=== design 1 ===
### Clock nets, design 1

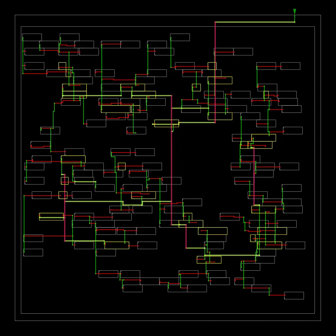
--- src/rtl/dmem_master_if.sv ---
// Signal bundle between dmem_master, the pipeline memory stage and the data memory.
interface dmem_master_if #(parameter int ADDR_W = 32);
  logic              req_valid_i;
  logic              req_ready_o;
  logic              req_we_i;
  logic [2:0]        req_size_i;
  logic [ADDR_W-1:0] req_addr_i;
  logic [31:0]       req_wdata_i;
  logic              resp_valid_o;
  logic              resp_ready_i;
  logic [31:0]       resp_rdata_o;
  logic [1:0]        resp_err_o;
  logic              mem_req_o;
  logic              mem_we_o;
  logic [ADDR_W-1:0] mem_addr_o;
  logic [31:0]       mem_wdata_o;
  logic              mem_gnt_i;
  logic              mem_rvalid_i;
  logic [31:0]       mem_rdata_i;

  modport master (
    input  req_valid_i, req_we_i, req_size_i, req_addr_i, req_wdata_i, resp_ready_i,
           mem_gnt_i, mem_rvalid_i, mem_rdata_i,
    output req_ready_o, resp_valid_o, resp_rdata_o, resp_err_o,
           mem_req_o, mem_we_o, mem_addr_o, mem_wdata_o
  );

  modport slave (
    output req_valid_i, req_we_i, req_size_i, req_addr_i, req_wdata_i, resp_ready_i,
           mem_gnt_i, mem_rvalid_i, mem_rdata_i,
    input  req_ready_o, resp_valid_o, resp_rdata_o, resp_err_o,
           mem_req_o, mem_we_o, mem_addr_o, mem_wdata_o
  );
endinterface

--- src/rtl/dmem_master.sv ---
// Single-outstanding load/store initiator: alignment check, word-only memory
// accesses, read-modify-write for sub-word stores, load extraction/extension.
module dmem_master #(
  parameter int ADDR_W  = 32,
  parameter int TIMEOUT = 0
) (
  input  logic          clk_i,
  input  logic          rst_i,
  dmem_master_if.master bus
);

  typedef enum logic [2:0] {IDLE, RD_REQ, RD_WAIT, WR_REQ, RESP} state_t;

  localparam int CNT_W = (TIMEOUT > 1) ? $clog2(TIMEOUT) : 1;
  localparam logic [CNT_W-1:0] TMO_LAST = CNT_W'((TIMEOUT > 0) ? TIMEOUT - 1 : 0);
  localparam logic [1:0] ERR_OK = 2'b00, ERR_MIS = 2'b01, ERR_TMO = 2'b10;

  state_t            state_q, state_n;
  logic              we_q;
  logic [2:0]        size_q;
  logic [ADDR_W-1:0] addr_q;
  logic [15:0]       wdata_q;
  logic [31:0]       rdata_q, mwdata_q;
  logic [1:0]        err_q;
  logic [CNT_W-1:0]  cnt_q;

  logic        accept, misaligned, tmo, tmo_hit;
  logic        req_ready, resp_valid, mem_req, mem_we;
  logic [7:0]  byte_lane;
  logic [15:0] half_lane;
  logic [31:0] load_val, merge_val;

  assign accept = (state_q == IDLE) && bus.req_valid_i;
  assign tmo    = (TIMEOUT > 0) && (cnt_q == TMO_LAST);

  // Size decode uses funct3[1:0] only; bit 2 is just the zero-extend flag.
  always_comb begin
    unique case (bus.req_size_i[1:0])
      2'b00:   misaligned = 1'b0;
      2'b01:   misaligned = bus.req_addr_i[0];
      default: misaligned = |bus.req_addr_i[1:0];
    endcase
  end

  always_comb begin
    byte_lane = bus.mem_rdata_i[{addr_q[1:0], 3'b000} +: 8];
    half_lane = addr_q[1] ? bus.mem_rdata_i[31:16] : bus.mem_rdata_i[15:0];
    unique case (size_q[1:0])
      2'b00:   load_val = {{24{byte_lane[7] & ~size_q[2]}}, byte_lane};
      2'b01:   load_val = {{16{half_lane[15] & ~size_q[2]}}, half_lane};
      default: load_val = bus.mem_rdata_i;
    endcase
  end

  always_comb begin
    merge_val = bus.mem_rdata_i;
    if (size_q[0]) merge_val[{addr_q[1], 4'b0000} +: 16] = wdata_q;
    else           merge_val[{addr_q[1:0], 3'b000} +: 8] = wdata_q[7:0];
  end

  always_comb begin
    state_n    = state_q;
    req_ready  = 1'b0;
    resp_valid = 1'b0;
    mem_req    = 1'b0;
    mem_we     = 1'b0;
    tmo_hit    = 1'b0;
    unique case (state_q)
      IDLE: begin
        req_ready = 1'b1;
        if (bus.req_valid_i) begin
          if (misaligned)                             state_n = RESP;
          else if (bus.req_we_i && bus.req_size_i[1]) state_n = WR_REQ;
          else                                        state_n = RD_REQ;
        end
      end
      RD_REQ: begin
        mem_req = 1'b1;
        if (bus.mem_gnt_i) state_n = RD_WAIT;
        else if (tmo) begin state_n = RESP; tmo_hit = 1'b1; end
      end
      RD_WAIT: begin
        if (bus.mem_rvalid_i) state_n = we_q ? WR_REQ : RESP;
        else if (tmo) begin state_n = RESP; tmo_hit = 1'b1; end
      end
      WR_REQ: begin
        mem_req = 1'b1;
        mem_we  = 1'b1;
        if (bus.mem_gnt_i) state_n = RESP;
        else if (tmo) begin state_n = RESP; tmo_hit = 1'b1; end
      end
      RESP: begin
        resp_valid = 1'b1;
        if (bus.resp_ready_i) state_n = IDLE;
      end
      default: state_n = IDLE;
    endcase
  end

  always_ff @(posedge clk_i) begin
    if (rst_i) begin
      state_q  <= IDLE;
      we_q     <= 1'b0;
      size_q   <= '0;
      addr_q   <= '0;
      wdata_q  <= '0;
      rdata_q  <= '0;
      mwdata_q <= '0;
      err_q    <= ERR_OK;
      cnt_q    <= '0;
    end else begin
      state_q <= state_n;
      // Restarts on every state change, so each wait state gets a full budget.
      cnt_q   <= (state_n != state_q) ? '0 : cnt_q + 1'b1;
      if (accept) begin
        we_q     <= bus.req_we_i;
        size_q   <= bus.req_size_i;
        addr_q   <= bus.req_addr_i;
        wdata_q  <= bus.req_wdata_i[15:0];
        mwdata_q <= bus.req_wdata_i;
        rdata_q  <= '0;
        err_q    <= misaligned ? ERR_MIS : ERR_OK;
      end
      if (state_q == RD_WAIT && bus.mem_rvalid_i) begin
        if (we_q) mwdata_q <= merge_val;
        else      rdata_q  <= load_val;
      end
      if (tmo_hit) begin
        rdata_q <= '0;
        err_q   <= ERR_TMO;
      end
    end
  end

  assign bus.req_ready_o  = req_ready;
  assign bus.resp_valid_o = resp_valid;
  assign bus.resp_rdata_o = rdata_q;
  assign bus.resp_err_o   = err_q;
  assign bus.mem_req_o    = mem_req;
  assign bus.mem_we_o     = mem_we;
  assign bus.mem_addr_o   = {addr_q[ADDR_W-1:2], 2'b00};
  assign bus.mem_wdata_o  = mwdata_q;

endmodule

--- src/flat_wrapper.sv ---
// flat-port wrapper written by rule: the top's interface ports become plain ports
module dmem_master_flat 
#(
  parameter int ADDR_W  = 32,
  parameter int TIMEOUT = 0
)
  (clk_i, rst_i, bus_req_valid_i, bus_req_we_i, bus_req_size_i, bus_req_addr_i, bus_req_wdata_i, bus_resp_ready_i, bus_mem_gnt_i, bus_mem_rvalid_i, bus_mem_rdata_i, bus_req_ready_o, bus_resp_valid_o, bus_resp_rdata_o, bus_resp_err_o, bus_mem_req_o, bus_mem_we_o, bus_mem_addr_o, bus_mem_wdata_o);
  dmem_master_if #(.ADDR_W(ADDR_W)) bus_i ();
  input  logic clk_i;
  input  logic rst_i;
  input wire logic [$bits(bus_i.req_valid_i)-1:0] bus_req_valid_i;
  input wire logic [$bits(bus_i.req_we_i)-1:0] bus_req_we_i;
  input wire logic [$bits(bus_i.req_size_i)-1:0] bus_req_size_i;
  input wire logic [$bits(bus_i.req_addr_i)-1:0] bus_req_addr_i;
  input wire logic [$bits(bus_i.req_wdata_i)-1:0] bus_req_wdata_i;
  input wire logic [$bits(bus_i.resp_ready_i)-1:0] bus_resp_ready_i;
  input wire logic [$bits(bus_i.mem_gnt_i)-1:0] bus_mem_gnt_i;
  input wire logic [$bits(bus_i.mem_rvalid_i)-1:0] bus_mem_rvalid_i;
  input wire logic [$bits(bus_i.mem_rdata_i)-1:0] bus_mem_rdata_i;
  output wire logic [$bits(bus_i.req_ready_o)-1:0] bus_req_ready_o;
  output wire logic [$bits(bus_i.resp_valid_o)-1:0] bus_resp_valid_o;
  output wire logic [$bits(bus_i.resp_rdata_o)-1:0] bus_resp_rdata_o;
  output wire logic [$bits(bus_i.resp_err_o)-1:0] bus_resp_err_o;
  output wire logic [$bits(bus_i.mem_req_o)-1:0] bus_mem_req_o;
  output wire logic [$bits(bus_i.mem_we_o)-1:0] bus_mem_we_o;
  output wire logic [$bits(bus_i.mem_addr_o)-1:0] bus_mem_addr_o;
  output wire logic [$bits(bus_i.mem_wdata_o)-1:0] bus_mem_wdata_o;
  assign bus_i.req_valid_i = bus_req_valid_i;
  assign bus_i.req_we_i = bus_req_we_i;
  assign bus_i.req_size_i = bus_req_size_i;
  assign bus_i.req_addr_i = bus_req_addr_i;
  assign bus_i.req_wdata_i = bus_req_wdata_i;
  assign bus_i.resp_ready_i = bus_resp_ready_i;
  assign bus_i.mem_gnt_i = bus_mem_gnt_i;
  assign bus_i.mem_rvalid_i = bus_mem_rvalid_i;
  assign bus_i.mem_rdata_i = bus_mem_rdata_i;
  assign bus_req_ready_o = bus_i.req_ready_o;
  assign bus_resp_valid_o = bus_i.resp_valid_o;
  assign bus_resp_rdata_o = bus_i.resp_rdata_o;
  assign bus_resp_err_o = bus_i.resp_err_o;
  assign bus_mem_req_o = bus_i.mem_req_o;
  assign bus_mem_we_o = bus_i.mem_we_o;
  assign bus_mem_addr_o = bus_i.mem_addr_o;
  assign bus_mem_wdata_o = bus_i.mem_wdata_o;
  dmem_master #(.ADDR_W(ADDR_W), .TIMEOUT(TIMEOUT)) u_core (.clk_i(clk_i), .rst_i(rst_i), .bus(bus_i));
endmodule
--- config.mk ---
export PLATFORM = sky130hd
export DESIGN_NAME = dmem_master_flat
export DESIGN_NICKNAME = d
export VERILOG_FILES = /design/src/rtl/dmem_master_if.sv /design/src/rtl/dmem_master.sv /design/src/flat_wrapper.sv
export SDC_FILE = /design/constraint.sdc
export NUM_CORES = 1
export LEC_CHECK = 0
export ABC_CLOCK_PERIOD_IN_PS = 3500
export CORE_MARGIN = 2
export CORE_UTILIZATION = 50
export CTS_CLUSTER_DIAMETER = 150
export DETAILED_ROUTE_END_ITERATION = 8
export PLACE_DENSITY = 0.86
export SYNTH_ARGS = -nofsm -noshare
export SYNTH_HDL_FRONTEND = slang
export SYNTH_SLANG_ARGS = --single-unit
--- constraint.sdc ---
create_clock -name clk_i -period 3.5 [get_ports clk_i]
set_input_delay 0.525 -clock clk_i [delete_from_list [all_inputs] [get_ports clk_i]]
set_output_delay 0.525 -clock clk_i [all_outputs]
set_load 0.01 [all_outputs]
==> run notes <==
Post-CTS repair ended up resizing 0 cells. The post-layout period usage of the worst path is 0.7825. The report shows a maximum critical-path fanout of 14.

Looking at the max-slew report, the worst-margin pin has a slew of 1.196 ns. In the per-layer breakdown of the detailed-route log, met1 shows 8.089 mm. The worst VDD IR drop from the latest analysis is 585.9 µV. The number of buffers inserted by hold repair at cts was 0. The logs give 13,440 µm² for the die footprint and 0 for the post-CTS setup-driven buffer insertion count.

After detailed placement, the design holds a cell count of 1,027. The run gives 8016 µm² for the placement-stage cell area. The primary flip-flop cell chosen by synthesis mapping was dfxtp_1.

For the total iterations of the first detailed-routing run, the log shows 5. The logs give 0 for the final hold violation count and 365.1 MHz for the highest achievable clock rate. According to the dpl log, the detail-placed design has an HPWL of 13.51 mm. Per the layout report, the design carries 933 filler cells. The multi-input combinational cells in the finished layout cover a total of 3244 µm². The run gives 0.3836 for the portion of the post-synthesis area used by sequential elements.

The top metal layer carrying routed signals was met4. The logs give 2402 µm² for the area occupied by registers and 19.99 mm for the total routed wirelength. The post-layout instance count excluding filler cells is 1,059. The detail route stage leaves a number of antenna-violating nets equal to 0. The logs give a warning total of 32. The endpoint identified for the worst register-to-register timing path is u_core.bus.mem_wdata_o[22]. For reference, the top cells by area after synthesis are dfxtp_1, nand2_1, a21oi_1, buf_4, a311oi_1. The first global-routing pass estimated 30.08 mm of wire.

Per the gpl log, the routability congestion estimate is 0.8563. The element type at the critical path start is a register. The count of nets after finishing was 989. With the buffer-and-inverter tally for the worst setup path at 2, the synthesized area per cell is 8.474 µm². The final antenna diode tally reported by the flow is 0. CTS clock-pin slew for the worst setup and hold paths: 0.06 ns. The origin of the critical flop-to-flop path is u_core.addr_q[1]. The run gives 3.82 ns for the required time of the critical path. Cell with the largest stage delay on the worst path: a32o_1. Final core utilization: 0.7118. The tools report the clock root buffer as clkbuf_16. The remaining max-slew budget at the tightest pin came out at 0.2025. The flow ran to the end, and the final reports show no timing, DRC or antenna violations. Share of the synthesized area in the top cell type: 0.3836.
About 'Clock nets' of design 1:
final-layout clock buffer total: 17
Fin Clk Skew: 0.005443 ns
Sinks on Clock Net: 120
TritonCTS Buffers: 17
clk latency late pin: 0.42 ns

[routing by layer]
metal	up-vias	GRT usage
met5	-	0
met4	0	0.1071
met3	57	0.08996
met2	396	0.4487
met1	2887	0.3804
li1	2901	-
[power by group]
part | switching, mW | internal [mW]
registers | 0.0896 | 1.48
logic | 0.520 | 0.458
clock network | 0.661 | 1.12
total | 1.27 | 3.05
[logic make-up after synthesis]
group | after synthesis | share of synthesized area
adders and majority gates | 5 | 0.009990
other | 1 | 0.0005988
and+or+nand+nor | 233 | 0.1670
DFF | 120 | 0.3836
muxes | 43 | 0.08432
AOI/OAI and AO/OA | 229 | 0.2547
buffers and inverters | 108 | 0.09970
[flip-flops by register name, summed over array words and instances, names as in the netlist]
signal,cells
u_core.bus.resp_rdata_o,32
u_core.bus.mem_wdata_o,32
u_core.size_q,3
u_core.bus.resp_err_o,1
u_core.wdata_q,16
u_core.state_q,3
u_core.we_q,1
u_core.addr_q,32
[cell type report]
cell class | count | share of cell area
clock buffers | 17 | 0.04935
multi-input cells | 513 | 0.3763
well taps | 168 | 0.02438
flip-flops and latches | 120 | 0.2787
inverters | 12 | 0.005225
repair buffers | 214 | 0.2453
clock inverters | 15 | 0.02075

=== design 2 ===
### PDN straps and rails, design 2

Drawn at 4 px/µm. Pins as bars on the die edge.
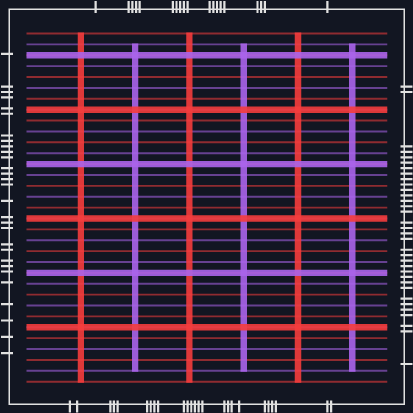
### Sequential cells coloured by netlist name, design 2

Drawn at 4 px/µm. Other sequential cells in the stronger grey, the rest of the logic in the fainter grey.
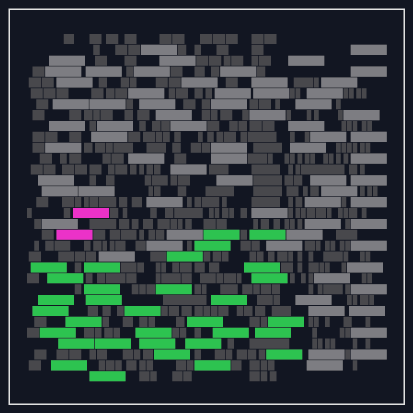
===== config.mk =====
export PLATFORM = sky130hd
export DESIGN_NAME = addsub_seq32
export DESIGN_NICKNAME = d
export VERILOG_FILES = /design/src/rtl/addsub_pkg.sv /design/src/rtl/addsub_slice.sv /design/src/rtl/addsub_seq32.sv
export SDC_FILE = /design/constraint.sdc
export NUM_CORES = 1
export LEC_CHECK = 0
export CAP_MARGIN = 5
export CORE_MARGIN = 4
export CORE_UTILIZATION = 63
export CTS_CLUSTER_DIAMETER = 40
export DETAILED_ROUTE_END_ITERATION = 12
export DONT_BUFFER_PORTS = 1
export GPL_TIMING_DRIVEN = 0
export PLACE_DENSITY = 0.79
export SKIP_LAST_GASP = 1
export SYNTH_ARGS = -nofsm -noshare
export SYNTH_HDL_FRONTEND = slang
export SYNTH_SLANG_ARGS = --single-unit

===== constraint.sdc =====
create_clock -name clk -period 4.35 [get_ports clk]
set_input_delay 0.435 -clock clk [delete_from_list [all_inputs] [get_ports clk]]
set_output_delay 0.435 -clock clk [all_outputs]
set_load 0.05 [all_outputs]

===== src/rtl/addsub_pkg.sv =====
// Shared types and constants for the sequential add/subtract unit.
package addsub_pkg;

  // Controller states: waiting for operands, crunching slices, holding result.
  typedef enum logic [1:0] {
    IDLE = 2'd0,
    RUN  = 2'd1,
    DONE = 2'd2
  } state_t;

  // Operation encoding on the op input.
  localparam logic OP_ADD = 1'b0;
  localparam logic OP_SUB = 1'b1;

  // Default datapath geometry.
  localparam int DEF_WIDTH = 32;
  localparam int DEF_SLICE = 8;

endpackage


===== src/rtl/addsub_slice.sv =====
// Combinational SLICE-bit ripple-carry adder; the only arithmetic in the unit.
module addsub_slice
  import addsub_pkg::*;
#(
  parameter int SLICE = DEF_SLICE
) (
  input  logic [SLICE-1:0] a,
  input  logic [SLICE-1:0] b,
  input  logic             cin,
  output logic [SLICE-1:0] sum,
  output logic             cout
);

  logic [SLICE:0] w_c;

  assign w_c[0] = cin;

  // One full adder per bit, carry rippling upward.
  for (genvar gi = 0; gi < SLICE; gi++) begin : g_bit
    assign sum[gi]    = a[gi] ^ b[gi] ^ w_c[gi];
    assign w_c[gi+1]  = (a[gi] & b[gi]) | (w_c[gi] & (a[gi] ^ b[gi]));
  end

  assign cout = w_c[SLICE];

endmodule


===== src/rtl/addsub_seq32.sv =====
// Multi-cycle add/subtract: one SLICE-bit adder reused over WIDTH/SLICE cycles,
// least-significant slice first, with valid/ready handshakes on both sides.
module addsub_seq32
  import addsub_pkg::*;
#(
  parameter int WIDTH = DEF_WIDTH,
  parameter int SLICE = DEF_SLICE
) (
  input  logic             clk,
  input  logic             rst_n,
  input  logic             in_valid,
  output logic             in_ready,
  input  logic             op,
  input  logic [WIDTH-1:0] a,
  input  logic [WIDTH-1:0] b,
  output logic             out_valid,
  input  logic             out_ready,
  output logic [WIDTH-1:0] y,
  output logic             cout,
  output logic             ovf,
  output logic             zero,
  output logic             busy
);

  localparam int NSLICE = WIDTH / SLICE;
  localparam int CW     = (NSLICE > 1) ? $clog2(NSLICE) : 1;
  localparam logic [CW-1:0] LAST_CNT = CW'(NSLICE - 1);

  state_t           r_state;
  state_t           w_state_next;
  logic [WIDTH-1:0] r_a;
  logic [WIDTH-1:0] r_b;
  logic [WIDTH-1:0] r_y;
  logic             r_carry;
  logic [CW-1:0]    r_cnt;
  logic             r_cout;
  logic             r_ovf;
  logic             r_zero;

  logic [SLICE-1:0] w_sum;
  logic             w_slice_cout;
  logic             w_last;
  logic [WIDTH-1:0] w_y_shift;

  addsub_slice #(.SLICE(SLICE)) u_slice (
    .a    (r_a[SLICE-1:0]),
    .b    (r_b[SLICE-1:0]),
    .cin  (r_carry),
    .sum  (w_sum),
    .cout (w_slice_cout)
  );

  assign w_last    = (r_cnt == LAST_CNT);
  // New slice enters at the top; after NSLICE shifts the full result is aligned.
  assign w_y_shift = {w_sum, r_y[WIDTH-1:SLICE]};

  // State register.
  always_ff @(posedge clk or negedge rst_n) begin
    if (!rst_n) r_state <= IDLE;
    else        r_state <= w_state_next;
  end

  // Next-state and handshake decode; outputs depend on registered state only.
  always_comb begin
    w_state_next = r_state;
    in_ready     = 1'b0;
    out_valid    = 1'b0;
    busy         = 1'b1;
    case (r_state)
      IDLE: begin
        in_ready = 1'b1;
        busy     = 1'b0;
        if (in_valid) w_state_next = RUN;
      end
      RUN: begin
        if (w_last) w_state_next = DONE;
      end
      DONE: begin
        out_valid = 1'b1;
        if (out_ready) w_state_next = IDLE;
      end
      default: w_state_next = IDLE;
    endcase
  end

  // Operand capture, slice-by-slice shifting, and flag capture on the last slice.
  always_ff @(posedge clk or negedge rst_n) begin
    if (!rst_n) begin
      r_a     <= '0;
      r_b     <= '0;
      r_y     <= '0;
      r_carry <= 1'b0;
      r_cnt   <= '0;
      r_cout  <= 1'b0;
      r_ovf   <= 1'b0;
      r_zero  <= 1'b0;
    end else begin
      case (r_state)
        IDLE: begin
          if (in_valid) begin
            r_a     <= a;
            // Subtract is a + ~b + 1: invert here, carry-in supplies the +1.
            r_b     <= (op == OP_SUB) ? ~b : b;
            r_carry <= (op == OP_SUB);
            r_cnt   <= '0;
          end
        end
        RUN: begin
          r_a     <= r_a >> SLICE;
          r_b     <= r_b >> SLICE;
          r_y     <= w_y_shift;
          r_carry <= w_slice_cout;
          r_cnt   <= r_cnt + CW'(1);
          if (w_last) begin
            r_cout <= w_slice_cout;
            // Remaining A/B low bits are now the operand sign bits.
            r_ovf  <= (r_a[SLICE-1] == r_b[SLICE-1]) && (w_sum[SLICE-1] != r_a[SLICE-1]);
            r_zero <= (w_y_shift == '0);
          end
        end
        default: ;
      endcase
    end
  end

  assign y    = r_y;
  assign cout = r_cout;
  assign ovf  = r_ovf;
  assign zero = r_zero;

endmodule

==> run notes <==
With the global route total overflow at 0, the reg2reg setup slack is 0.16 ns. From bottom edge to top edge, the die measures 98.36 µm. In this run the full chip footprint comes out at 9675 µm². The final layout contains routed wiring with a total length of 12.49 mm. The synthesized area per cell is 10.15 µm². The final reports fail on hold timing. The share of post-route cells with drive strength above 1 works out to 0.09351. The post-cts gate resize count came out at 0. The run finished, with violations left.

The final hold violation count was 15. With the remaining max-slew budget at the tightest pin at 0.3340, the number of clock sinks is 104. The tools report the portion of the post-synthesis area used by sequential elements as 0.5060. The post-layout period usage of the worst path is 0.9630. CTS built an H-tree with a depth of 3. The routed via count divided by cell count is 6.288. The tools report the minimum hold slack as -0.02248 ns.
About 'PDN straps and rails' of design 2:
net	colour
VSS	red
VDD	purple
met1 rails	33
met4 straps	6
met5 straps	6
signal pins	107
rows	32

About 'Sequential cells coloured by netlist name' of design 2:
netlist name	colour	placed flops
`r_cnt`	magenta	2
`r_a`	green	32

## state kept, by name, summed over array words and instances (netlist names)
register	flops
r_a	32
r_b	32
y	32
r_cnt	2
r_state	2
cout	1
ovf	1
r_carry	1
zero	1
## power by group
part / internal, mW / total, mW / switching, mW
combinational: 0.765 / 1.84 / 1.07
sequential: 1.38 / 2.32 / 0.935
clock: 0.343 / 0.673 / 0.330
## routing by layer
| metal | routed length (µm) | share of wire | GRT usage |
|---|---|---|---|
| met1 | 5038 | 0.40 | 0.3571 |
| met2 | 6129 | 0.49 | 0.4176 |
| met3 | 1019 | 0.082 | 0.07929 |
| met4 | 303 | 0.024 | 0.08298 |
| met5 | 0 | 0 | 0 |
## worst max-delay path: cells and delay by family (launching register included)
family                   cells  cell delay [ns]
AND/OR/NAND/NOR              2             0.32
flip-flops                   1             0.43
adder cells (fa/ha/maj)      8             3.05
AND-OR/OR-AND                1             0.07
buffers and inverters        3             0.20
## cells by family after synthesis
logic type / Yosys count
AND-OR/OR-AND: 172
flip-flops: 104
XOR/XNOR: 33
AND/OR/NAND/NOR: 137
buffers and inverters: 51
adder cells (fa/ha/maj): 10

=== design 3 ===
--- src/rtl/band_mixer.sv ---
// Three-band recombination for the equalizer: per-band gain, sum, arithmetic
// shift and 16-bit saturation, with one multiplier shared across the bands.
module band_mixer #(
    parameter int AUDIO_DEPTH = 16,
    parameter int GAIN_WIDTH  = 8,
    parameter int GAIN_FRAC   = 5,
    parameter int GAIN_RESET  = 32
) (
    input  logic                          clk,
    input  logic                          reset,
    input  logic                          sample_valid,
    output logic                          sample_ready,
    input  logic signed [AUDIO_DEPTH-1:0] low_band,
    input  logic signed [AUDIO_DEPTH-1:0] mid_band,
    input  logic signed [AUDIO_DEPTH-1:0] high_band,
    input  logic                          gain_we,
    input  logic [1:0]                    gain_sel,
    input  logic [GAIN_WIDTH-1:0]         gain_data,
    output logic signed [AUDIO_DEPTH-1:0] audio_out,
    output logic                          out_valid,
    input  logic                          out_ready,
    output logic                          clip
);

    localparam int PROD_W = AUDIO_DEPTH + GAIN_WIDTH + 1;
    localparam int ACC_W  = AUDIO_DEPTH + GAIN_WIDTH + 3;
    localparam int MAX_V  = 2**(AUDIO_DEPTH-1) - 1;
    localparam logic signed [ACC_W-1:0] SAT_MAX = ACC_W'(MAX_V);
    localparam logic signed [ACC_W-1:0] SAT_MIN = ACC_W'(-MAX_V - 1);

    localparam logic [1:0] ST_IDLE = 2'd0;
    localparam logic [1:0] ST_MAC  = 2'd1;
    localparam logic [1:0] ST_OUT  = 2'd2;

    logic [1:0]                    state_reg;
    logic [1:0]                    idx_reg;
    logic signed [ACC_W-1:0]       acc_reg;
    logic signed [AUDIO_DEPTH-1:0] audio_reg;
    logic                          clip_reg;

    logic signed [AUDIO_DEPTH-1:0] band_in   [0:2];
    logic signed [AUDIO_DEPTH-1:0] band_cap  [0:2];
    logic [GAIN_WIDTH-1:0]         gain_cur  [0:2];
    logic [GAIN_WIDTH-1:0]         gain_snap [0:2];

    logic                          accept;
    logic signed [AUDIO_DEPTH-1:0] cur_band;
    logic [GAIN_WIDTH-1:0]         cur_gain;
    logic signed [PROD_W-1:0]      product;
    logic signed [ACC_W-1:0]       acc_sum;
    logic signed [ACC_W-1:0]       shifted;
    logic signed [AUDIO_DEPTH-1:0] sat_val;
    logic                          sat_clip;

    assign band_in[0] = low_band;
    assign band_in[1] = mid_band;
    assign band_in[2] = high_band;

    assign accept = (state_reg == ST_IDLE) && sample_valid;

    genvar gi;
    generate
        for (gi = 0; gi < 3; gi++) begin : g_band
            logic [GAIN_WIDTH-1:0]         gain_reg;
            logic [GAIN_WIDTH-1:0]         snap_reg;
            logic signed [AUDIO_DEPTH-1:0] band_reg;

            // The snapshot samples gain_reg before any same-edge write lands.
            always_ff @(posedge clk or posedge reset) begin
                if (reset) begin
                    gain_reg <= GAIN_WIDTH'(GAIN_RESET);
                    snap_reg <= '0;
                    band_reg <= '0;
                end else begin
                    if (gain_we && (gain_sel == 2'(gi)))
                        gain_reg <= gain_data;
                    if (accept) begin
                        snap_reg <= gain_reg;
                        band_reg <= band_in[gi];
                    end
                end
            end

            assign gain_cur[gi]  = gain_reg;
            assign gain_snap[gi] = snap_reg;
            assign band_cap[gi]  = band_reg;
        end
    endgenerate

    always_comb begin
        cur_band = band_cap[0];
        cur_gain = gain_snap[0];
        case (idx_reg)
            2'd1:    begin cur_band = band_cap[1]; cur_gain = gain_snap[1]; end
            2'd2:    begin cur_band = band_cap[2]; cur_gain = gain_snap[2]; end
            default: begin cur_band = band_cap[0]; cur_gain = gain_snap[0]; end
        endcase
    end

    // Gain is unsigned, so it is zero-extended before the signed multiply.
    assign product = cur_band * $signed({1'b0, cur_gain});
    assign acc_sum = acc_reg + {{(ACC_W-PROD_W){product[PROD_W-1]}}, product};
    assign shifted = acc_sum >>> GAIN_FRAC;

    always_comb begin
        sat_val  = shifted[AUDIO_DEPTH-1:0];
        sat_clip = 1'b0;
        if (shifted > SAT_MAX) begin
            sat_val  = SAT_MAX[AUDIO_DEPTH-1:0];
            sat_clip = 1'b1;
        end else if (shifted < SAT_MIN) begin
            sat_val  = SAT_MIN[AUDIO_DEPTH-1:0];
            sat_clip = 1'b1;
        end
    end

    always_ff @(posedge clk or posedge reset) begin
        if (reset) begin
            state_reg <= ST_IDLE;
            idx_reg   <= 2'd0;
            acc_reg   <= '0;
            audio_reg <= '0;
            clip_reg  <= 1'b0;
        end else begin
            case (state_reg)
                ST_IDLE: begin
                    if (sample_valid) begin
                        acc_reg   <= '0;
                        idx_reg   <= 2'd0;
                        state_reg <= ST_MAC;
                    end
                end
                ST_MAC: begin
                    acc_reg <= acc_sum;
                    idx_reg <= idx_reg + 2'd1;
                    if (idx_reg == 2'd2) begin
                        audio_reg <= sat_val;
                        clip_reg  <= sat_clip;
                        state_reg <= ST_OUT;
                    end
                end
                ST_OUT: begin
                    if (out_ready)
                        state_reg <= ST_IDLE;
                end
                default: state_reg <= ST_IDLE;
            endcase
        end
    end

    assign sample_ready = (state_reg == ST_IDLE);
    assign out_valid    = (state_reg == ST_OUT);
    assign audio_out    = audio_reg;
    assign clip         = clip_reg;

endmodule

--- config.mk ---
export PLATFORM = sky130hd
export DESIGN_NAME = band_mixer
export DESIGN_NICKNAME = d
export VERILOG_FILES = /design/src/rtl/band_mixer.sv
export SDC_FILE = /design/constraint.sdc
export NUM_CORES = 1
export LEC_CHECK = 0
export ABC_CLOCK_PERIOD_IN_PS = 11260
export CAP_MARGIN = 15
export CORE_AREA = 2 2 168 170
export CTS_CLUSTER_DIAMETER = 150
export DETAILED_ROUTE_END_ITERATION = 8
export DIE_AREA = 0 0 170 172
export SLEW_MARGIN = 30
export SYNTH_ARGS = -nofsm -noshare
export SYNTH_HDL_FRONTEND = slang
export SYNTH_SLANG_ARGS = --single-unit
--- constraint.sdc ---
create_clock -name clk -period 11.26 [get_ports clk]
set_input_delay 1.126 -clock clk [delete_from_list [all_inputs] [get_ports clk]]
set_output_delay 1.126 -clock clk [all_outputs]
set_load 0.01 [all_outputs]
==> run notes <==
The run finished with clean final reports. The floorplan step set the die height to 172 µm. The layout stage reports a final design area of 13,880 µm².

By area the synthesized netlist is led by dfrtp_1, fa_1, nand2_1, ha_1, inv_1. The run gives 0.2137 for the global router's overall resource usage. The kind of cell with the highest combined delay along the critical path is AND-OR/OR-AND gates. STA classifies the critical path startpoint as a register. According to the finish report, the design has a final net count of 1,726. The worst setup margin was 1.974 ns; the number of clock sinks was 144. The primary flip-flop cell chosen by synthesis mapping is dfrtp_1. The core region is 27,480 µm².

The share of the synthesized area in the top cell type was 0.2913. After synthesis, the most frequently instantiated cells are nand2_1, inv_1, dfrtp_1. The fraction of area in multi-input gates is 0.5532.

The floorplan step set the die width to 170 µm. With the remaining max-slew budget at the tightest pin at 0.4094, the number of design-rule violations left by the first detailed-router iteration is 549. In the CTS report, the clock slew at the register clock pins of the worst setup and hold paths is listed as 0.07 ns.

The run gives 0.4650 ns for the minimum hold slack. Among the non-sequential cells, adder cells take the most area. The effective utilization at floorplan came out at 0.4408. Launch point of the worst path: idx_reg[1].

For this design the top-level I/O count stands at 82.
-- placed cells by master (no fill, tap or decap), types with 37 or more instances in the layout --
master	n
a21oi_1	50
clkdlybuf4s50_1	81
dfrtp_1	141
fa_1	103
ha_1	81
inv_1	170
nand2_1	359
nand3_1	37
nor2_1	100
o21ai_0	62
-- routing by layer --
layer,vias up,wire (µm)
met3,40,978
met2,167,14020
met4,0,628
met5,-,0
li1,4693,-
met1,4608,14160
-- worst paths after layout --
path                                              end  slack (ns)  cells past startpoint
worst max-delay path                    audio_out[12]        1.97                     31
worst min-delay path            g_band[0].snap_reg[2]        0.47                      2
worst max register to register          audio_out[12]        1.97                     31
worst min register to register  g_band[0].snap_reg[2]        0.47                      2
max in group asynchronous                audio_out[5]        8.86                      3
min in group asynchronous       g_band[0].gain_reg[2]        1.22                      2
### PDN straps and rails, design 3

Drawn at 2 px/µm. Pins as bars on the die edge.
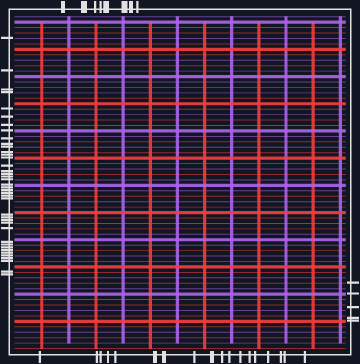
net	colour
VDD	purple
VSS	red
met5 straps	12
met1 rails	62
signal pins	82
rows	61

### Local utilization, design 3

Drawn at 2 px/µm. 17 x 17 tiles, from black (low) to pale yellow (high), 0 to 100% covered.
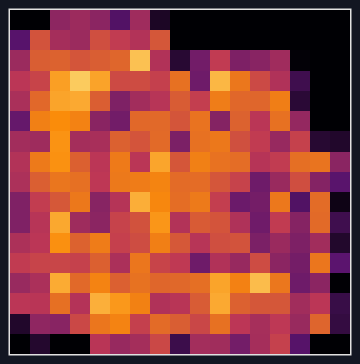
densest ninth of the die	centre
emptiest ninth of the die	north-east
mean over tiles	46%
tiles over 75% full	7.3%
nearly empty tiles	12%
fullest tile	89%

### Clock nets, design 3

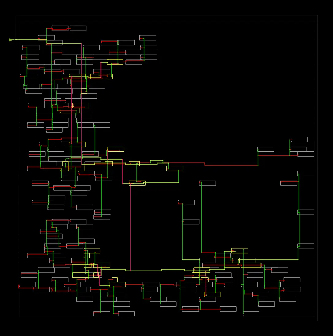
Fin Clk Skew: 0.01484 ns
final-layout clock buffer total: 17
clk latency late pin: 0.44 ns


=== design 4 ===
### Sequential cells coloured by netlist name, design 4

Drawn at 4 px/µm. Other sequential cells in the stronger grey, the rest of the logic in the fainter grey.
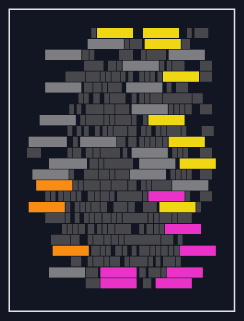
### Local utilization, design 4

Drawn at 4 px/µm. 6 x 8 tiles, from black (low) to pale yellow (high), 0 to 100% covered.
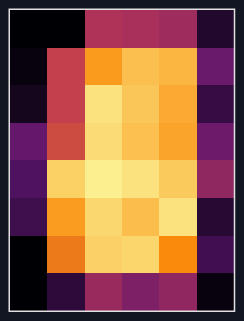
### src/rtl/uart_rx.sv
// 8N1 UART receiver: 2-flop input sync, mid-bit sampling, start-glitch rejection, framing-error strobe.
// Define UART_RX_MAJORITY_VOTE_EN for 2-of-3 voting around each sample point (needs CLKS_PER_BIT >= 6).
module uart_rx #(
  parameter int CLKS_PER_BIT = 87
) (
  input  logic       i_Clock,
  input  logic       i_Reset,
  input  logic       i_Rx_Serial,
  output logic       o_Rx_DV,
  output logic [7:0] o_Rx_Byte,
  output logic       o_Rx_Busy,
  output logic       o_Rx_Frame_Err
);

  localparam int CW  = $clog2(CLKS_PER_BIT);
  localparam int MID = (CLKS_PER_BIT - 1) / 2;
`ifdef UART_RX_MAJORITY_VOTE_EN
  // Decide one cycle late so the three votes straddle the nominal point.
  localparam int START_PT = MID + 1;
`else
  localparam int START_PT = MID;
`endif
  localparam logic [CW-1:0] START_CNT = CW'(START_PT);
  localparam logic [CW-1:0] LAST_CNT  = CW'(CLKS_PER_BIT - 1);

  typedef enum logic [2:0] {IDLE, START, DATA, STOP, CLEANUP} state_t;

  state_t        state;
  logic          r_Rx_Meta, r_Rx, armed, samp;
  logic [CW-1:0] count;
  logic [2:0]    index;
  logic [7:0]    shift;

  always_ff @(posedge i_Clock or posedge i_Reset) begin
    if (i_Reset) begin
      r_Rx_Meta <= 1'b1;
      r_Rx      <= 1'b1;
    end else begin
      r_Rx_Meta <= i_Rx_Serial;
      r_Rx      <= r_Rx_Meta;
    end
  end

`ifdef UART_RX_MAJORITY_VOTE_EN
  logic [1:0] r_Hist;
  always_ff @(posedge i_Clock or posedge i_Reset) begin
    if (i_Reset) r_Hist <= 2'b11;
    else         r_Hist <= {r_Hist[0], r_Rx};
  end
  assign samp = (r_Hist[0] & r_Hist[1]) | (r_Hist[0] & r_Rx) | (r_Hist[1] & r_Rx);
`else
  assign samp = r_Rx;
`endif

  always_ff @(posedge i_Clock or posedge i_Reset) begin
    if (i_Reset) begin
      state          <= IDLE;
      count          <= '0;
      index          <= '0;
      shift          <= '0;
      armed          <= 1'b0;
      o_Rx_DV        <= 1'b0;
      o_Rx_Byte      <= 8'h00;
      o_Rx_Busy      <= 1'b0;
      o_Rx_Frame_Err <= 1'b0;
    end else begin
      o_Rx_DV        <= 1'b0;
      o_Rx_Frame_Err <= 1'b0;
      case (state)
        IDLE: begin
          count     <= '0;
          index     <= '0;
          o_Rx_Busy <= 1'b0;
          if (r_Rx) armed <= 1'b1;
          // The detection cycle counts as the first cycle of the start bit.
          if (armed && !r_Rx) begin
            state     <= START;
            count     <= CW'(1);
            o_Rx_Busy <= 1'b1;
          end
        end
        START: begin
          if (count == START_CNT) begin
            count <= '0;
            if (!samp) begin
              state <= DATA;
            end else begin
              state     <= IDLE;
              o_Rx_Busy <= 1'b0;
            end
          end else begin
            count <= count + 1'b1;
          end
        end
        DATA: begin
          if (count == LAST_CNT) begin
            count        <= '0;
            shift[index] <= samp;
            if (index == 3'd7) begin
              index <= '0;
              state <= STOP;
            end else begin
              index <= index + 1'b1;
            end
          end else begin
            count <= count + 1'b1;
          end
        end
        STOP: begin
          if (count == LAST_CNT) begin
            count <= '0;
            state <= CLEANUP;
            if (samp) begin
              o_Rx_Byte <= shift;
              o_Rx_DV   <= 1'b1;
              armed     <= 1'b1;
            end else begin
              // Line held low: refuse new starts until it idles high again.
              o_Rx_Frame_Err <= 1'b1;
              armed          <= 1'b0;
            end
          end else begin
            count <= count + 1'b1;
          end
        end
        CLEANUP: begin
          state     <= IDLE;
          o_Rx_Busy <= 1'b0;
        end
        default: state <= IDLE;
      endcase
    end
  end

endmodule

### config.mk
export PLATFORM = sky130hd
export DESIGN_NAME = uart_rx
export DESIGN_NICKNAME = d
export VERILOG_FILES = /design/src/rtl/uart_rx.sv
export SDC_FILE = /design/constraint.sdc
export NUM_CORES = 1
export LEC_CHECK = 0
export ABC_AREA = 1
export CAP_MARGIN = 30
export CORE_ASPECT_RATIO = 1.4
export CORE_MARGIN = 4
export CORE_UTILIZATION = 55
export CTS_CLUSTER_SIZE = 10
export DETAILED_ROUTE_END_ITERATION = 8
export PLACE_DENSITY = 0.88
export SLEW_MARGIN = 0
export SYNTH_ARGS = -nofsm -noshare
export SYNTH_HDL_FRONTEND = slang
export SYNTH_SLANG_ARGS = --single-unit
### constraint.sdc
create_clock -name i_Clock -period 1.5 [get_ports i_Clock]
set_input_delay 0.3 -clock i_Clock [delete_from_list [all_inputs] [get_ports i_Clock]]
set_output_delay 0.3 -clock i_Clock [all_outputs]
set_load 0.02 [all_outputs]
==> run notes <==
The final core utilization was 0.7124. The synthesized area per cell is 8.197 µm². Highest-utilization routing layer at the global route stage: met2.

Signal nets in the final route climb as high as met4. STA classifies the critical path endpoint as a register. At the end of the flow, the number of nets in the layout was 252. The pin closest to its max-slew limit shows a slew of 0.3584 ns. Routed via count divided by cell count: 5.484. The largest registers in the layout are o_Rx_Byte x8, shift x8, count x7. With the number of setup violations in the final report at 7, the yosys stat cell total is 216. After routing, the total negative slack on setup checks comes to -0.1107 ns.

The run gives 865.8 µm² for the combinational gate area. The power dissipated by switching net loads came out at 1.139 mW. For this run, the script counts the antenna cells in the layout as 0.

The post-layout instance count excluding filler cells was 285. The run finished, with violations left. With the worst setup margin at -0.03919 ns, the global route total overflow is 0. The run gives 2 as the maximum count of clock buffers along a single path.

The power share of the clock group came out at 0.249. The final reports fail on setup timing. Row generation in the floorplan step produced 24 rows. Counting the warning lines in the Yosys log gives 0. The signal on the critical path passes through inv_2 -> ha_4 -> nand2_2 -> inv_2 -> nand3_4 -> nand2_4 -> nand3_2 -> inv_2 -> nor2_1. The initial antenna violation count is 0.
Notes on 'Sequential cells coloured by netlist name' of design 4 above:
netlist name	colour	placed flops
`o_Rx_Byte`	yellow	8
`count`	magenta	7
`state`	orange	3
not coloured	17

Notes on 'Local utilization' of design 4 above:
mean over tiles	51%
tiles over 75% full	40%
fullest tile	97%
densest ninth of the die	centre
emptiest ninth of the die	north-west
nearly empty tiles	8.3%

## synth_stat cells, drive strengths merged
master and number:
nand4 11, buf 4, o31ai 1, a31oi 1, dfstp 2, clkinv 3
xor2 3, nor3 2, ha 4, nand2 77, nor2 20, dfrtp 33
nand3 26, xnor2 1, inv 24, o21ai 4
## kinds of logic (layout without fill, tap and decap cells)
| logic type | after synthesis | count (layout) | synth area share |
|---|---|---|---|
| AND/OR/NAND/NOR | 136 | 139 | 0.3569 |
| flip-flops | 35 | 35 | 0.4961 |
| buffers and inverters | 31 | 58 | 0.07986 |
| AND-OR/OR-AND | 6 | 6 | 0.01909 |
| adder cells (fa/ha/maj) | 4 | 4 | 0.02827 |
| XOR/XNOR | 4 | 4 | 0.01979 |
## timing repair
item | CTS | global route
setup endpoints to repair | 11 | 26
gates cloned | 0 | 4
resized | 11 | 22
pin swaps | 0 | 7
buffers inserted | 0 | 1
## cell usage in the layout, fill, tap and decap left out, drive strengths merged
master,count
o21ai,4
nor2,22
a31oi,1
o31ai,1
dfstp,2
xnor2,1
clkdlybuf4s50,2
inv,24
ha,4
nand4,11
nand2,77
buf,9
clkbuf,8
nor3,2
dfrtp,33
nand3,27
clkinv,4
dlygate4sd2,11
xor2,3

=== design 5 ===
$ cat config.mk
export PLATFORM = sky130hd
export DESIGN_NAME = pmcc_code_loader_flat
export DESIGN_NICKNAME = d
export VERILOG_FILES = /design/src/rtl/pmcc_loader_pkg.sv /design/src/rtl/ibex_data_bus.sv /design/src/rtl/pmcc_code_loader.sv /design/src/flat_wrapper.sv
export SDC_FILE = /design/constraint.sdc
export NUM_CORES = 1
export LEC_CHECK = 0
export ABC_AREA = 1
export CORE_MARGIN = 3
export CORE_UTILIZATION = 37
export CTS_CLUSTER_SIZE = 10
export DETAILED_ROUTE_END_ITERATION = 8
export SYNTH_ARGS = -nofsm -noshare
export SYNTH_HDL_FRONTEND = slang
export SYNTH_SLANG_ARGS = --single-unit
export TNS_END_PERCENT = 10
$ cat constraint.sdc
create_clock -name clk -period 2.8 [get_ports clk]
set_input_delay 0.56 -clock clk [delete_from_list [all_inputs] [get_ports clk]]
set_output_delay 0.56 -clock clk [all_outputs]
set_load 0.1 [all_outputs]
$ cat src/rtl/pmcc_loader_pkg.sv
// pmcc_loader_pkg: shared state encoding and load-length limit for the code loader
package pmcc_loader_pkg;
   typedef enum logic [2:0] {IDLE, WAIT_DATA, WR_REQ, WR_RESP, RD_REQ, RD_RESP, FINISH} state_t;
   localparam int MAX_WORDS_DEFAULT = 1024;
endpackage

$ cat src/rtl/ibex_data_bus.sv
// ibex_data_bus: request/grant/response data bus between an initiator and a memory
interface ibex_data_bus;
   logic req, gnt, rvalid, err, we;
   logic [3:0] be;
   logic [31:0] addr, wdata, rdata;
   modport master (output req, addr, we, be, wdata, input gnt, rvalid, err, rdata);
   modport slave (input req, addr, we, be, wdata, output gnt, rvalid, err, rdata);
endinterface

$ cat src/rtl/pmcc_code_loader.sv
// pmcc_code_loader: streams words to memory over the data bus, then optionally reads back and checksums them
module pmcc_code_loader
   import pmcc_loader_pkg::*;
#(
   parameter bit VERIFY = 1'b1,
   parameter int MAX_WORDS = MAX_WORDS_DEFAULT
) (
   input  logic        clk,
   input  logic        rst,
   input  logic        start,
   input  logic [31:0] base_addr,
   input  logic [10:0] word_cnt,
   input  logic [31:0] din,
   input  logic        din_valid,
   output logic        din_ready,
   output logic        busy,
   output logic        done,
   output logic        error,
   ibex_data_bus.master data_bus
);
   state_t state, state_nx;
   logic [31:0] base, wdata, wsum, rsum;
   logic [10:0] cnt, idx;
   logic [3:0] be;
   logic req, we, last, bad_cnt, req_nx;
   assign last = idx + 11'd1 >= cnt;
   assign bad_cnt = 32'(word_cnt) > MAX_WORDS;
   assign req_nx = state_nx == WR_REQ || state_nx == RD_REQ;
   assign data_bus.req = req;
   assign data_bus.we = we;
   assign data_bus.be = be;
   assign data_bus.wdata = wdata;
   assign data_bus.addr = base + {19'b0, idx, 2'b00};
   always_comb begin
      state_nx = state;
      case (state)
         IDLE:      if (start) state_nx = (word_cnt == 11'd0 || bad_cnt) ? FINISH : WAIT_DATA;
         WAIT_DATA: if (din_valid) state_nx = WR_REQ;
         WR_REQ:    if (data_bus.gnt) state_nx = WR_RESP;
         WR_RESP:   if (data_bus.rvalid) state_nx = data_bus.err ? FINISH : !last ? WAIT_DATA : VERIFY ? RD_REQ : FINISH;
         RD_REQ:    if (data_bus.gnt) state_nx = RD_RESP;
         RD_RESP:   if (data_bus.rvalid) state_nx = (data_bus.err || last) ? FINISH : RD_REQ;
         default:   state_nx = IDLE;
      endcase
   end
   always_ff @(posedge clk) begin
      if (rst) begin
         state <= IDLE;
         req <= 1'b0;
         we <= 1'b0;
         be <= 4'h0;
         base <= '0;
         cnt <= '0;
         idx <= '0;
         wdata <= '0;
         wsum <= '0;
         rsum <= '0;
         din_ready <= 1'b0;
         busy <= 1'b0;
         done <= 1'b0;
         error <= 1'b0;
      end else begin
         state <= state_nx;
         busy <= state_nx != IDLE;
         din_ready <= state_nx == WAIT_DATA;
         done <= state_nx == FINISH;
         req <= req_nx;
         we <= state_nx == WR_REQ;
         be <= req_nx ? 4'hF : 4'h0;
         case (state)
            IDLE: if (start) begin
               base <= base_addr & 32'hFFFF_FFFC;
               cnt <= word_cnt;
               idx <= '0;
               wsum <= '0;
               rsum <= '0;
               error <= bad_cnt;
            end
            WAIT_DATA: if (din_valid) wdata <= din;
            WR_RESP: if (data_bus.rvalid) begin
               if (data_bus.err) error <= 1'b1;
               else begin
                  wsum <= wsum + wdata;
                  idx <= last ? '0 : idx + 11'd1;
               end
            end
            RD_RESP: if (data_bus.rvalid) begin
               if (data_bus.err) error <= 1'b1;
               else begin
                  rsum <= rsum + data_bus.rdata;
                  idx <= idx + 11'd1;
                  if (last) error <= rsum + data_bus.rdata != wsum;
               end
            end
            default: ;
         endcase
      end
   end
endmodule

$ cat src/flat_wrapper.sv
// flat-port wrapper written by rule: the top's interface ports become plain ports
module pmcc_code_loader_flat import pmcc_loader_pkg::*;
#(
   parameter bit VERIFY = 1'b1,
   parameter int MAX_WORDS = MAX_WORDS_DEFAULT
)
  (clk, rst, start, base_addr, word_cnt, din, din_valid, din_ready, busy, done, error, data_bus_req, data_bus_addr, data_bus_we, data_bus_be, data_bus_wdata, data_bus_gnt, data_bus_rvalid, data_bus_err, data_bus_rdata);
  ibex_data_bus data_bus_i ();
  input  logic clk;
  input  logic rst;
  input  logic start;
  input  logic [31:0] base_addr;
  input  logic [10:0] word_cnt;
  input  logic [31:0] din;
  input  logic din_valid;
  output logic din_ready;
  output logic busy;
  output logic done;
  output logic error;
  output wire logic [$bits(data_bus_i.req)-1:0] data_bus_req;
  output wire logic [$bits(data_bus_i.addr)-1:0] data_bus_addr;
  output wire logic [$bits(data_bus_i.we)-1:0] data_bus_we;
  output wire logic [$bits(data_bus_i.be)-1:0] data_bus_be;
  output wire logic [$bits(data_bus_i.wdata)-1:0] data_bus_wdata;
  input wire logic [$bits(data_bus_i.gnt)-1:0] data_bus_gnt;
  input wire logic [$bits(data_bus_i.rvalid)-1:0] data_bus_rvalid;
  input wire logic [$bits(data_bus_i.err)-1:0] data_bus_err;
  input wire logic [$bits(data_bus_i.rdata)-1:0] data_bus_rdata;
  assign data_bus_req = data_bus_i.req;
  assign data_bus_addr = data_bus_i.addr;
  assign data_bus_we = data_bus_i.we;
  assign data_bus_be = data_bus_i.be;
  assign data_bus_wdata = data_bus_i.wdata;
  assign data_bus_i.gnt = data_bus_gnt;
  assign data_bus_i.rvalid = data_bus_rvalid;
  assign data_bus_i.err = data_bus_err;
  assign data_bus_i.rdata = data_bus_rdata;
  pmcc_code_loader #(.VERIFY(VERIFY), .MAX_WORDS(MAX_WORDS)) u_core (.clk(clk), .rst(rst), .start(start), .base_addr(base_addr), .word_cnt(word_cnt), .din(din), .din_valid(din_valid), .din_ready(din_ready), .busy(busy), .done(done), .error(error), .data_bus(data_bus_i));
endmodule
### Signal wires on met2, design 5

Drawn at 2 px/µm.
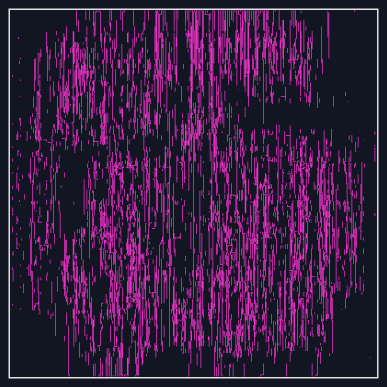
share of all routed wire	44%
wire length on this layer	16,700 µm
nets with wire on the layer	1,882
longest straight run	118 µm

==> run notes <==
The flow ran to the end, but the final reports show violations. The final reports fail on setup timing. In this run the critical register-to-register path is captured at u_core.busy.

The run gives 0.3780 as the effective utilization at floorplan. Gate count of the mapped netlist: 1,799. The run gives 16,780 µm² for the final instance area. With the power consumed by combinational cells at 3.44 mW, the port buffer count is 183. The most critical setup path has its startpoint at u_core.idx[0]. The count of nets left with antenna violations once routing finished came out at 0. The post-synthesis async set-or-reset flop share came out at 0.

The power share of the clock group is 0.286. Yosys shows that the main logic family after synthesis is simple AND/OR/NAND/NOR gates. Entering global routing, the biggest net connects 78 pins. The tools report the portion of the post-synthesis area used by sequential elements as 0.2697.

The fraction of the mapped netlist area in simple logic gates is 0.3116, and the number of OpenROAD warnings is 31. Summing over every cut layer, the via total after detailed routing is 12,792. In the layout the commonest cells are nand2_1, buf_4, inv_1. The synth_stat.txt file lists the number of cells as 1,799.

The run gives 60.34 mm for the first-pass GRT wire length. TritonRoute output was used to compute an average wire per cell of 14.65 µm. The most frequently used library cell after synthesis is nand2_1. With the adder and majority gate portion of the synthesized area at 0.09642, the number of setup violations in the final report is 39. The met3 usage came out at 0.02533. The power report puts the leakage power at 7.902 nW.

For this run, the chip area from Yosys synthesis comes to 11,650 µm². The depth of the worst hold-timing path works out to 2. Per STA, the endpoint of the critical path is data_bus_addr[28]. Max-slew check failures listed in the final report amount to 0. At the worst endpoint, the arrival time is 2.84 ns. The run gives -0.5996 ns for the worst setup margin. The number of synthesized flops with an enable pin was 0.
### Local utilization, design 5

Drawn at 2 px/µm. 18 x 18 tiles, from black (low) to pale yellow (high), 0 to 100% covered.
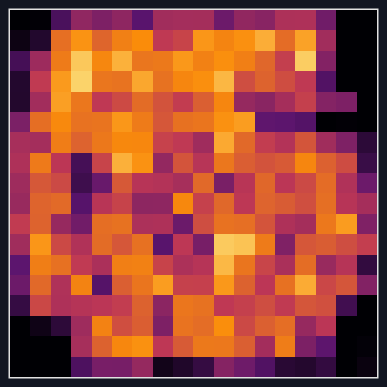
tiles over 75% full	10%
densest ninth of the die	north
nearly empty tiles	8.3%
emptiest ninth of the die	north-east
fullest tile	90%
mean over tiles	48%

==> area by class of cell <==
cell class	instances	area, µm²
fill	2922	14050
multi-input combinational	1357	8001
timing repair buffer	395	3657
sequential	157	3163
inverter	231	869.6
tap	396	495.5
clock buffer	19	452.9
clock inverter	13	143.9
==> how the worst min path moves through the flow <==
stage                               from             end  slack (ns)
after global placement     u_core.cnt[1]   u_core.cnt[1]        0.45
final                      u_core.cnt[9]   u_core.cnt[9]        0.46
after detailed placement   u_core.cnt[9]   u_core.cnt[9]        0.46
after global routing      u_core.rsum[5]  u_core.rsum[5]        0.49
after floorplan           u_core.cnt[10]  u_core.cnt[10]        0.44
after CTS                  u_core.cnt[9]   u_core.cnt[9]        0.47
==> state kept, by name, indices dropped and copies added (netlist names), 3 cells and up <==
signal	flops
u_core.data_bus.wdata	32
u_core.rsum	32
u_core.state	3
u_core.wsum	32
u_core.base	30
u_core.idx	11
u_core.cnt	11
==> routing by layer <==
metal  up-vias  part of all wire
li1       6602                 -
met1      5816              0.49
met2       353              0.44
met3        21             0.056
met4         0             0.010
met5         -                 0

=== design 6 ===
## src/rtl/pool_window_reorder.sv

```systemverilog
// Reorders a raster-order activation stream into 2x2 window order (4 beats per window)
// using one row of line buffer plus two hold registers for the lower row of each window.
module pool_window_reorder #(
    parameter int DATA_WIDTH = 8,
    parameter int MAX_WIDTH  = 64,
    parameter int DIM_WIDTH  = 7
) (
    input  logic                  clock,
    input  logic                  reset_n,
    input  logic                  start,
    input  logic [DIM_WIDTH-1:0]  fmap_width,
    input  logic [DIM_WIDTH-1:0]  fmap_height,
    input  logic [DATA_WIDTH-1:0] in_data,
    input  logic                  in_valid,
    output logic                  in_ready,
    output logic [DATA_WIDTH-1:0] out_data,
    output logic                  out_valid,
    output logic                  busy,
    output logic                  frame_done
);
    localparam int AW = (MAX_WIDTH > 1) ? $clog2(MAX_WIDTH) : 1;
    localparam logic [DIM_WIDTH-1:0] DIM_ZERO = {DIM_WIDTH{1'b0}};
    localparam logic [DIM_WIDTH-1:0] DIM_ONE  = DIM_WIDTH'(1);
    localparam logic [DIM_WIDTH-1:0] DIM_TWO  = DIM_WIDTH'(2);
    localparam logic [DIM_WIDTH:0]   COL_STEP = (DIM_WIDTH + 1)'(2);

    typedef enum logic [2:0] {
        S_IDLE   = 3'd0,
        S_FILL   = 3'd1,
        S_PAIR_A = 3'd2,
        S_PAIR_B = 3'd3,
        S_EMIT   = 3'd4,
        S_DROP   = 3'd5,
        S_DONE   = 3'd6
    } state_t;

    state_t                state_q, state_d, eor_state_s;
    logic [DIM_WIDTH-1:0]  w_q, w_d, h_q, h_d;
    logic [DIM_WIDTH-1:0]  row_q, row_d, col_q, col_d;
    logic [1:0]            emit_idx_q, emit_idx_d;
    logic [DATA_WIDTH-1:0] hold_q, hold_d, hold2_q, hold2_d;
    logic [DATA_WIDTH-1:0] linebuf_q [MAX_WIDTH];
    logic                  lb_we_s;
    logic [AW-1:0]         lb_idx_s, rd_idx_s;
    logic                  xfer_s, col_last_s, row_last_s, row_penult_s, win_more_s;

    assign xfer_s       = in_valid & in_ready;
    assign col_last_s   = (col_q == (w_q - DIM_ONE));
    assign row_last_s   = (row_q == (h_q - DIM_ONE));
    assign row_penult_s = (row_q == (h_q - DIM_TWO));
    assign win_more_s   = (({1'b0, col_q} + COL_STEP) < {1'b0, w_q});
    assign lb_idx_s     = col_q[AW-1:0];
    // Window left column is always even, so the second upper pixel is col | 1.
    assign rd_idx_s     = lb_idx_s | AW'(emit_idx_q[0]);

    assign in_ready   = (state_q == S_FILL) || (state_q == S_PAIR_A) ||
                        (state_q == S_PAIR_B) || (state_q == S_DROP);
    assign out_valid  = (state_q == S_EMIT);
    assign busy       = (state_q != S_IDLE) && (state_q != S_DONE);
    assign frame_done = (state_q == S_DONE);

    // Window element selection; forced to zero outside the emit burst.
    always_comb begin
        out_data = {DATA_WIDTH{1'b0}};
        if (state_q == S_EMIT) begin
            case (emit_idx_q)
                2'd0, 2'd1: out_data = linebuf_q[rd_idx_s];
                2'd2:       out_data = hold_q;
                2'd3:       out_data = hold2_q;
                default:    out_data = {DATA_WIDTH{1'b0}};
            endcase
        end else begin
            out_data = {DATA_WIDTH{1'b0}};
        end
    end

    // Where to go once an odd row (or its trailing column) is finished.
    always_comb begin
        eor_state_s = S_FILL;
        if (row_last_s) begin
            eor_state_s = S_DONE;
        end else if (row_penult_s) begin
            eor_state_s = S_DROP;
        end else begin
            eor_state_s = S_FILL;
        end
    end

    // Next-state and counter logic.
    always_comb begin
        state_d    = state_q;
        w_d        = w_q;
        h_d        = h_q;
        row_d      = row_q;
        col_d      = col_q;
        emit_idx_d = emit_idx_q;
        hold_d     = hold_q;
        hold2_d    = hold2_q;
        lb_we_s    = 1'b0;
        case (state_q)
            S_IDLE: begin
                if (start) begin
                    w_d        = fmap_width;
                    h_d        = fmap_height;
                    row_d      = DIM_ZERO;
                    col_d      = DIM_ZERO;
                    emit_idx_d = 2'd0;
                    if ((fmap_width == DIM_ZERO) || (fmap_height == DIM_ZERO)) begin
                        state_d = S_DONE;
                    end else if ((fmap_width == DIM_ONE) || (fmap_height == DIM_ONE)) begin
                        state_d = S_DROP;
                    end else begin
                        state_d = S_FILL;
                    end
                end else begin
                    state_d = S_IDLE;
                end
            end
            S_FILL: begin
                if (xfer_s) begin
                    lb_we_s = 1'b1;
                    if (col_last_s) begin
                        col_d   = DIM_ZERO;
                        row_d   = row_q + DIM_ONE;
                        state_d = S_PAIR_A;
                    end else begin
                        col_d = col_q + DIM_ONE;
                    end
                end else begin
                    state_d = S_FILL;
                end
            end
            S_PAIR_A: begin
                if (xfer_s) begin
                    if (col_last_s) begin
                        col_d   = DIM_ZERO;
                        row_d   = row_q + DIM_ONE;
                        state_d = eor_state_s;
                    end else begin
                        hold_d  = in_data;
                        state_d = S_PAIR_B;
                    end
                end else begin
                    state_d = S_PAIR_A;
                end
            end
            S_PAIR_B: begin
                if (xfer_s) begin
                    hold2_d    = in_data;
                    emit_idx_d = 2'd0;
                    state_d    = S_EMIT;
                end else begin
                    state_d = S_PAIR_B;
                end
            end
            S_EMIT: begin
                if (emit_idx_q == 2'd3) begin
                    emit_idx_d = 2'd0;
                    if (win_more_s) begin
                        col_d   = col_q + DIM_TWO;
                        state_d = S_PAIR_A;
                    end else begin
                        col_d   = DIM_ZERO;
                        row_d   = row_q + DIM_ONE;
                        state_d = eor_state_s;
                    end
                end else begin
                    emit_idx_d = emit_idx_q + 2'd1;
                end
            end
            S_DROP: begin
                if (xfer_s) begin
                    if (col_last_s) begin
                        col_d = DIM_ZERO;
                        if (row_last_s) begin
                            state_d = S_DONE;
                        end else begin
                            row_d = row_q + DIM_ONE;
                        end
                    end else begin
                        col_d = col_q + DIM_ONE;
                    end
                end else begin
                    state_d = S_DROP;
                end
            end
            S_DONE:  state_d = S_IDLE;
            default: state_d = S_IDLE;
        endcase
    end

    // Control state registers.
    always_ff @(posedge clock or negedge reset_n) begin
        if (!reset_n) begin
            state_q    <= S_IDLE;
            w_q        <= DIM_ZERO;
            h_q        <= DIM_ZERO;
            row_q      <= DIM_ZERO;
            col_q      <= DIM_ZERO;
            emit_idx_q <= 2'd0;
            hold_q     <= {DATA_WIDTH{1'b0}};
            hold2_q    <= {DATA_WIDTH{1'b0}};
        end else begin
            state_q    <= state_d;
            w_q        <= w_d;
            h_q        <= h_d;
            row_q      <= row_d;
            col_q      <= col_d;
            emit_idx_q <= emit_idx_d;
            hold_q     <= hold_d;
            hold2_q    <= hold2_d;
        end
    end

    // Line buffer holding the upper row of the current row pair; not reset.
    always_ff @(posedge clock) begin
        if (lb_we_s) begin
            linebuf_q[lb_idx_s] <= in_data;
        end
    end
endmodule

```

## config.mk

```make
export PLATFORM = sky130hd
export DESIGN_NAME = pool_window_reorder
export DESIGN_NICKNAME = d
export VERILOG_FILES = /design/src/rtl/pool_window_reorder.sv
export SDC_FILE = /design/constraint.sdc
export NUM_CORES = 1
export LEC_CHECK = 0
export CORE_MARGIN = 10
export CORE_UTILIZATION = 55
export CTS_CLUSTER_SIZE = 25
export DETAILED_ROUTE_END_ITERATION = 12
export GPL_ROUTABILITY_DRIVEN = 0
export PLACE_DENSITY_LB_ADDON = 0.2
export SYNTH_ARGS = -nofsm -noshare
export SYNTH_HDL_FRONTEND = slang
export SYNTH_SLANG_ARGS = --single-unit
```

## constraint.sdc

```tcl
create_clock -name clock -period 4.15 [get_ports clock]
set_clock_uncertainty 0.15 [all_clocks]
set_input_delay 0.83 -clock clock [delete_from_list [all_inputs] [get_ports clock]]
set_output_delay 0.83 -clock clock [all_outputs]
set_load 0.005 [all_outputs]
```

### PDN straps and rails, design 6

Drawn at 1.5 px/µm. Pins as bars on the die edge.
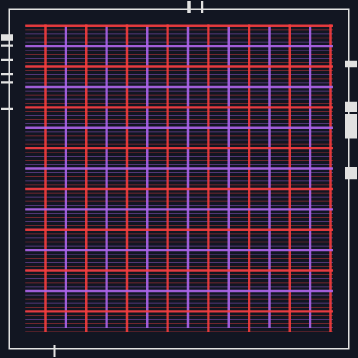
net	colour
VDD	purple
VSS	red
met4 straps	15
met5 straps	15
signal pins	38
met1 rails	76
rows	75

### Local utilization, design 6

Drawn at 1.5 px/µm. 23 x 23 tiles, from black (low) to pale yellow (high), 0 to 100% covered.
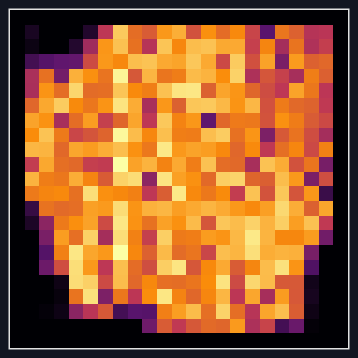
densest ninth of the die	centre
fullest tile	100%
emptiest ninth of the die	south-west
nearly empty tiles	22%

### Sequential cells coloured by netlist name, design 6

Drawn at 1.5 px/µm. Other sequential cells in the stronger grey, the rest of the logic in the fainter grey.
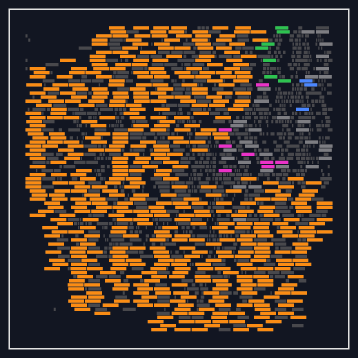
netlist name	colour	placed flops
`linebuf_q`	orange	512
`hold_q`	magenta	8
`state_q`	blue	3
`row_q`	green	7

==> run notes <==
The number of gates resized after CTS was 109. Together, buffers and inverters on the worst path number 4. The run gives 13,248 as the via count of the first global-routing pass. The run reported a max-capacitance violation count of 0.

The worst min-delay path category was primary input to asynchronous set/reset pin. The final reports fail on setup timing. The tools report the highest achievable clock rate as 232.6 MHz. The floorplan step set the die height to 225.4 µm. Synthesis produced a netlist with a net count of 1,352.

TritonCTS built the clock tree. The tools report the count of nets after finishing as 1,552. The yosys stat chip area is 23,200 µm². The run gives 0.7155 as the portion of the post-synthesis area used by sequential elements. Setup violations remaining at the end of the flow were counted as 7.

The report lists the cells along the critical path as or2_4 -> buf_12 -> buf_12 -> buf_12 -> mux4_2 -> mux4_2 -> a211oi_2 -> o22ai_2 -> buf_2. For the final core utilization, the log shows 0.6562. The delay of the slowest cell on the worst path came out at 0.56 ns. Kind of cell adding the most delay to the critical path: multiplexers. The global router's overall resource usage is 0.2302. The top cell types in the final layout, fill and taps aside, are edfxtp_1, buf_4, mux4_2. The tools report the worst setup margin as -0.1494 ns. In this design, the critical path's most frequently occurring cell is buf_12.

The static leakage was 9.227 nW; the remaining max-slew budget at the tightest pin was 0.1633. The post-layout period usage of the worst path was 1.036. The slowest stage of the critical path is the mux4_2 cell. The met1 capacity usage during global routing came out at 0.3194. STA classifies the critical path endpoint as an output port. The flow ran to the end, but the final reports show violations. The tools report the launch point of the worst path as col_q[0]. Entering global routing, the biggest net connects 67 pins. The capturing element of the worst setup path is out_data[2]. Final hold violation count: 0. Ranked by total cell area, the synthesized netlist is headed by edfxtp_1, mux4_2, dfrtp_1, nand2_1, nor2_1. According to the report, the first pass of detailed routing completed in 5 iterations.

With the distinct cell type count after synthesis at 69, the slew at the pin closest to its max-slew limit is 1.255 ns. The synthesis-stage register bit count is 561. Clock root buffer: clkbuf_16. In this run the critical register-to-register path is launched from col_q[1].
-- state kept, by name, indices dropped and copies added, names as in the netlist --
name,cells
hold_q,8
hold2_q,8
emit_idx_q,2
h_q,7
col_q,7
w_q,7
state_q,3
linebuf_q,512
row_q,7
-- power breakdown --
| group | switching (mW) | total, mW | internal [mW] |
|---|---|---|---|
| Clock | 2.02 | 4.62 | 2.60 |
| Sequential | 0.253 | 6.67 | 6.42 |
| Combinational | 3.42 | 6.79 | 3.37 |
-- cells by family after synthesis --
kind of cell / after synthesis / share of synthesized area
multiplexers: 167 / 0.1453
AND-OR/OR-AND: 154 / 0.04584
buffers and inverters: 85 / 0.01532
XOR/XNOR: 25 / 0.01008
adder cells (fa/ha/maj): 19 / 0.01025
AND/OR/NAND/NOR: 296 / 0.05770
flip-flops: 561 / 0.7155
-- worst min-delay path by stage --
stage / startpoint / endpoint / cells past startpoint
4_1_cts: reset_n / w_q[0] / 1
5_1_grt: reset_n / w_q[0] / 1
3_3_place_gp: hold2_q[7] / hold2_q[7] / 1
6_report: reset_n / w_q[0] / 1
3_5_place_dp: h_q[6] / h_q[6] / 2
2_1_floorplan: h_q[6] / h_q[6] / 2

=== design 7 ===
<file path="src/rtl/router_fifo.sv">
// -----------------------------------------------------------------------------
// router_fifo
//
// Per-destination output FIFO of the 1x3 router. It sits directly downstream
// of the synchronizer: the synchronizer supplies one bit of its one-hot
// write-enable and the timeout soft reset, the FSM supplies the byte stream
// and the first-byte (lfd) flag, and the external reader drains it.
//
// Each entry stores {lfd_state, data_in}. When a header byte (lfd=1) is read,
// its length field plus one (payload + parity) loads a packet counter. The
// counter is decremented on every following byte. While that counter is zero
// and no read is taken, data_out is driven to 0 so the output bus idles clean.
//
// Optional feature macro: ROUTER_FIFO_OCCUPANCY_EN
//   Defined     -> adds output fill_level = wr_ptr - rd_ptr (0..DEPTH).
//   Not defined -> no fill_level port; behaviour otherwise identical.
//
// Ports
//   clock       in   1          rising-edge clock
//   reset       in   1          asynchronous, active-high reset
//   soft_reset  in   1          synchronous flush (timeout from synchronizer)
//   write_enb   in   1          write request
//   read_enb    in   1          read request from the output port
//   lfd_state   in   1          1 = data_in is a packet header byte
//   data_in     in   WIDTH      byte to store
//   data_out    out  WIDTH      registered read data (1-cycle latency)
//   full        out  1          occupancy == DEPTH
//   empty       out  1          occupancy == 0
//   fill_level  out  ADDR_W+1   occupancy (only with ROUTER_FIFO_OCCUPANCY_EN)
// -----------------------------------------------------------------------------
module router_fifo #(
   parameter int DEPTH  = 16,   // power of two, >= 4
   parameter int WIDTH  = 8,    // data byte width
   parameter int ADDR_W = 4     // log2(DEPTH)
) (
   input  logic             clock,
   input  logic             reset,
   input  logic             soft_reset,
   input  logic             write_enb,
   input  logic             read_enb,
   input  logic             lfd_state,
   input  logic [WIDTH-1:0] data_in,
   output logic [WIDTH-1:0] data_out,
   output logic             full,
`ifdef ROUTER_FIFO_OCCUPANCY_EN
   output logic             empty,
   output logic [ADDR_W:0]  fill_level
`else
   output logic             empty
`endif
);

   // Pointers carry one extra wrap bit so full and empty are distinguishable
   // without a separate occupancy counter.
   typedef logic [ADDR_W:0] ptr_t;

   typedef struct packed {
      logic             lfd;
      logic [WIDTH-1:0] data;
   } entry_t;

   localparam int CNT_W = 7;

   entry_t           mem [DEPTH];
   entry_t           rd_entry;

   ptr_t             wr_ptr, wr_ptr_nxt;
   ptr_t             rd_ptr, rd_ptr_nxt;
   logic [CNT_W-1:0] pkt_cnt, pkt_cnt_nxt;
   logic [WIDTH-1:0] data_out_nxt;

   logic             wr_accept;
   logic             rd_accept;

   // --------------------------------------------------------------------------
   // Flags: purely combinational from the registered pointers, so both reflect
   // the state sampled before the edge when read and write collide.
   // --------------------------------------------------------------------------
   assign full  = (wr_ptr[ADDR_W] != rd_ptr[ADDR_W]) &&
                  (wr_ptr[ADDR_W-1:0] == rd_ptr[ADDR_W-1:0]);
   assign empty = (wr_ptr == rd_ptr);

   // Soft reset wins over both sides; a full FIFO drops writes and an empty
   // one ignores reads.
   assign wr_accept = write_enb && !full  && !soft_reset;
   assign rd_accept = read_enb  && !empty && !soft_reset;

   assign rd_entry  = mem[rd_ptr[ADDR_W-1:0]];

`ifdef ROUTER_FIFO_OCCUPANCY_EN
   // Modulo-2*DEPTH difference yields 0..DEPTH because the wrap bit is kept.
   assign fill_level = wr_ptr - rd_ptr;
`endif

   // --------------------------------------------------------------------------
   // Storage.
   // NOTE: the array is deliberately left out of the reset; its contents are
   // never observable before being written, and resetting it would turn a
   // simple RAM into a bank of resettable flops.
   // --------------------------------------------------------------------------
   always_ff @(posedge clock) begin
      if (wr_accept) begin
         mem[wr_ptr[ADDR_W-1:0]] <= '{lfd: lfd_state, data: data_in};
      end
   end

   // --------------------------------------------------------------------------
   // Next-state logic for pointers, packet counter and read data.
   // NOTE: every output of this block is given a hold value first; a path that
   // leaves a variable unassigned would otherwise infer a latch.
   // --------------------------------------------------------------------------
   always_comb begin
      wr_ptr_nxt   = wr_ptr;
      rd_ptr_nxt   = rd_ptr;
      pkt_cnt_nxt  = pkt_cnt;
      data_out_nxt = data_out;

      if (soft_reset) begin
         // Flush: any partially delivered packet is discarded.
         wr_ptr_nxt   = '0;
         rd_ptr_nxt   = '0;
         pkt_cnt_nxt  = '0;
         data_out_nxt = '0;
      end else begin
         if (wr_accept) begin
            wr_ptr_nxt = wr_ptr + ptr_t'(1);
         end

         if (rd_accept) begin
            rd_ptr_nxt   = rd_ptr + ptr_t'(1);
            data_out_nxt = rd_entry.data;
            if (rd_entry.lfd) begin
               // Header length field counts payload bytes; +1 covers parity.
               pkt_cnt_nxt = CNT_W'(rd_entry.data[WIDTH-1:2]) + CNT_W'(1);
            end else if (pkt_cnt != '0) begin
               pkt_cnt_nxt = pkt_cnt - CNT_W'(1);
            end
         end else if (pkt_cnt == '0) begin
            // Between packets the output bus idles at zero.
            data_out_nxt = '0;
         end
      end
   end

   // --------------------------------------------------------------------------
   // State registers.
   // NOTE: sequential state uses non-blocking assignments so every register
   // samples the pre-edge values computed above, independent of block order.
   // --------------------------------------------------------------------------
   always_ff @(posedge clock or posedge reset) begin
      if (reset) begin
         wr_ptr   <= '0;
         rd_ptr   <= '0;
         pkt_cnt  <= '0;
         data_out <= '0;
      end else begin
         wr_ptr   <= wr_ptr_nxt;
         rd_ptr   <= rd_ptr_nxt;
         pkt_cnt  <= pkt_cnt_nxt;
         data_out <= data_out_nxt;
      end
   end

endmodule
</file>
<file path="config.mk">
export PLATFORM = sky130hd
export DESIGN_NAME = router_fifo
export DESIGN_NICKNAME = d
export VERILOG_FILES = /design/src/rtl/router_fifo.sv
export SDC_FILE = /design/constraint.sdc
export NUM_CORES = 1
export LEC_CHECK = 0
export CORE_MARGIN = 2
export CORE_UTILIZATION = 50
export CTS_BUF_LIST = sky130_fd_sc_hd__clkbuf_16
export DETAILED_ROUTE_END_ITERATION = 8
export MAX_ROUTING_LAYER = met4
export PLACE_DENSITY_LB_ADDON = 0.3
export SETUP_SLACK_MARGIN = 0.02
export SLEW_MARGIN = 15
export SYNTH_ARGS = -nofsm -noshare
export SYNTH_HDL_FRONTEND = slang
export SYNTH_SLANG_ARGS = --single-unit
export TNS_END_PERCENT = 5
</file>
<file path="constraint.sdc">
create_clock -name clock -period 7.2 [get_ports clock]
set_clock_uncertainty 0.15 [all_clocks]
set_input_delay 1.44 -clock clock [delete_from_list [all_inputs] [get_ports clock]]
set_output_delay 1.44 -clock clock [all_outputs]
set_load 0.005 [all_outputs]
</file>
### Signal wires on met2, design 7

Drawn at 3 px/µm.
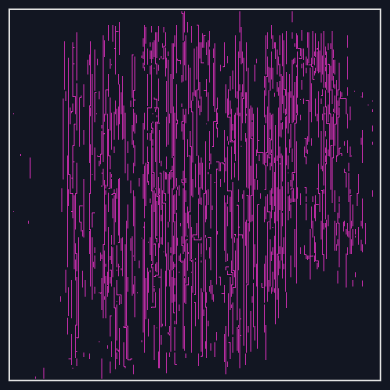
main direction	vertical
longest straight run	66.3 µm
nets with wire on the layer	403
share of all routed wire	49%
wire length on this layer	7,250 µm

### PDN straps and rails, design 7

Drawn at 3 px/µm. Pins as bars on the die edge.
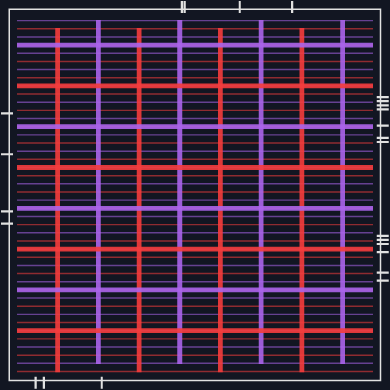
net	colour
VDD	purple
VSS	red
met4 straps	8
signal pins	24
met5 straps	8

==> run notes <==
The flow ran to the end, and the final reports show no timing, DRC or antenna violations. The report counts max-capacitance violations totalling 0. The analysis attributes to cell leakage a power of 2.603 nW. The number of filler cells placed in the layout came out at 1,013.

The buffer-and-inverter tally for the worst setup path was 1. The run gives 0 for the post-cts gate resize count. The top metal layer carrying routed signals is met4. The cell with the most instances after synthesis was edfxtp_1. For the yosys stat cell total, the log shows 408. TritonCTS built the clock tree. The cell with the largest stage delay on the worst path is dfrtp_2. Setup repair after global routing left no endpoint under its margin. The run gives 14.93 mm for the total routed wirelength. Post-layout instance count excluding filler cells: 627. The tools report the minimum hold slack as 0.3892 ns. The fraction of the mapped netlist area in compound gates works out to 0.03486. The run gives 9.942 mm as the HPWL reported at the end of detailed placement. The fraction of the mapped netlist area in simple logic gates came out at 0.05968. The worst-case IR drop observed on VDD is 191.1 µV. The worst min-delay path category is register to register. TritonCTS created 17 clock buffers. The final timing report lists a hold violation count of 0.

The run gives 0.3407 for the remaining max-slew budget at the tightest pin. Via count of the first global-routing pass: 3,668. Effective utilization at floorplan: 0.5120.

Maximum count of clock buffers along a single path: 2. The synthesis-stage register bit count was 169; the DRC violations left was 0. The mux share of post-synthesis cell area was 0.1551.

The floorplan step defined a core boundary enclosing 13,880 µm². The final timing report gives a worst setup slack of 3.176 ns. The run gives 3.345 ns as the post-placement setup slack. The post-synthesis async set-or-reset flop share is 0.1479.

Post-synthesis, Yosys gives the total cell area as 7107 µm². The tools report the later-pin clock latency in the skew report as 0.43 ns. The critical path in this run is classified as register to output port. Share of post-route cells with drive strength above 1: 0.1879. With the routability congestion estimate from global placement at 0.8854, the total iterations of the first detailed-routing run is 7. The delay of the slowest cell on the worst path is 0.97 ns.

The global route stage reports its total congestion overflow as 0.
### Sequential cells coloured by netlist name, design 7

Drawn at 3 px/µm. Other sequential cells in the stronger grey, the rest of the logic in the fainter grey.
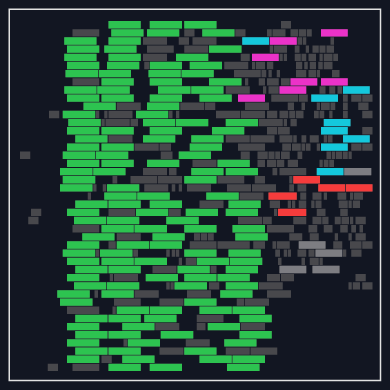
netlist name	colour	placed flops
`pkt_cnt`	magenta	7
`mem`	green	144
`rd_ptr`	red	5
`data_out`	cyan	8
not coloured	5

==> per-stage QoR <==
step | area (µm²) | power [mW]
3_3_place_gp | 7495 | 1.498
4_1_cts | 8071 | 2.380
6_report | 8071 | 2.366
5_1_grt | 8071 | 2.455
3_5_place_dp | 7495 | 1.505
2_1_floorplan | 7107 | 1.397
==> final cells by class <==
cell class                      count  area, µm²  area share
Sequential cell                   169       4952      0.6135
Multi-Input combinational cell    211       2023      0.2507
Clock buffer                       17      425.4     0.05271
Timing Repair Buffer               28      267.8     0.03317
Tap cell                          180      225.2     0.02790
Clock inverter                     15      151.4     0.01876
Inverter                            7      26.28    0.003255
==> path summary, 6_finish.rpt <==
check                                 start          end  slack, ns  depth (start not counted)
worst max-delay path              rd_ptr[0]         full       3.18                          4
worst min-delay path            data_out[2]  data_out[2]       0.39                          2
worst max register to register    rd_ptr[0]    mem[8][4]       3.79                          5
worst min register to register  data_out[2]  data_out[2]       0.39                          2
max in group asynchronous             reset    rd_ptr[0]       4.84                          2
min in group asynchronous             reset    wr_ptr[1]       1.40                          2
==> where the power goes <==
group,switching [mW],internal (mW)
Combinational,0.190,0.164
Sequential,0.0414,1.09
Clock,0.373,0.510

=== design 8 ===
### Signal wires on met2, design 8

Drawn at 6 px/µm.
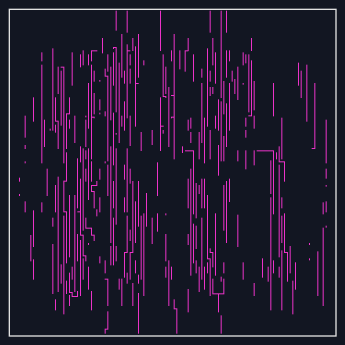
### Local utilization, design 8

Drawn at 6 px/µm. 11 x 11 tiles, from black (low) to pale yellow (high), 0 to 100% covered.
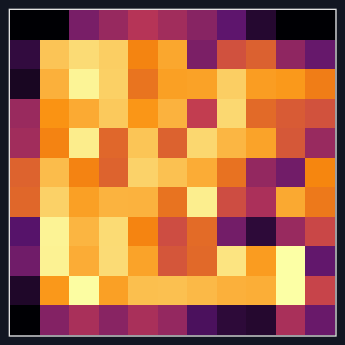
===== config.mk =====
export PLATFORM = sky130hd
export DESIGN_NAME = serial_adder
export DESIGN_NICKNAME = d
export VERILOG_FILES = /design/src/rtl/serial_adder_pkg.sv /design/src/rtl/fa_module.sv /design/src/rtl/serial_adder.sv
export SDC_FILE = /design/constraint.sdc
export NUM_CORES = 1
export LEC_CHECK = 0
export CAP_MARGIN = 20
export CORE_UTILIZATION = 53
export DETAILED_ROUTE_END_ITERATION = 10
export PLACE_DENSITY = 0.83
export REMOVE_ABC_BUFFERS = 1
export SLEW_MARGIN = 20
export SYNTH_ARGS = -nofsm -noshare
export SYNTH_HDL_FRONTEND = slang
export SYNTH_SLANG_ARGS = --single-unit

===== constraint.sdc =====
create_clock -name clk -period 1.89 [get_ports clk]
set_input_delay 0.378 -clock clk [delete_from_list [all_inputs] [get_ports clk]]
set_output_delay 0.378 -clock clk [all_outputs]
set_load 0.02 [all_outputs]

===== src/rtl/serial_adder_pkg.sv =====
// serial_adder_pkg
//   Shared types and constants for the bit-serial adder.
//   sa_state_e   : controller state encoding (IDLE, RUN, DONE)
//   SA_MAX_WIDTH : widest operand the adder accepts
package serial_adder_pkg;

    localparam int SA_MAX_WIDTH = 32;

    typedef enum logic [1:0] {
        IDLE = 2'd0,
        RUN  = 2'd1,
        DONE = 2'd2
    } sa_state_e;

endpackage


===== src/rtl/fa_module.sv =====
// fa_module
//   Single-bit full-adder cell.
//   A, B, Cin : addend bits and carry-in
//   S, Cout   : sum bit and carry-out
module fa_module (
    input  logic A,
    input  logic B,
    input  logic Cin,
    output logic S,
    output logic Cout
);

    assign S    = A ^ B ^ Cin;
    assign Cout = (A & B) | (A & Cin) | (B & Cin);

endmodule


===== src/rtl/serial_adder.sv =====
// serial_adder
//   Bit-serial, LSB-first adder: one full-adder cell, operand/sum shift
//   registers and a registered carry. {cout,sum} = a + b + cin after WIDTH
//   RUN cycles; done pulses for one cycle when the result is valid.
//   clk, rst    : clock, asynchronous active-high reset
//   start       : request an add (accepted only in IDLE)
//   a, b, cin   : operands, captured on the accepted start edge
//   busy        : high whenever the controller is not IDLE
//   done        : one-cycle result-valid pulse
//   sum, cout   : result, held until the next accepted start
//
// state | meaning
// ------+-------------------------------------------------------------
// IDLE  | waiting for start; result outputs hold the last result
// RUN   | one bit per cycle through the full adder, LSB first
// DONE  | result valid, done pulse; returns to IDLE unconditionally
module serial_adder
    import serial_adder_pkg::*;
#(
    parameter int WIDTH = 8
) (
    input  logic             clk,
    input  logic             rst,
    input  logic             start,
    input  logic [WIDTH-1:0] a,
    input  logic [WIDTH-1:0] b,
    input  logic             cin,
    output logic             busy,
    output logic             done,
    output logic [WIDTH-1:0] sum,
    output logic             cout
);

    localparam int CNT_W = $clog2(WIDTH);
    localparam logic [CNT_W-1:0] CNT_LAST = CNT_W'(WIDTH - 1);

    if (WIDTH < 2 || WIDTH > SA_MAX_WIDTH) begin : g_width_check
        $error("serial_adder: WIDTH must lie in 2..%0d", SA_MAX_WIDTH);
    end

    sa_state_e        state;
    sa_state_e        state_nxt;
    logic [WIDTH-1:0] a_sh;
    logic [WIDTH-1:0] b_sh;
    logic [WIDTH-1:0] sum_sh;
    logic             carry;
    logic [CNT_W-1:0] cnt;
    logic             fa_s;
    logic             fa_cout;

    fa_module u_fa (
        .A    (a_sh[0]),
        .B    (b_sh[0]),
        .Cin  (carry),
        .S    (fa_s),
        .Cout (fa_cout)
    );

    always_ff @(posedge clk or posedge rst) begin
        if (rst) begin
            state <= IDLE;
        end else begin
            state <= state_nxt;
        end
    end

    always_comb begin
        state_nxt = state;
        case (state)
            IDLE: if (start) state_nxt = RUN;
            RUN:  if (cnt == CNT_LAST) state_nxt = DONE;
            DONE: state_nxt = IDLE;
            default: state_nxt = IDLE;
        endcase
    end

    always_ff @(posedge clk or posedge rst) begin
        if (rst) begin
            a_sh   <= '0;
            b_sh   <= '0;
            sum_sh <= '0;
            carry  <= 1'b0;
            cnt    <= '0;
        end else begin
            case (state)
                IDLE: begin
                    if (start) begin
                        a_sh   <= a;
                        b_sh   <= b;
                        carry  <= cin;
                        sum_sh <= '0;
                        cnt    <= '0;
                    end
                end
                RUN: begin
                    a_sh   <= a_sh >> 1;
                    b_sh   <= b_sh >> 1;
                    // after WIDTH shifts the first (LSB) sum bit lands in bit 0
                    sum_sh <= {fa_s, sum_sh[WIDTH-1:1]};
                    carry  <= fa_cout;
                    cnt    <= cnt + 1'b1;
                end
                default: ;
            endcase
        end
    end

    assign busy = (state != IDLE);
    assign done = (state == DONE);
    assign sum  = sum_sh;
    assign cout = carry;

endmodule


==> run notes <==
The CTS clock-pin slew for the worst setup and hold paths works out to 0.10 ns. The setup path with the least slack is of type register to output port. OpenROAD emitted warnings numbering 25. The first detailed-routing pass took 4 iterations.

The synthesis-stage register bit count came out at 30. Row generation in the floorplan step produced 18 rows. Sorting the synthesis cell report by count puts at the top dfrtp_1. With the share of the synthesized area in the top cell type at 0.5195, the delay of the slowest cell on the worst path is 0.61 ns. The gate count of the mapped netlist is 131, and the fraction of the mapped netlist area in compound gates is 0.2260. The first-pass GRT wire length is 4.588 mm. The cell with the largest stage delay on the worst path is clkdlybuf4s50_1.

The final layout reports a setup TNS of 0 ns. The element type at the critical path start was a register. The sort of element at the end of the critical path was an output port. The capturing element of the worst setup path is sum[6].

Per the Yosys statistics, synthesis produced 131 cells. The run gives 1.894 mm as the HPWL reported at the end of detailed placement. For reference, the critical path is launched at sum[6].

The run finished with clean final reports.
About 'Signal wires on met2' of design 8:
longest straight run	20.7 µm
nets with wire on the layer	157
share of all routed wire	46%

About 'Local utilization' of design 8:
nearly empty tiles	4.1%
emptiest ninth of the die	north-east
tiles over 75% full	43%
densest ninth of the die	centre

stage by stage:
| stage | setup WS, ns | power (mW) |
|---|---|---|
| after floorplan | 0.1881 | 1.834 |
| after global placement | 0.2429 | 2.272 |
| after detailed placement | 0.1677 | 2.320 |
| after CTS | 0.1610 | 2.800 |
| after global routing | 0.08943 | 2.992 |
| final | 0.1776 | 2.797 |
routing by layer:
metal	up-vias	wire (µm)	global-route usage
met2	40	1340	0.3455
met1	550	1333	0.2959
met5	-	0	0
met3	4	174	0.08611
met4	0	48	0.1026
li1	542	-	-
registers in the layout (all words and copies together), names as in the netlist:
name   flops
a_sh       8
b_sh       8
sum        8
cnt        3
state      2
cout       1
layout make-up:
type                       instances  share of cell area
clock buffer                       8             0.04277
sequential                        30              0.4080
inverter                           8             0.01629
timing repair buffer              37              0.1901
multi-input combinational         84              0.3225
tap                               30             0.02037
kinds of logic (layout without fill, tap and decap cells):
kind of cell,count (synthesis),in the layout
adders and majority gates,3,3
and+or+nand+nor,39,39
AOI/OAI and AO/OA,42,42
DFF,30,30
buffers and inverters,17,53

=== design 9 ===
$ cat config.mk
export PLATFORM = sky130hd
export DESIGN_NAME = descriptor_tx
export DESIGN_NICKNAME = d
export VERILOG_FILES = /design/src/rtl/descriptor_tx.sv
export SDC_FILE = /design/constraint.sdc
export NUM_CORES = 1
export LEC_CHECK = 0
export CORE_AREA = 3 3 80 90
export DETAILED_ROUTE_END_ITERATION = 16
export DIE_AREA = 0 0 83 93
export DONT_BUFFER_PORTS = 1
export GPL_ROUTABILITY_DRIVEN = 1
export PLACE_DENSITY = 0.79
export SYNTH_ARGS = -nofsm -noshare
export SYNTH_HDL_FRONTEND = slang
export SYNTH_SLANG_ARGS = --single-unit
$ cat constraint.sdc
create_clock -name clk_i -period 4.1 [get_ports clk_i]
set_clock_uncertainty 0.15 [all_clocks]
set_input_delay 0.615 -clock clk_i [delete_from_list [all_inputs] [get_ports clk_i]]
set_output_delay 0.615 -clock clk_i [all_outputs]
set_load 0.01 [all_outputs]
$ cat src/rtl/descriptor_tx.sv
// descriptor_tx
//   Serves controller-issued Private Reads. It pops one TX descriptor (a byte
//   count in bits [15:0]) and then streams that many bytes from the TTI TX data
//   queue to the target FSM, flagging the final byte. If the controller ends
//   the read early, the unsent remainder is drained from the data queue so the
//   next descriptor starts on its own data. Every finished transfer produces a
//   one-cycle done pulse together with its delivered-byte count and abort flag.
//
//   Optional build macro: DESCRIPTOR_TX_ABORT_CNT_EN adds tx_abort_cnt_o, a
//   saturating count of aborted transfers.
//
//   Ports
//     clk_i, rst_i                 clock, async active-high reset
//     tti_tx_desc_queue_*          descriptor queue read side (valid/ready/data)
//     tti_tx_queue_*               data queue read side, one byte per entry
//     tx_desc_avail_o              transfer loaded, target FSM may ACK header
//     tx_byte_o/_valid_o/_ready_i  byte stream to the target FSM
//     tx_byte_last_o               current byte is the descriptor's final byte
//     tx_byte_err_i                controller early-termination pulse
//     tx_done_o                    one-cycle pulse at transfer end
//     tx_sent_cnt_o, tx_aborted_o  status of the last finished transfer
//
//   state | meaning
//   IDLE  | waiting for a descriptor; descriptor queue ready
//   SEND  | passing data bytes through to the target FSM
//   DRAIN | discarding the unsent remainder after early termination
module descriptor_tx #(
    parameter int TtiTxDescDataWidth = 32,
    parameter int TtiTxDataWidth     = 8
) (
    input  logic                          clk_i,
    input  logic                          rst_i,
    input  logic                          tti_tx_desc_queue_rvalid_i,
    output logic                          tti_tx_desc_queue_rready_o,
    input  logic [TtiTxDescDataWidth-1:0] tti_tx_desc_queue_rdata_i,
    input  logic                          tti_tx_queue_rvalid_i,
    output logic                          tti_tx_queue_rready_o,
    input  logic [TtiTxDataWidth-1:0]     tti_tx_queue_rdata_i,
    output logic                          tx_desc_avail_o,
    output logic [7:0]                    tx_byte_o,
    output logic                          tx_byte_valid_o,
    input  logic                          tx_byte_ready_i,
    output logic                          tx_byte_last_o,
    input  logic                          tx_byte_err_i,
    output logic                          tx_done_o,
    output logic [15:0]                   tx_sent_cnt_o,
    output logic                          tx_aborted_o
`ifdef DESCRIPTOR_TX_ABORT_CNT_EN
   ,output logic [7:0]                    tx_abort_cnt_o
`endif
);

    localparam logic [1:0] IDLE  = 2'd0;
    localparam logic [1:0] SEND  = 2'd1;
    localparam logic [1:0] DRAIN = 2'd2;

    logic [1:0]  state_q, state_d;
    logic [15:0] remaining_q, remaining_d;
    logic [15:0] sent_q, sent_d;
    logic        done_q, done_d;
    logic [15:0] sent_out_q, sent_out_d;
    logic        aborted_out_q, aborted_out_d;
    logic [15:0] rem_after;
    logic [15:0] sent_after;
    logic        in_idle, in_send, in_drain;
    logic        handshake;
    logic        unused_desc_bits;

    assign unused_desc_bits = ^tti_tx_desc_queue_rdata_i[TtiTxDescDataWidth-1:16];

    assign in_idle  = (state_q == IDLE);
    assign in_send  = (state_q == SEND);
    assign in_drain = (state_q == DRAIN);

    // Descriptor ready is gated by reset so every output reads 0 while held in reset.
    assign tti_tx_desc_queue_rready_o = in_idle & ~rst_i;
    assign tti_tx_queue_rready_o      = (in_send & tx_byte_ready_i) | in_drain;
    assign tx_desc_avail_o            = in_send;
    assign tx_byte_o                  = in_send ? tti_tx_queue_rdata_i[7:0] : 8'h00;
    assign tx_byte_valid_o            = in_send & tti_tx_queue_rvalid_i;
    assign tx_byte_last_o             = tx_byte_valid_o & (remaining_q == 16'd1);
    assign handshake                  = tx_byte_valid_o & tx_byte_ready_i;

    assign tx_done_o     = done_q;
    assign tx_sent_cnt_o = sent_out_q;
    assign tx_aborted_o  = aborted_out_q;

    always_comb begin
        state_d       = state_q;
        remaining_d   = remaining_q;
        sent_d        = sent_q;
        done_d        = 1'b0;
        sent_out_d    = sent_out_q;
        aborted_out_d = aborted_out_q;
        rem_after     = handshake ? remaining_q - 16'd1 : remaining_q;
        sent_after    = handshake ? sent_q + 16'd1 : sent_q;
        case (state_q)
            IDLE: begin
                if (tti_tx_desc_queue_rvalid_i) begin
                    remaining_d = tti_tx_desc_queue_rdata_i[15:0];
                    sent_d      = 16'd0;
                    if (tti_tx_desc_queue_rdata_i[15:0] == 16'd0) begin
                        done_d        = 1'b1;
                        sent_out_d    = 16'd0;
                        aborted_out_d = 1'b0;
                    end else begin
                        state_d = SEND;
                    end
                end
            end
            SEND: begin
                remaining_d = rem_after;
                sent_d      = sent_after;
                // A byte accepted in the termination cycle still counts as delivered.
                if (tx_byte_err_i) begin
                    if (rem_after == 16'd0) begin
                        state_d       = IDLE;
                        done_d        = 1'b1;
                        sent_out_d    = sent_after;
                        aborted_out_d = 1'b1;
                    end else begin
                        state_d = DRAIN;
                    end
                end else if (handshake && remaining_q == 16'd1) begin
                    state_d       = IDLE;
                    done_d        = 1'b1;
                    sent_out_d    = sent_after;
                    aborted_out_d = 1'b0;
                end
            end
            DRAIN: begin
                if (tti_tx_queue_rvalid_i) begin
                    remaining_d = remaining_q - 16'd1;
                    if (remaining_q == 16'd1) begin
                        state_d       = IDLE;
                        done_d        = 1'b1;
                        sent_out_d    = sent_q;
                        aborted_out_d = 1'b1;
                    end
                end
            end
            default: state_d = IDLE;
        endcase
    end

    always_ff @(posedge clk_i or posedge rst_i) begin
        if (rst_i) begin
            state_q       <= IDLE;
            remaining_q   <= 16'd0;
            sent_q        <= 16'd0;
            done_q        <= 1'b0;
            sent_out_q    <= 16'd0;
            aborted_out_q <= 1'b0;
        end else begin
            state_q       <= state_d;
            remaining_q   <= remaining_d;
            sent_q        <= sent_d;
            done_q        <= done_d;
            sent_out_q    <= sent_out_d;
            aborted_out_q <= aborted_out_d;
        end
    end

`ifdef DESCRIPTOR_TX_ABORT_CNT_EN
    logic [7:0] abort_cnt_q;

    // Updated on the edge that raises tx_done_o, so the new count is visible with the pulse.
    always_ff @(posedge clk_i or posedge rst_i) begin
        if (rst_i) begin
            abort_cnt_q <= 8'd0;
        end else if (done_d && aborted_out_d && abort_cnt_q != 8'hFF) begin
            abort_cnt_q <= abort_cnt_q + 8'd1;
        end
    end

    assign tx_abort_cnt_o = abort_cnt_q;
`endif

endmodule

### Signal wires on met2, design 9

Drawn at 4 px/µm.
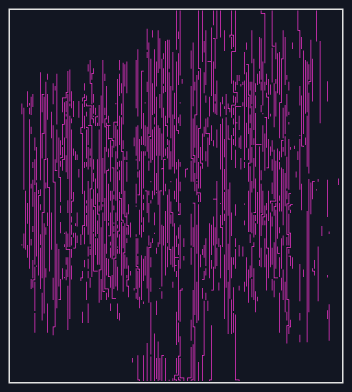
nets with wire on the layer	397
share of all routed wire	51%
wire length on this layer	4,850 µm
main direction	vertical

### Clock nets, design 9

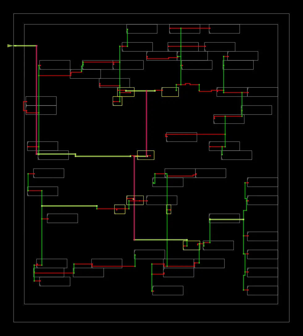
clk latency late pin: 0.31 ns
TritonCTS Buffers: 5
power dissipated in the clock network: 0.302 mW

## through the flow
stage	total power, mW	cell area, µm²	setup WS [ns]	hold slack, ns
3_3_place_gp	2.163	3766	0.6893	0.3489
2_1_floorplan	1.933	3796	0.9504	0.3214
3_5_place_dp	2.207	3766	0.5934	0.3518
5_1_grt	2.730	3855	0.3689	0.3600
6_report	2.524	3855	0.5503	0.2887
4_1_cts	2.508	3855	0.5769	0.3300
## state kept, by name (all words and copies together) (netlist names)
| signal | count |
|---|---|
| remaining_q | 16 |
| sent_q | 16 |
| state_q | 2 |
| tx_aborted_o | 1 |
| tx_done_o | 1 |
| tx_sent_cnt_o | 16 |
## logic make-up (layout without fill, tap and decap cells)
logic type	count (synthesis)	after routing	share of synthesized area
DFF	52	52	0.3428
muxes	23	23	0.07383
and+or+nand+nor	166	166	0.2403
AOI/OAI and AO/OA	147	147	0.2264
adders and majority gates	7	7	0.02307
xor gates and xnor gates	13	13	0.02999
buffers and inverters	52	29	0.06361
==> run notes <==
The flow ran to the end, and the final reports show no timing, DRC or antenna violations. In this run the number of H-tree levels came out at 2. Among all flip-flop cells after synthesis, the most frequent one is dfrtp_1. The initialized floorplan defines 31 standard-cell rows. For this run, the detailed router reports a per-instance via density of 6.572. In the final timing run, aggregate negative setup slack is 0 ns. The clock network area share works out to 0.02304. The tools report the total of max-cap violations as 0. In the final layout, excluding clock inverters the inverter count is 14.

The setup path with the least slack is of type register to register. The routed length per instance works out to 18.46 µm. In the final design database the tool counted 489 nets.

Per the repair_timing log after CTS, setup buffers inserted total 0. Power share of the clock group: 0.119. Of all nets on the critical path, the largest fanout is 17. The run gives 52 for the sequential cell count of the final layout. The worst min-delay path category is primary input to asynchronous set/reset pin. The power consumed by combinational cells is 1.41 mW, and the total power divided by cell area is 654.6 nW/µm².

The gate-level netlist out of Yosys references 62 unique cell types. The synth_stat.txt file lists the number of cells as 460. The count of nets left with antenna violations once routing finished came out at 0. Hold repair after CTS inserted 0 buffers. TritonCTS built the clock tree. The die is 83 µm wide.

The tools report the sort of element at the end of the critical path as a register.

=== design 10 ===
### Clock nets, design 10

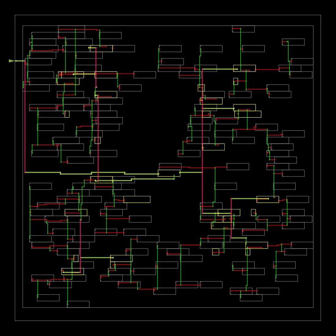
## src/rtl/br_pred_ctrl.sv

```systemverilog
// Branch prediction controller: 2-bit saturating counter table with a shared write
// port (resolution updates vs. clear sweep), mispredict flush/redirect and statistics.
module br_pred_ctrl #(
   parameter int ENTRIES = 16,
   parameter int XLEN    = 32
) (
   input  logic            clk,
   input  logic            rst,
   input  logic            clr_req,
   output logic            busy,
   input  logic [XLEN-1:0] lk_pc,
   output logic            lk_pred,
   input  logic            upd_valid,
   output logic            upd_ready,
   input  logic [XLEN-1:0] upd_pc,
   input  logic            upd_taken,
   input  logic            upd_pred,
   input  logic [XLEN-1:0] upd_target,
   output logic            flush,
   output logic [XLEN-1:0] redirect_pc,
   output logic [31:0]     br_cnt,
   output logic [31:0]     mis_cnt
);

   localparam int IDX_W = $clog2(ENTRIES);
   localparam logic [IDX_W-1:0] LAST_IDX = IDX_W'(ENTRIES - 1);

   // Handshake: an update is consumed on a rising edge where upd_valid && upd_ready.
   typedef enum logic {S_CLEAR, S_IDLE} state_t;

   state_t            state_q, state_d;
   logic [IDX_W-1:0]  sweep_q, sweep_d;
   logic              flush_q, flush_d;
   logic [XLEN-1:0]   redirect_q, redirect_d;
   logic [31:0]       br_cnt_q, br_cnt_d;
   logic [31:0]       mis_cnt_q, mis_cnt_d;
   logic [1:0]        table_q [ENTRIES];

   logic [IDX_W-1:0]  lk_idx, upd_idx;
   logic              upd_acc, mispredict;
   logic [1:0]        cnt_cur, cnt_new;
   logic              unused_pc_bits;

   assign lk_idx  = lk_pc[IDX_W+1:2];
   assign upd_idx = upd_pc[IDX_W+1:2];
   assign unused_pc_bits = ^{lk_pc[XLEN-1:IDX_W+2], lk_pc[1:0]};

   assign busy      = (state_q == S_CLEAR);
   assign upd_ready = (state_q == S_IDLE);
   assign lk_pred   = (state_q == S_IDLE) && table_q[lk_idx][1];

   assign flush       = flush_q;
   assign redirect_pc = redirect_q;
   assign br_cnt      = br_cnt_q;
   assign mis_cnt     = mis_cnt_q;

   always_comb begin
      state_d    = state_q;
      sweep_d    = sweep_q;
      flush_d    = 1'b0;
      redirect_d = redirect_q;
      br_cnt_d   = br_cnt_q;
      mis_cnt_d  = mis_cnt_q;
      upd_acc    = (state_q == S_IDLE) && upd_valid;
      mispredict = upd_acc && (upd_pred != upd_taken);
      cnt_cur    = table_q[upd_idx];
      cnt_new    = cnt_cur;

      if (upd_taken) begin
         if (cnt_cur != 2'b11) cnt_new = cnt_cur + 2'd1;
      end else begin
         if (cnt_cur != 2'b00) cnt_new = cnt_cur - 2'd1;
      end

      case (state_q)
         S_CLEAR: begin
            if (clr_req) sweep_d = '0;
            else if (sweep_q == LAST_IDX) state_d = S_IDLE;
            else sweep_d = sweep_q + IDX_W'(1);
         end
         S_IDLE: begin
            // An update in the same cycle is applied first; the sweep starts next edge.
            if (clr_req) begin
               state_d = S_CLEAR;
               sweep_d = '0;
            end
         end
      endcase

      if (upd_acc && br_cnt_q != 32'hFFFF_FFFF) br_cnt_d = br_cnt_q + 32'd1;
      if (mispredict) begin
         flush_d    = 1'b1;
         redirect_d = upd_taken ? upd_target : upd_pc + XLEN'(4);
         if (mis_cnt_q != 32'hFFFF_FFFF) mis_cnt_d = mis_cnt_q + 32'd1;
      end
   end

   always_ff @(posedge clk or negedge rst) begin
      if (!rst) begin
         state_q    <= S_CLEAR;
         sweep_q    <= '0;
         flush_q    <= 1'b0;
         redirect_q <= '0;
         br_cnt_q   <= '0;
         mis_cnt_q  <= '0;
      end else begin
         state_q    <= state_d;
         sweep_q    <= sweep_d;
         flush_q    <= flush_d;
         redirect_q <= redirect_d;
         br_cnt_q   <= br_cnt_d;
         mis_cnt_q  <= mis_cnt_d;
      end
   end

   // Single write port: the sweep owns it in CLEAR, resolved branches in IDLE.
   always_ff @(posedge clk) begin
      if (state_q == S_CLEAR) table_q[sweep_q] <= 2'b00;
      else if (upd_acc) table_q[upd_idx] <= cnt_new;
   end

endmodule

```

## config.mk

```make
export PLATFORM = sky130hd
export DESIGN_NAME = br_pred_ctrl
export DESIGN_NICKNAME = d
export VERILOG_FILES = /design/src/rtl/br_pred_ctrl.sv
export SDC_FILE = /design/constraint.sdc
export NUM_CORES = 1
export LEC_CHECK = 0
export CORE_MARGIN = 3
export CORE_UTILIZATION = 48
export DETAILED_ROUTE_END_ITERATION = 16
export PLACE_DENSITY = 0.81
export RECOVER_POWER = 50
export SETUP_SLACK_MARGIN = 0.15
export SYNTH_ARGS = -nofsm -noshare
export SYNTH_HDL_FRONTEND = slang
export SYNTH_SLANG_ARGS = --single-unit
```

## constraint.sdc

```tcl
create_clock -name clk -period 2.65 [get_ports clk]
set_input_delay 0.3975 -clock clk [delete_from_list [all_inputs] [get_ports clk]]
set_output_delay 0.3975 -clock clk [all_outputs]
set_load 0.01 [all_outputs]
```

==> run notes <==
The logs give 0.33 ns for the reg2reg setup slack and 1 for the initial antenna violation count. On the critical path the largest part of the delay comes from multiplexers. The portion of the post-synthesis area used by sequential elements was 0.5013; the synthesized cell area was 7008 µm². Fraction of the mapped netlist area in compound gates: 0.06874. Per the detailed placement report, the placed cell area equals 9006 µm². The cell with the most instances after synthesis is dfrtp_1.

Met3 usage: 0.04842. CTS reports a maximum clock tree buffer depth of 2. The final core utilization was 0.6774; the static leakage was 4.142 nW.

The adder and majority gate portion of the synthesized area is 0.007142. The run finished with clean final reports. CTS clock-pin slew for the worst setup and hold paths: 0.06 ns.
## Picture notes: 'Clock nets' of design 10
Fin Clk Skew: 0.008115 ns
Sinks on Clock Net: 134
final-layout clock buffer total: 19
TritonCTS Buffers: 17
power dissipated in the clock network: 2.31 mW

cell type report:
| class | count | area, µm² | area share |
|---|---|---|---|
| clock buffers | 19 | 454.2 | 0.04756 |
| clock inverters | 13 | 128.9 | 0.01350 |
| inverters | 12 | 45.04 | 0.004717 |
| multi-input cells | 471 | 3281 | 0.3436 |
| flip-flops and latches | 134 | 3513 | 0.3679 |
| well taps | 180 | 225.2 | 0.02358 |
| repair buffers | 197 | 1902 | 0.1992 |
sequential cells by signal (all words and copies together), names as in the netlist:
| register | cells |
|---|---|
| mis_cnt | 32 |
| table_q | 32 |
| redirect_pc | 32 |
| upd_ready | 1 |
| br_cnt | 32 |
| flush | 1 |
| sweep_q | 4 |
layer usage:
layer / wire, µm / up-vias
li1: - / 2739
met2: 9408 / 223
met5: 18 / -
met4: 449 / 2
met1: 7575 / 2913
met3: 1233 / 43
worst min-delay path by stage:
stage	startpoint	to	slack (ns)	cells past startpoint
after floorplan	rst	br_cnt[0]	0.10	0
after global placement	rst	mis_cnt[22]	0.45	1
after detailed placement	rst	mis_cnt[21]	0.46	1
after CTS	rst	mis_cnt[21]	0.02	1
after global routing	rst	mis_cnt[23]	0.33	1
final	rst	mis_cnt[22]	0.22	1

=== design 11 ===
### Signal wires on met2, design 11

Drawn at 6 px/µm.
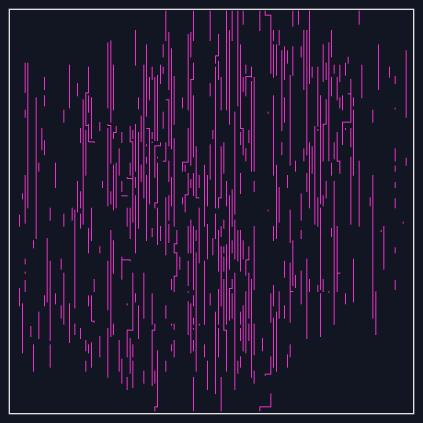
### Sequential cells coloured by netlist name, design 11

Drawn at 6 px/µm. Other sequential cells in the stronger grey, the rest of the logic in the fainter grey.
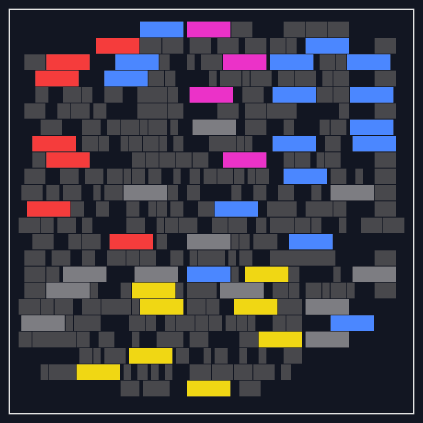
### PDN straps and rails, design 11

Drawn at 6 px/µm. Pins as bars on the die edge.
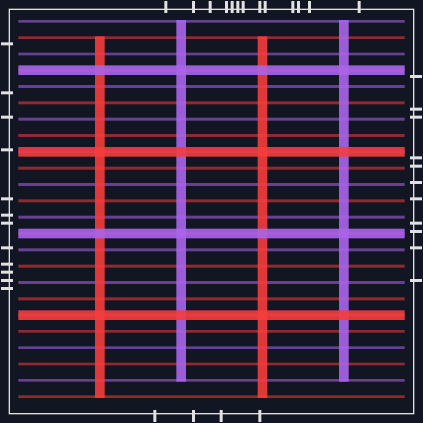
[config.mk]
export PLATFORM = sky130hd
export DESIGN_NAME = sseg_scan_decoder
export DESIGN_NICKNAME = d
export VERILOG_FILES = /design/src/rtl/sseg_scan_decoder.sv
export SDC_FILE = /design/constraint.sdc
export NUM_CORES = 1
export LEC_CHECK = 0
export CAP_MARGIN = 20
export CORE_UTILIZATION = 51
export CTS_CLUSTER_SIZE = 30
export DETAILED_ROUTE_END_ITERATION = 8
export PLACE_DENSITY = 0.78
export SLEW_MARGIN = 20
export SYNTH_ARGS = -nofsm -noshare
export SYNTH_HDL_FRONTEND = slang
export SYNTH_SLANG_ARGS = --single-unit
[constraint.sdc]
create_clock -name clk -period 3 [get_ports clk]
set_clock_uncertainty 0.1 [all_clocks]
set_input_delay 0.3 -clock clk [delete_from_list [all_inputs] [get_ports clk]]
set_output_delay 0.3 -clock clk [all_outputs]
set_load 0.05 [all_outputs]
[src/rtl/sseg_scan_decoder.sv]
// Loopback monitor for a multiplexed active-low seven-segment bus.
// Recovers one BCD digit per anode position once its pattern has been stable long enough.
module sseg_scan_decoder #(
    parameter int NDIG       = 4,
    parameter int STABLE_CYC = 4,
    localparam int IW        = (NDIG > 2) ? $clog2(NDIG) : 1
) (
    input  logic              clk,
    input  logic              rst,
    input  logic [0:6]        SSeg,
    input  logic [NDIG-1:0]   An,
    output logic [4*NDIG-1:0] BCD,
    output logic [NDIG-1:0]   Valid,
    output logic [NDIG-1:0]   Err,
    output logic              upd,
    output logic [IW-1:0]     upd_idx
);

    localparam logic [7:0] STABLE = 8'(STABLE_CYC);

    logic [NDIG-1:0] samp_an;
    logic [0:6]      samp_seg;
    logic [7:0]      cnt;
    logic            done;

    logic            in_legal;
    logic            same;
    logic            trig;
    logic [IW-1:0]   idx;
    logic [3:0]      gval;
    logic            gok;
    logic            gblank;

    always_comb begin
        in_legal = $onehot(~An);
        same     = (An == samp_an) && (SSeg == samp_seg);
        trig     = (cnt == STABLE) && !done;
    end

    // A trigger only fires for a legal registered sample, so exactly one anode is low here
    always_comb begin
        idx = '0;
        for (int k = 0; k < NDIG; k++) begin
            if (!samp_an[k]) idx = IW'(k);
        end
    end

    always_comb begin
        gval   = 4'hF;
        gok    = 1'b1;
        gblank = 1'b0;
        case (samp_seg)
            7'b0000001: gval = 4'd0;
            7'b1001111: gval = 4'd1;
            7'b0010010: gval = 4'd2;
            7'b0000110: gval = 4'd3;
            7'b1001100: gval = 4'd4;
            7'b0100100: gval = 4'd5;
            7'b0100000: gval = 4'd6;
            7'b0001111: gval = 4'd7;
            7'b0000000: gval = 4'd8;
            7'b0000100: gval = 4'd9;
            7'b1111111: begin
                gok    = 1'b0;
                gblank = 1'b1;
            end
            default: gok = 1'b0;
        endcase
    end

    always_ff @(posedge clk) begin
        if (rst) begin
            samp_an  <= '1;
            samp_seg <= '1;
            cnt      <= '0;
            done     <= 1'b0;
            BCD      <= '1;
            Valid    <= '0;
            Err      <= '0;
            upd      <= 1'b0;
            upd_idx  <= '0;
        end else begin
            samp_an  <= An;
            samp_seg <= SSeg;
            upd      <= trig;

            if (!in_legal) begin
                cnt  <= '0;
                done <= 1'b0;
            end else if (!same) begin
                cnt  <= 8'd1;
                done <= 1'b0;
            end else begin
                if (cnt != STABLE) cnt <= cnt + 8'd1;
                if (trig) done <= 1'b1;
            end

            // The write uses the registered sample, so a change arriving on this edge cannot corrupt it
            if (trig) begin
                upd_idx <= idx;
                for (int k = 0; k < NDIG; k++) begin
                    if (idx == IW'(k)) begin
                        if (gok) begin
                            BCD[4*k +: 4] <= gval;
                            Valid[k]      <= 1'b1;
                            Err[k]        <= 1'b0;
                        end else if (gblank) begin
                            BCD[4*k +: 4] <= 4'hF;
                            Valid[k]      <= 1'b0;
                            Err[k]        <= 1'b0;
                        end else begin
                            Valid[k]      <= 1'b0;
                            Err[k]        <= 1'b1;
                        end
                    end
                end
            end
        end
    end

endmodule
==> run notes <==
In the layout the commonest cells are dfxtp_1, clkdlybuf4s50_1, nor2_1. The tools report the yosys stat cell total as 238. The final layout report lists a filler cell count of 349. According to the report, the first pass of detailed routing completed in 4 iterations.

The launch point of the worst min-delay path is recorded as Err[3]. The run gives 0.4344 for the share of the synthesized area in the top cell type. For reference, the final report shows the max-slew violation count at 0.

The fraction of synthesized cell area in xor and xnor cells came out at 0.08088. The routed layout has 1,768 vias. Summed over all sequential cells, the power is 0.650 mW. For reference, the top logic cell family by area is simple AND/OR/NAND/NOR gates. The mux share of post-synthesis cell area was 0.01849; the gate count of the mapped netlist was 238. The logs give 4.389 mm for the total routed wirelength and 2166 µm² for the synthesized cell area.

The tools report the post-placement setup slack as 0.03088 ns. The commonest register cell is dfxtp_1. The number of clock sinks was 47; the relative area change from synthesis to final layout was 25.01%.

The highest achievable clock rate is 376.6 MHz. Walking the worst path, the cells encountered are clkdlybuf4s50_1 -> fa_1 -> inv_1 -> ha_1 -> ha_1 -> nand2b_1 -> or4_1 -> nand2b_1 -> nor2_1. The run reported a max-capacitance violation count of 0. The run gives 0 for the global route total overflow. CTS added clock buffers totalling 5. The first global-routing pass estimated 7.279 mm of wire. In the final timing run, aggregate negative setup slack is 0 ns. The timing report gives the biggest stage delay along the critical path as 0.55 ns. By area the synthesized netlist is led by dfxtp_1, xor2_1, nor2_1, a211oi_1, a21oi_1.

In the routed layout, each cell is associated on average with a via count of 5.423. The peak supply drop came out at 330.6 µV. For the largest net degree at the start of global routing, the log shows 20. The flow reports power dissipated in the clock network as 0.482 mW.

Per the OpenROAD power report, leakage power amounts to 0.9832 nW. The maximum level of the CTS H-tree is 2, and the yosys stat chip area is 2166 µm². The run finished with clean final reports. Along the critical path, the tally of buffer and inverter instances is 2. Per the timing report, the most critical flop-to-flop path originates at cnt[0].

The net count after synthesis is 256. The logs give a warning total of 27.
About 'Signal wires on met2' of design 11:
nets with wire on the layer	241
wire length on this layer	2,080 µm
main direction	vertical
longest straight run	24.1 µm
share of all routed wire	47%

About 'Sequential cells coloured by netlist name' of design 11:
netlist name	colour	placed flops
`cnt`	yellow	8
`samp_seg`	red	7
`Err`	magenta	4
`BCD`	blue	16
not coloured	12

About 'PDN straps and rails' of design 11:
net	colour
VSS	red
VDD	purple
signal pins	40
met4 straps	4
met5 straps	4
rows	23

## area by class of cell
cell class,count,area [µm²],share of cell area
Clock inverter,2,35.03,0.01294
Inverter,7,26.28,0.009704
Clock buffer,6,82.58,0.03050
Timing Repair Buffer,46,442.9,0.1636
Sequential cell,47,940.9,0.3475
Tap cell,50,62.56,0.02311
Multi-Input combinational cell,168,1117,0.4127
## layer usage
metal | vias up | global-route usage | wire length, µm
li1 | 906 | - | -
met1 | 812 | 0.2769 | 2042
met2 | 45 | 0.3550 | 2080
met3 | 5 | 0.05574 | 192
met4 | 0 | 0.08777 | 73
met5 | - | 0 | 0
## synth_stat cells (all sizes together), types with 3 or more instances
cell / instances
nand2: 4
inv: 7
dfxtp: 47
ha: 4
mux2i: 4
buf: 5
xnor2: 5
nand2b: 6
clkbuf: 11
or3: 3
or2: 12
nor3: 7
nand3: 6
o21bai: 4
a21oi: 19
and3: 5
nor2: 32
xor2: 15
a211oi: 15
nor4: 6
## sequential cells by signal, indices dropped and copies added, names as in the netlist
register	count
BCD	16
Err	4
Valid	4
cnt	8
done	1
samp_an	4
samp_seg	7
upd	1
upd_idx	2

=== design 12 ===
### Signal wires on met2, design 12

Drawn at 4 px/µm.
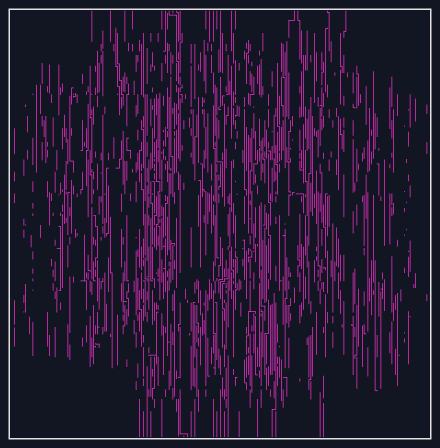
### Local utilization, design 12

Drawn at 4 px/µm. 10 x 11 tiles, from black (low) to pale yellow (high), 0 to 100% covered.
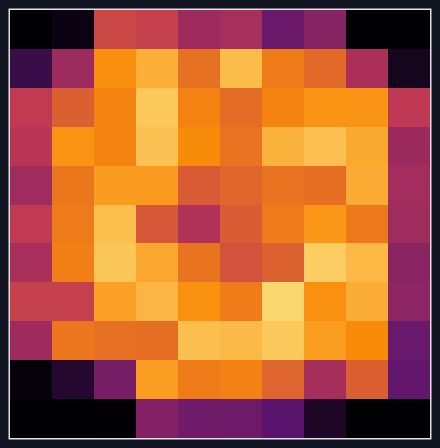
### PDN straps and rails, design 12

Drawn at 4 px/µm. Pins as bars on the die edge.
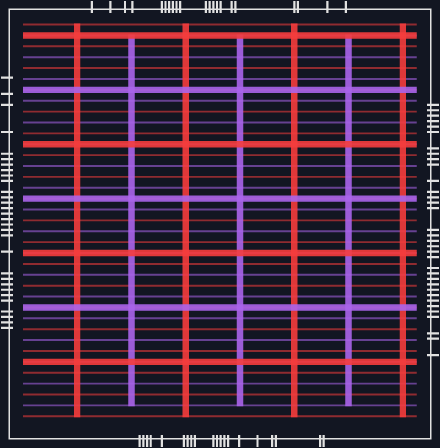
**config.mk**
```make
export PLATFORM = sky130hd
export DESIGN_NAME = cla_sub_serial
export DESIGN_NICKNAME = d
export VERILOG_FILES = /design/src/rtl/cla_sub_serial.sv
export SDC_FILE = /design/constraint.sdc
export NUM_CORES = 1
export LEC_CHECK = 0
export CORE_AREA = 3 3 102 104
export CTS_CLUSTER_SIZE = 40
export DETAILED_ROUTE_END_ITERATION = 8
export DIE_AREA = 0 0 105 107
export HOLD_SLACK_MARGIN = 0.1
export PLACE_DENSITY = 0.83
export SYNTH_ARGS = -nofsm -noshare
export SYNTH_HDL_FRONTEND = slang
export SYNTH_SLANG_ARGS = --single-unit
```
**constraint.sdc**
```tcl
create_clock -name clk -period 9.33 [get_ports clk]
set_input_delay 0.933 -clock clk [delete_from_list [all_inputs] [get_ports clk]]
set_output_delay 0.933 -clock clk [all_outputs]
set_load 0.03 [all_outputs]
```
**src/rtl/cla_sub_serial.sv**
```systemverilog
// rtl/cla_sub_serial.sv - digit-serial subtractor, one 4-bit CLA slice per clock
module cla_sub_serial #(
  parameter int WIDTH = 32
) (
  input  logic             clk,
  input  logic             rst_n,
  input  logic             in_valid,
  output logic             in_ready,
  input  logic [WIDTH-1:0] a,
  input  logic [WIDTH-1:0] b,
  input  logic             bin,
  output logic             out_valid,
  input  logic             out_ready,
  output logic [WIDTH-1:0] diff,
  output logic             borrow,
  output logic             ovf
);

  localparam int NSLICE = WIDTH / 4;
  localparam int CNT_W  = (NSLICE > 1) ? $clog2(NSLICE) : 1;
  localparam logic [CNT_W-1:0] LAST_CNT = CNT_W'(NSLICE - 1);

  typedef enum logic [1:0] {
    S_IDLE = 2'd0,
    S_CALC = 2'd1,
    S_DONE = 2'd2
  } state_t;

  state_t           r_state;
  logic [WIDTH-1:0] r_a;
  logic [WIDTH-1:0] r_b;
  logic [WIDTH-1:0] r_diff;
  logic [CNT_W-1:0] r_cnt;
  logic             r_carry;
  logic             r_borrow;
  logic             r_ovf;
  logic             r_out_valid;
  logic             r_in_ready;

  logic [3:0] w_x;
  logic [3:0] w_y;
  logic [3:0] w_p;
  logic [3:0] w_g;
  logic [3:0] w_c;
  logic [3:0] w_d;
  logic       w_cout;
  logic       w_ovf;

  // Select the current nibble of the latched operands; subtrahend is inverted.
  always_comb begin
    w_x = 4'd0;
    w_y = 4'd0;
    for (int k = 0; k < NSLICE; k++) begin
      if (r_cnt == CNT_W'(k)) begin
        w_x = r_a[4*k +: 4];
        w_y = ~r_b[4*k +: 4];
      end
    end
  end

  // 4-bit carry-lookahead: every carry is a flat sum of generate/propagate terms.
  always_comb begin
    w_p    = w_x ^ w_y;
    w_g    = w_x & w_y;
    w_c[0] = r_carry;
    w_c[1] = w_g[0] | (w_p[0] & r_carry);
    w_c[2] = w_g[1] | (w_p[1] & w_g[0]) | (w_p[1] & w_p[0] & r_carry);
    w_c[3] = w_g[2] | (w_p[2] & w_g[1]) | (w_p[2] & w_p[1] & w_g[0])
           | (w_p[2] & w_p[1] & w_p[0] & r_carry);
    w_cout = w_g[3] | (w_p[3] & w_g[2]) | (w_p[3] & w_p[2] & w_g[1])
           | (w_p[3] & w_p[2] & w_p[1] & w_g[0])
           | (w_p[3] & w_p[2] & w_p[1] & w_p[0] & r_carry);
    w_d    = w_p ^ w_c;
    // Signed overflow: operands differ in sign and result sign differs from a.
    w_ovf  = (r_a[WIDTH-1] ^ r_b[WIDTH-1]) & (w_d[3] ^ r_a[WIDTH-1]);
  end

  // Control FSM with registered handshakes; one slice is retired per CALC cycle.
  always_ff @(posedge clk or negedge rst_n) begin
    if (!rst_n) begin
      r_state     <= S_IDLE;
      r_a         <= '0;
      r_b         <= '0;
      r_diff      <= '0;
      r_cnt       <= '0;
      r_carry     <= 1'b0;
      r_borrow    <= 1'b0;
      r_ovf       <= 1'b0;
      r_out_valid <= 1'b0;
      r_in_ready  <= 1'b1;
    end else begin
      case (r_state)
        S_IDLE: begin
          if (in_valid && r_in_ready) begin
            r_a        <= a;
            r_b        <= b;
            // Subtract as a + ~b + 1; an incoming borrow removes the +1.
            r_carry    <= ~bin;
            r_cnt      <= '0;
            r_diff     <= '0;
            r_in_ready <= 1'b0;
            r_state    <= S_CALC;
          end
        end
        S_CALC: begin
          for (int k = 0; k < NSLICE; k++) begin
            if (r_cnt == CNT_W'(k)) begin
              r_diff[4*k +: 4] <= w_d;
            end
          end
          r_carry <= w_cout;
          if (r_cnt == LAST_CNT) begin
            r_borrow    <= ~w_cout;
            r_ovf       <= w_ovf;
            r_out_valid <= 1'b1;
            r_state     <= S_DONE;
          end else begin
            r_cnt <= r_cnt + 1'b1;
          end
        end
        S_DONE: begin
          if (out_ready) begin
            r_out_valid <= 1'b0;
            r_in_ready  <= 1'b1;
            r_state     <= S_IDLE;
          end
        end
        default: begin
          r_state     <= S_IDLE;
          r_out_valid <= 1'b0;
          r_in_ready  <= 1'b1;
        end
      endcase
    end
  end

  assign in_ready  = r_in_ready;
  assign out_valid = r_out_valid;
  assign diff      = r_diff;
  assign borrow    = r_borrow;
  assign ovf       = r_ovf;

endmodule
```
==> run notes <==
The count of inserted tapcells came out at 133. In this run the horizontal extent of the chip is 105 µm. The warning tally printed by Yosys for this design is 0. In this run the critical register-to-register path is captured at ovf. The layout buffering overhead excluding clock cells is 0.1653, and the fraction of synthesized cell area in xor and xnor cells is 0.001680. The area inside the core boundary is 9639 µm². Looking at the hold checks, the worst path lands on r_a[28]. With the combinational gate count at 409, the number of clock sinks is 106. The portion of the post-synthesis area used by sequential elements is 0.5090. The report shows a maximum critical-path fanout of 18.

Synthesis instantiated 59 different standard cells from the library. The flow ran to the end, and the final reports show no timing, DRC or antenna violations. The remaining max-slew budget at the tightest pin is 0.3764. CTS built an H-tree with a depth of 3. The layout has 108 buffers outside the clock class.

Per the layout report, the design carries 9 non-clock inverters. The report puts the cell count of the worst reg-to-reg path at 11. Summed over all layers, the routed wires come to 12.11 mm. The tools report the effective utilization at floorplan as 0.5409.
About 'Signal wires on met2' of design 12:
nets with wire on the layer	605
share of all routed wire	50%
longest straight run	34.7 µm

About 'Local utilization' of design 12:
mean over tiles	56%
emptiest ninth of the die	south-west
tiles over 75% full	28%
nearly empty tiles	8.2%
fullest tile	91%

About 'PDN straps and rails' of design 12:
net	colour
VSS	red
VDD	purple
met5 straps	7
met4 straps	7
rows	36
signal pins	105

## metrics by stage
step	total power [mW]	worst slack [ns]
final	2.301	5.554
after global placement	1.954	5.825
after global routing	2.458	5.375
after CTS	2.303	5.620
after detailed placement	2.006	5.662
after floorplan	1.640	6.398
## cell usage after synthesis, drive strengths merged, types with 8 or more instances
| cell type | number |
|---|---|
| nor2 | 25 |
| ha | 10 |
| a32o | 8 |
| inv | 9 |
| mux2 | 17 |
| nand2b | 17 |
| o21ai | 10 |
| or3b | 8 |
| o31ai | 8 |
| nand2 | 205 |
| dfrtp | 105 |
| a21oi | 26 |
| a22oi | 8 |
| buf | 23 |
| clkbuf | 9 |
## critical path: cells and delay by family (launching register included)
kind	cells	cell delay, ns
adders and majority gates	2	0.77
AOI/OAI and AO/OA	6	1.23
DFF	1	0.74
buffers and inverters	1	0.21
and+or+nand+nor	2	0.69
## where the power goes
group	switching (mW)	leakage [nW]	total (mW)	internal (mW)
registers	0.153	1.35	0.822	0.670
clock network	0.168	0.104	0.298	0.129
logic	0.682	1.68	1.18	0.498


==> notes/layouts.md <==
Pictures saved along the way, in no particular order.

PDN straps and rails.
shot_01.png
Drawn at 4 px/µm. Pins as bars on the die edge.
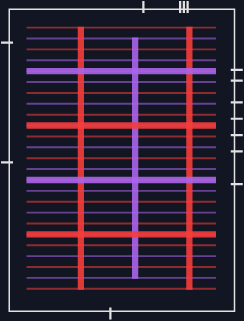
shot_02.png
Drawn at 4 px/µm. Pins as bars on the die edge.
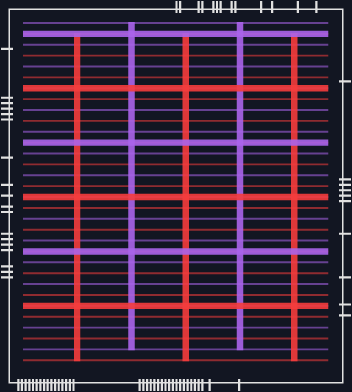
shot_03.png
Drawn at 6 px/µm. Pins as bars on the die edge.
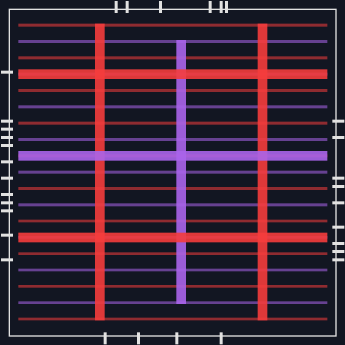
shot_04.png
Drawn at 2 px/µm. Pins as bars on the die edge.
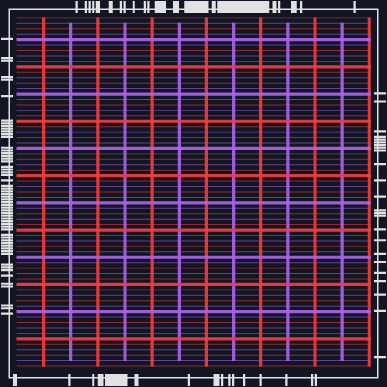
shot_05.png
Drawn at 3 px/µm. Pins as bars on the die edge.
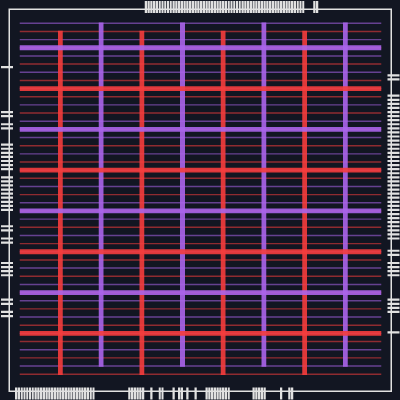
shot_06.png
Drawn at 3 px/µm. Pins as bars on the die edge.
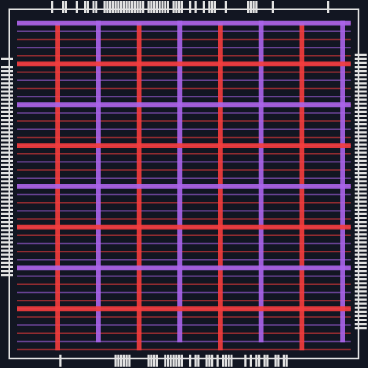
Of these, fewest pins: shot_01.png
| from | picture |
|---|---|
| design 1 | shot_06.png |
| design 9 | shot_02.png |
| design 4 | shot_01.png |
| design 10 | shot_05.png |
| design 5 | shot_04.png |
| design 8 | shot_03.png |


## Gallery

Sequential cells coloured by netlist name.
image #1
Drawn at 3 px/µm. Other sequential cells in the stronger grey, the rest of the logic in the fainter grey.
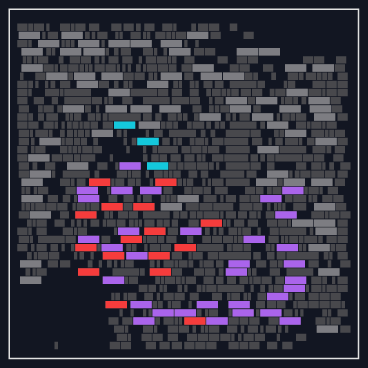
image #2
Drawn at 2 px/µm. Other sequential cells in the stronger grey, the rest of the logic in the fainter grey.
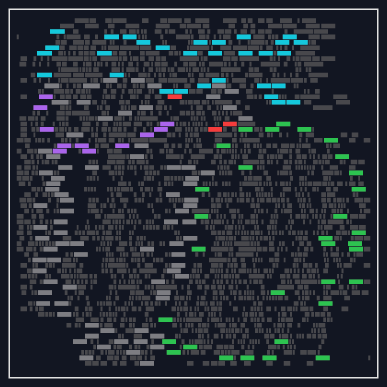
image #3
Drawn at 3 px/µm. Other sequential cells in the stronger grey, the rest of the logic in the fainter grey.
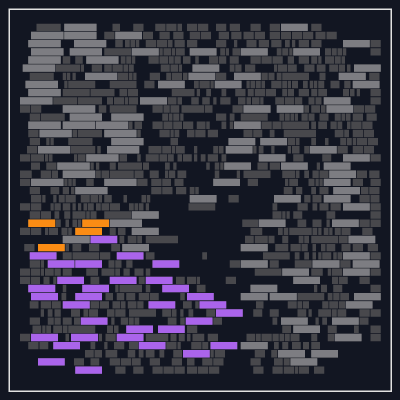
image #4
Drawn at 6 px/µm. Other sequential cells in the stronger grey, the rest of the logic in the fainter grey.
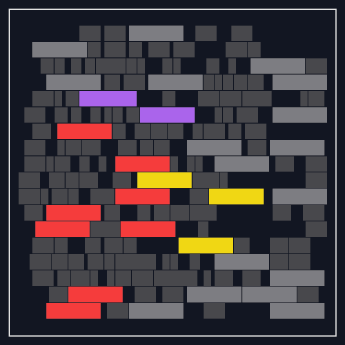
image #5
Drawn at 2 px/µm. Other sequential cells in the stronger grey, the rest of the logic in the fainter grey.
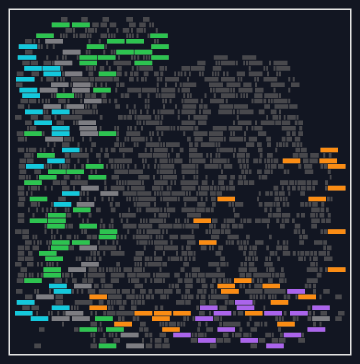
image #6
Drawn at 4 px/µm. Other sequential cells in the stronger grey, the rest of the logic in the fainter grey.
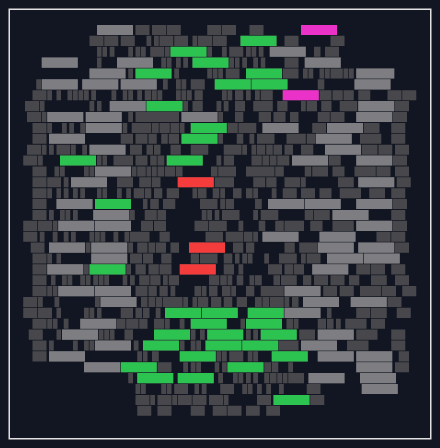
- fewest sequential cells: image #4
- most cells: image #2
design 8: image #4
design 5: image #2
design 3: image #5
design 12: image #6
design 1: image #1
design 10: image #3

Key to image #3:
netlist name	colour	placed flops
`br_cnt`	purple	32
`sweep_q`	orange	4
not coloured	98

Power is estimated from default activity; no workload was simulated.
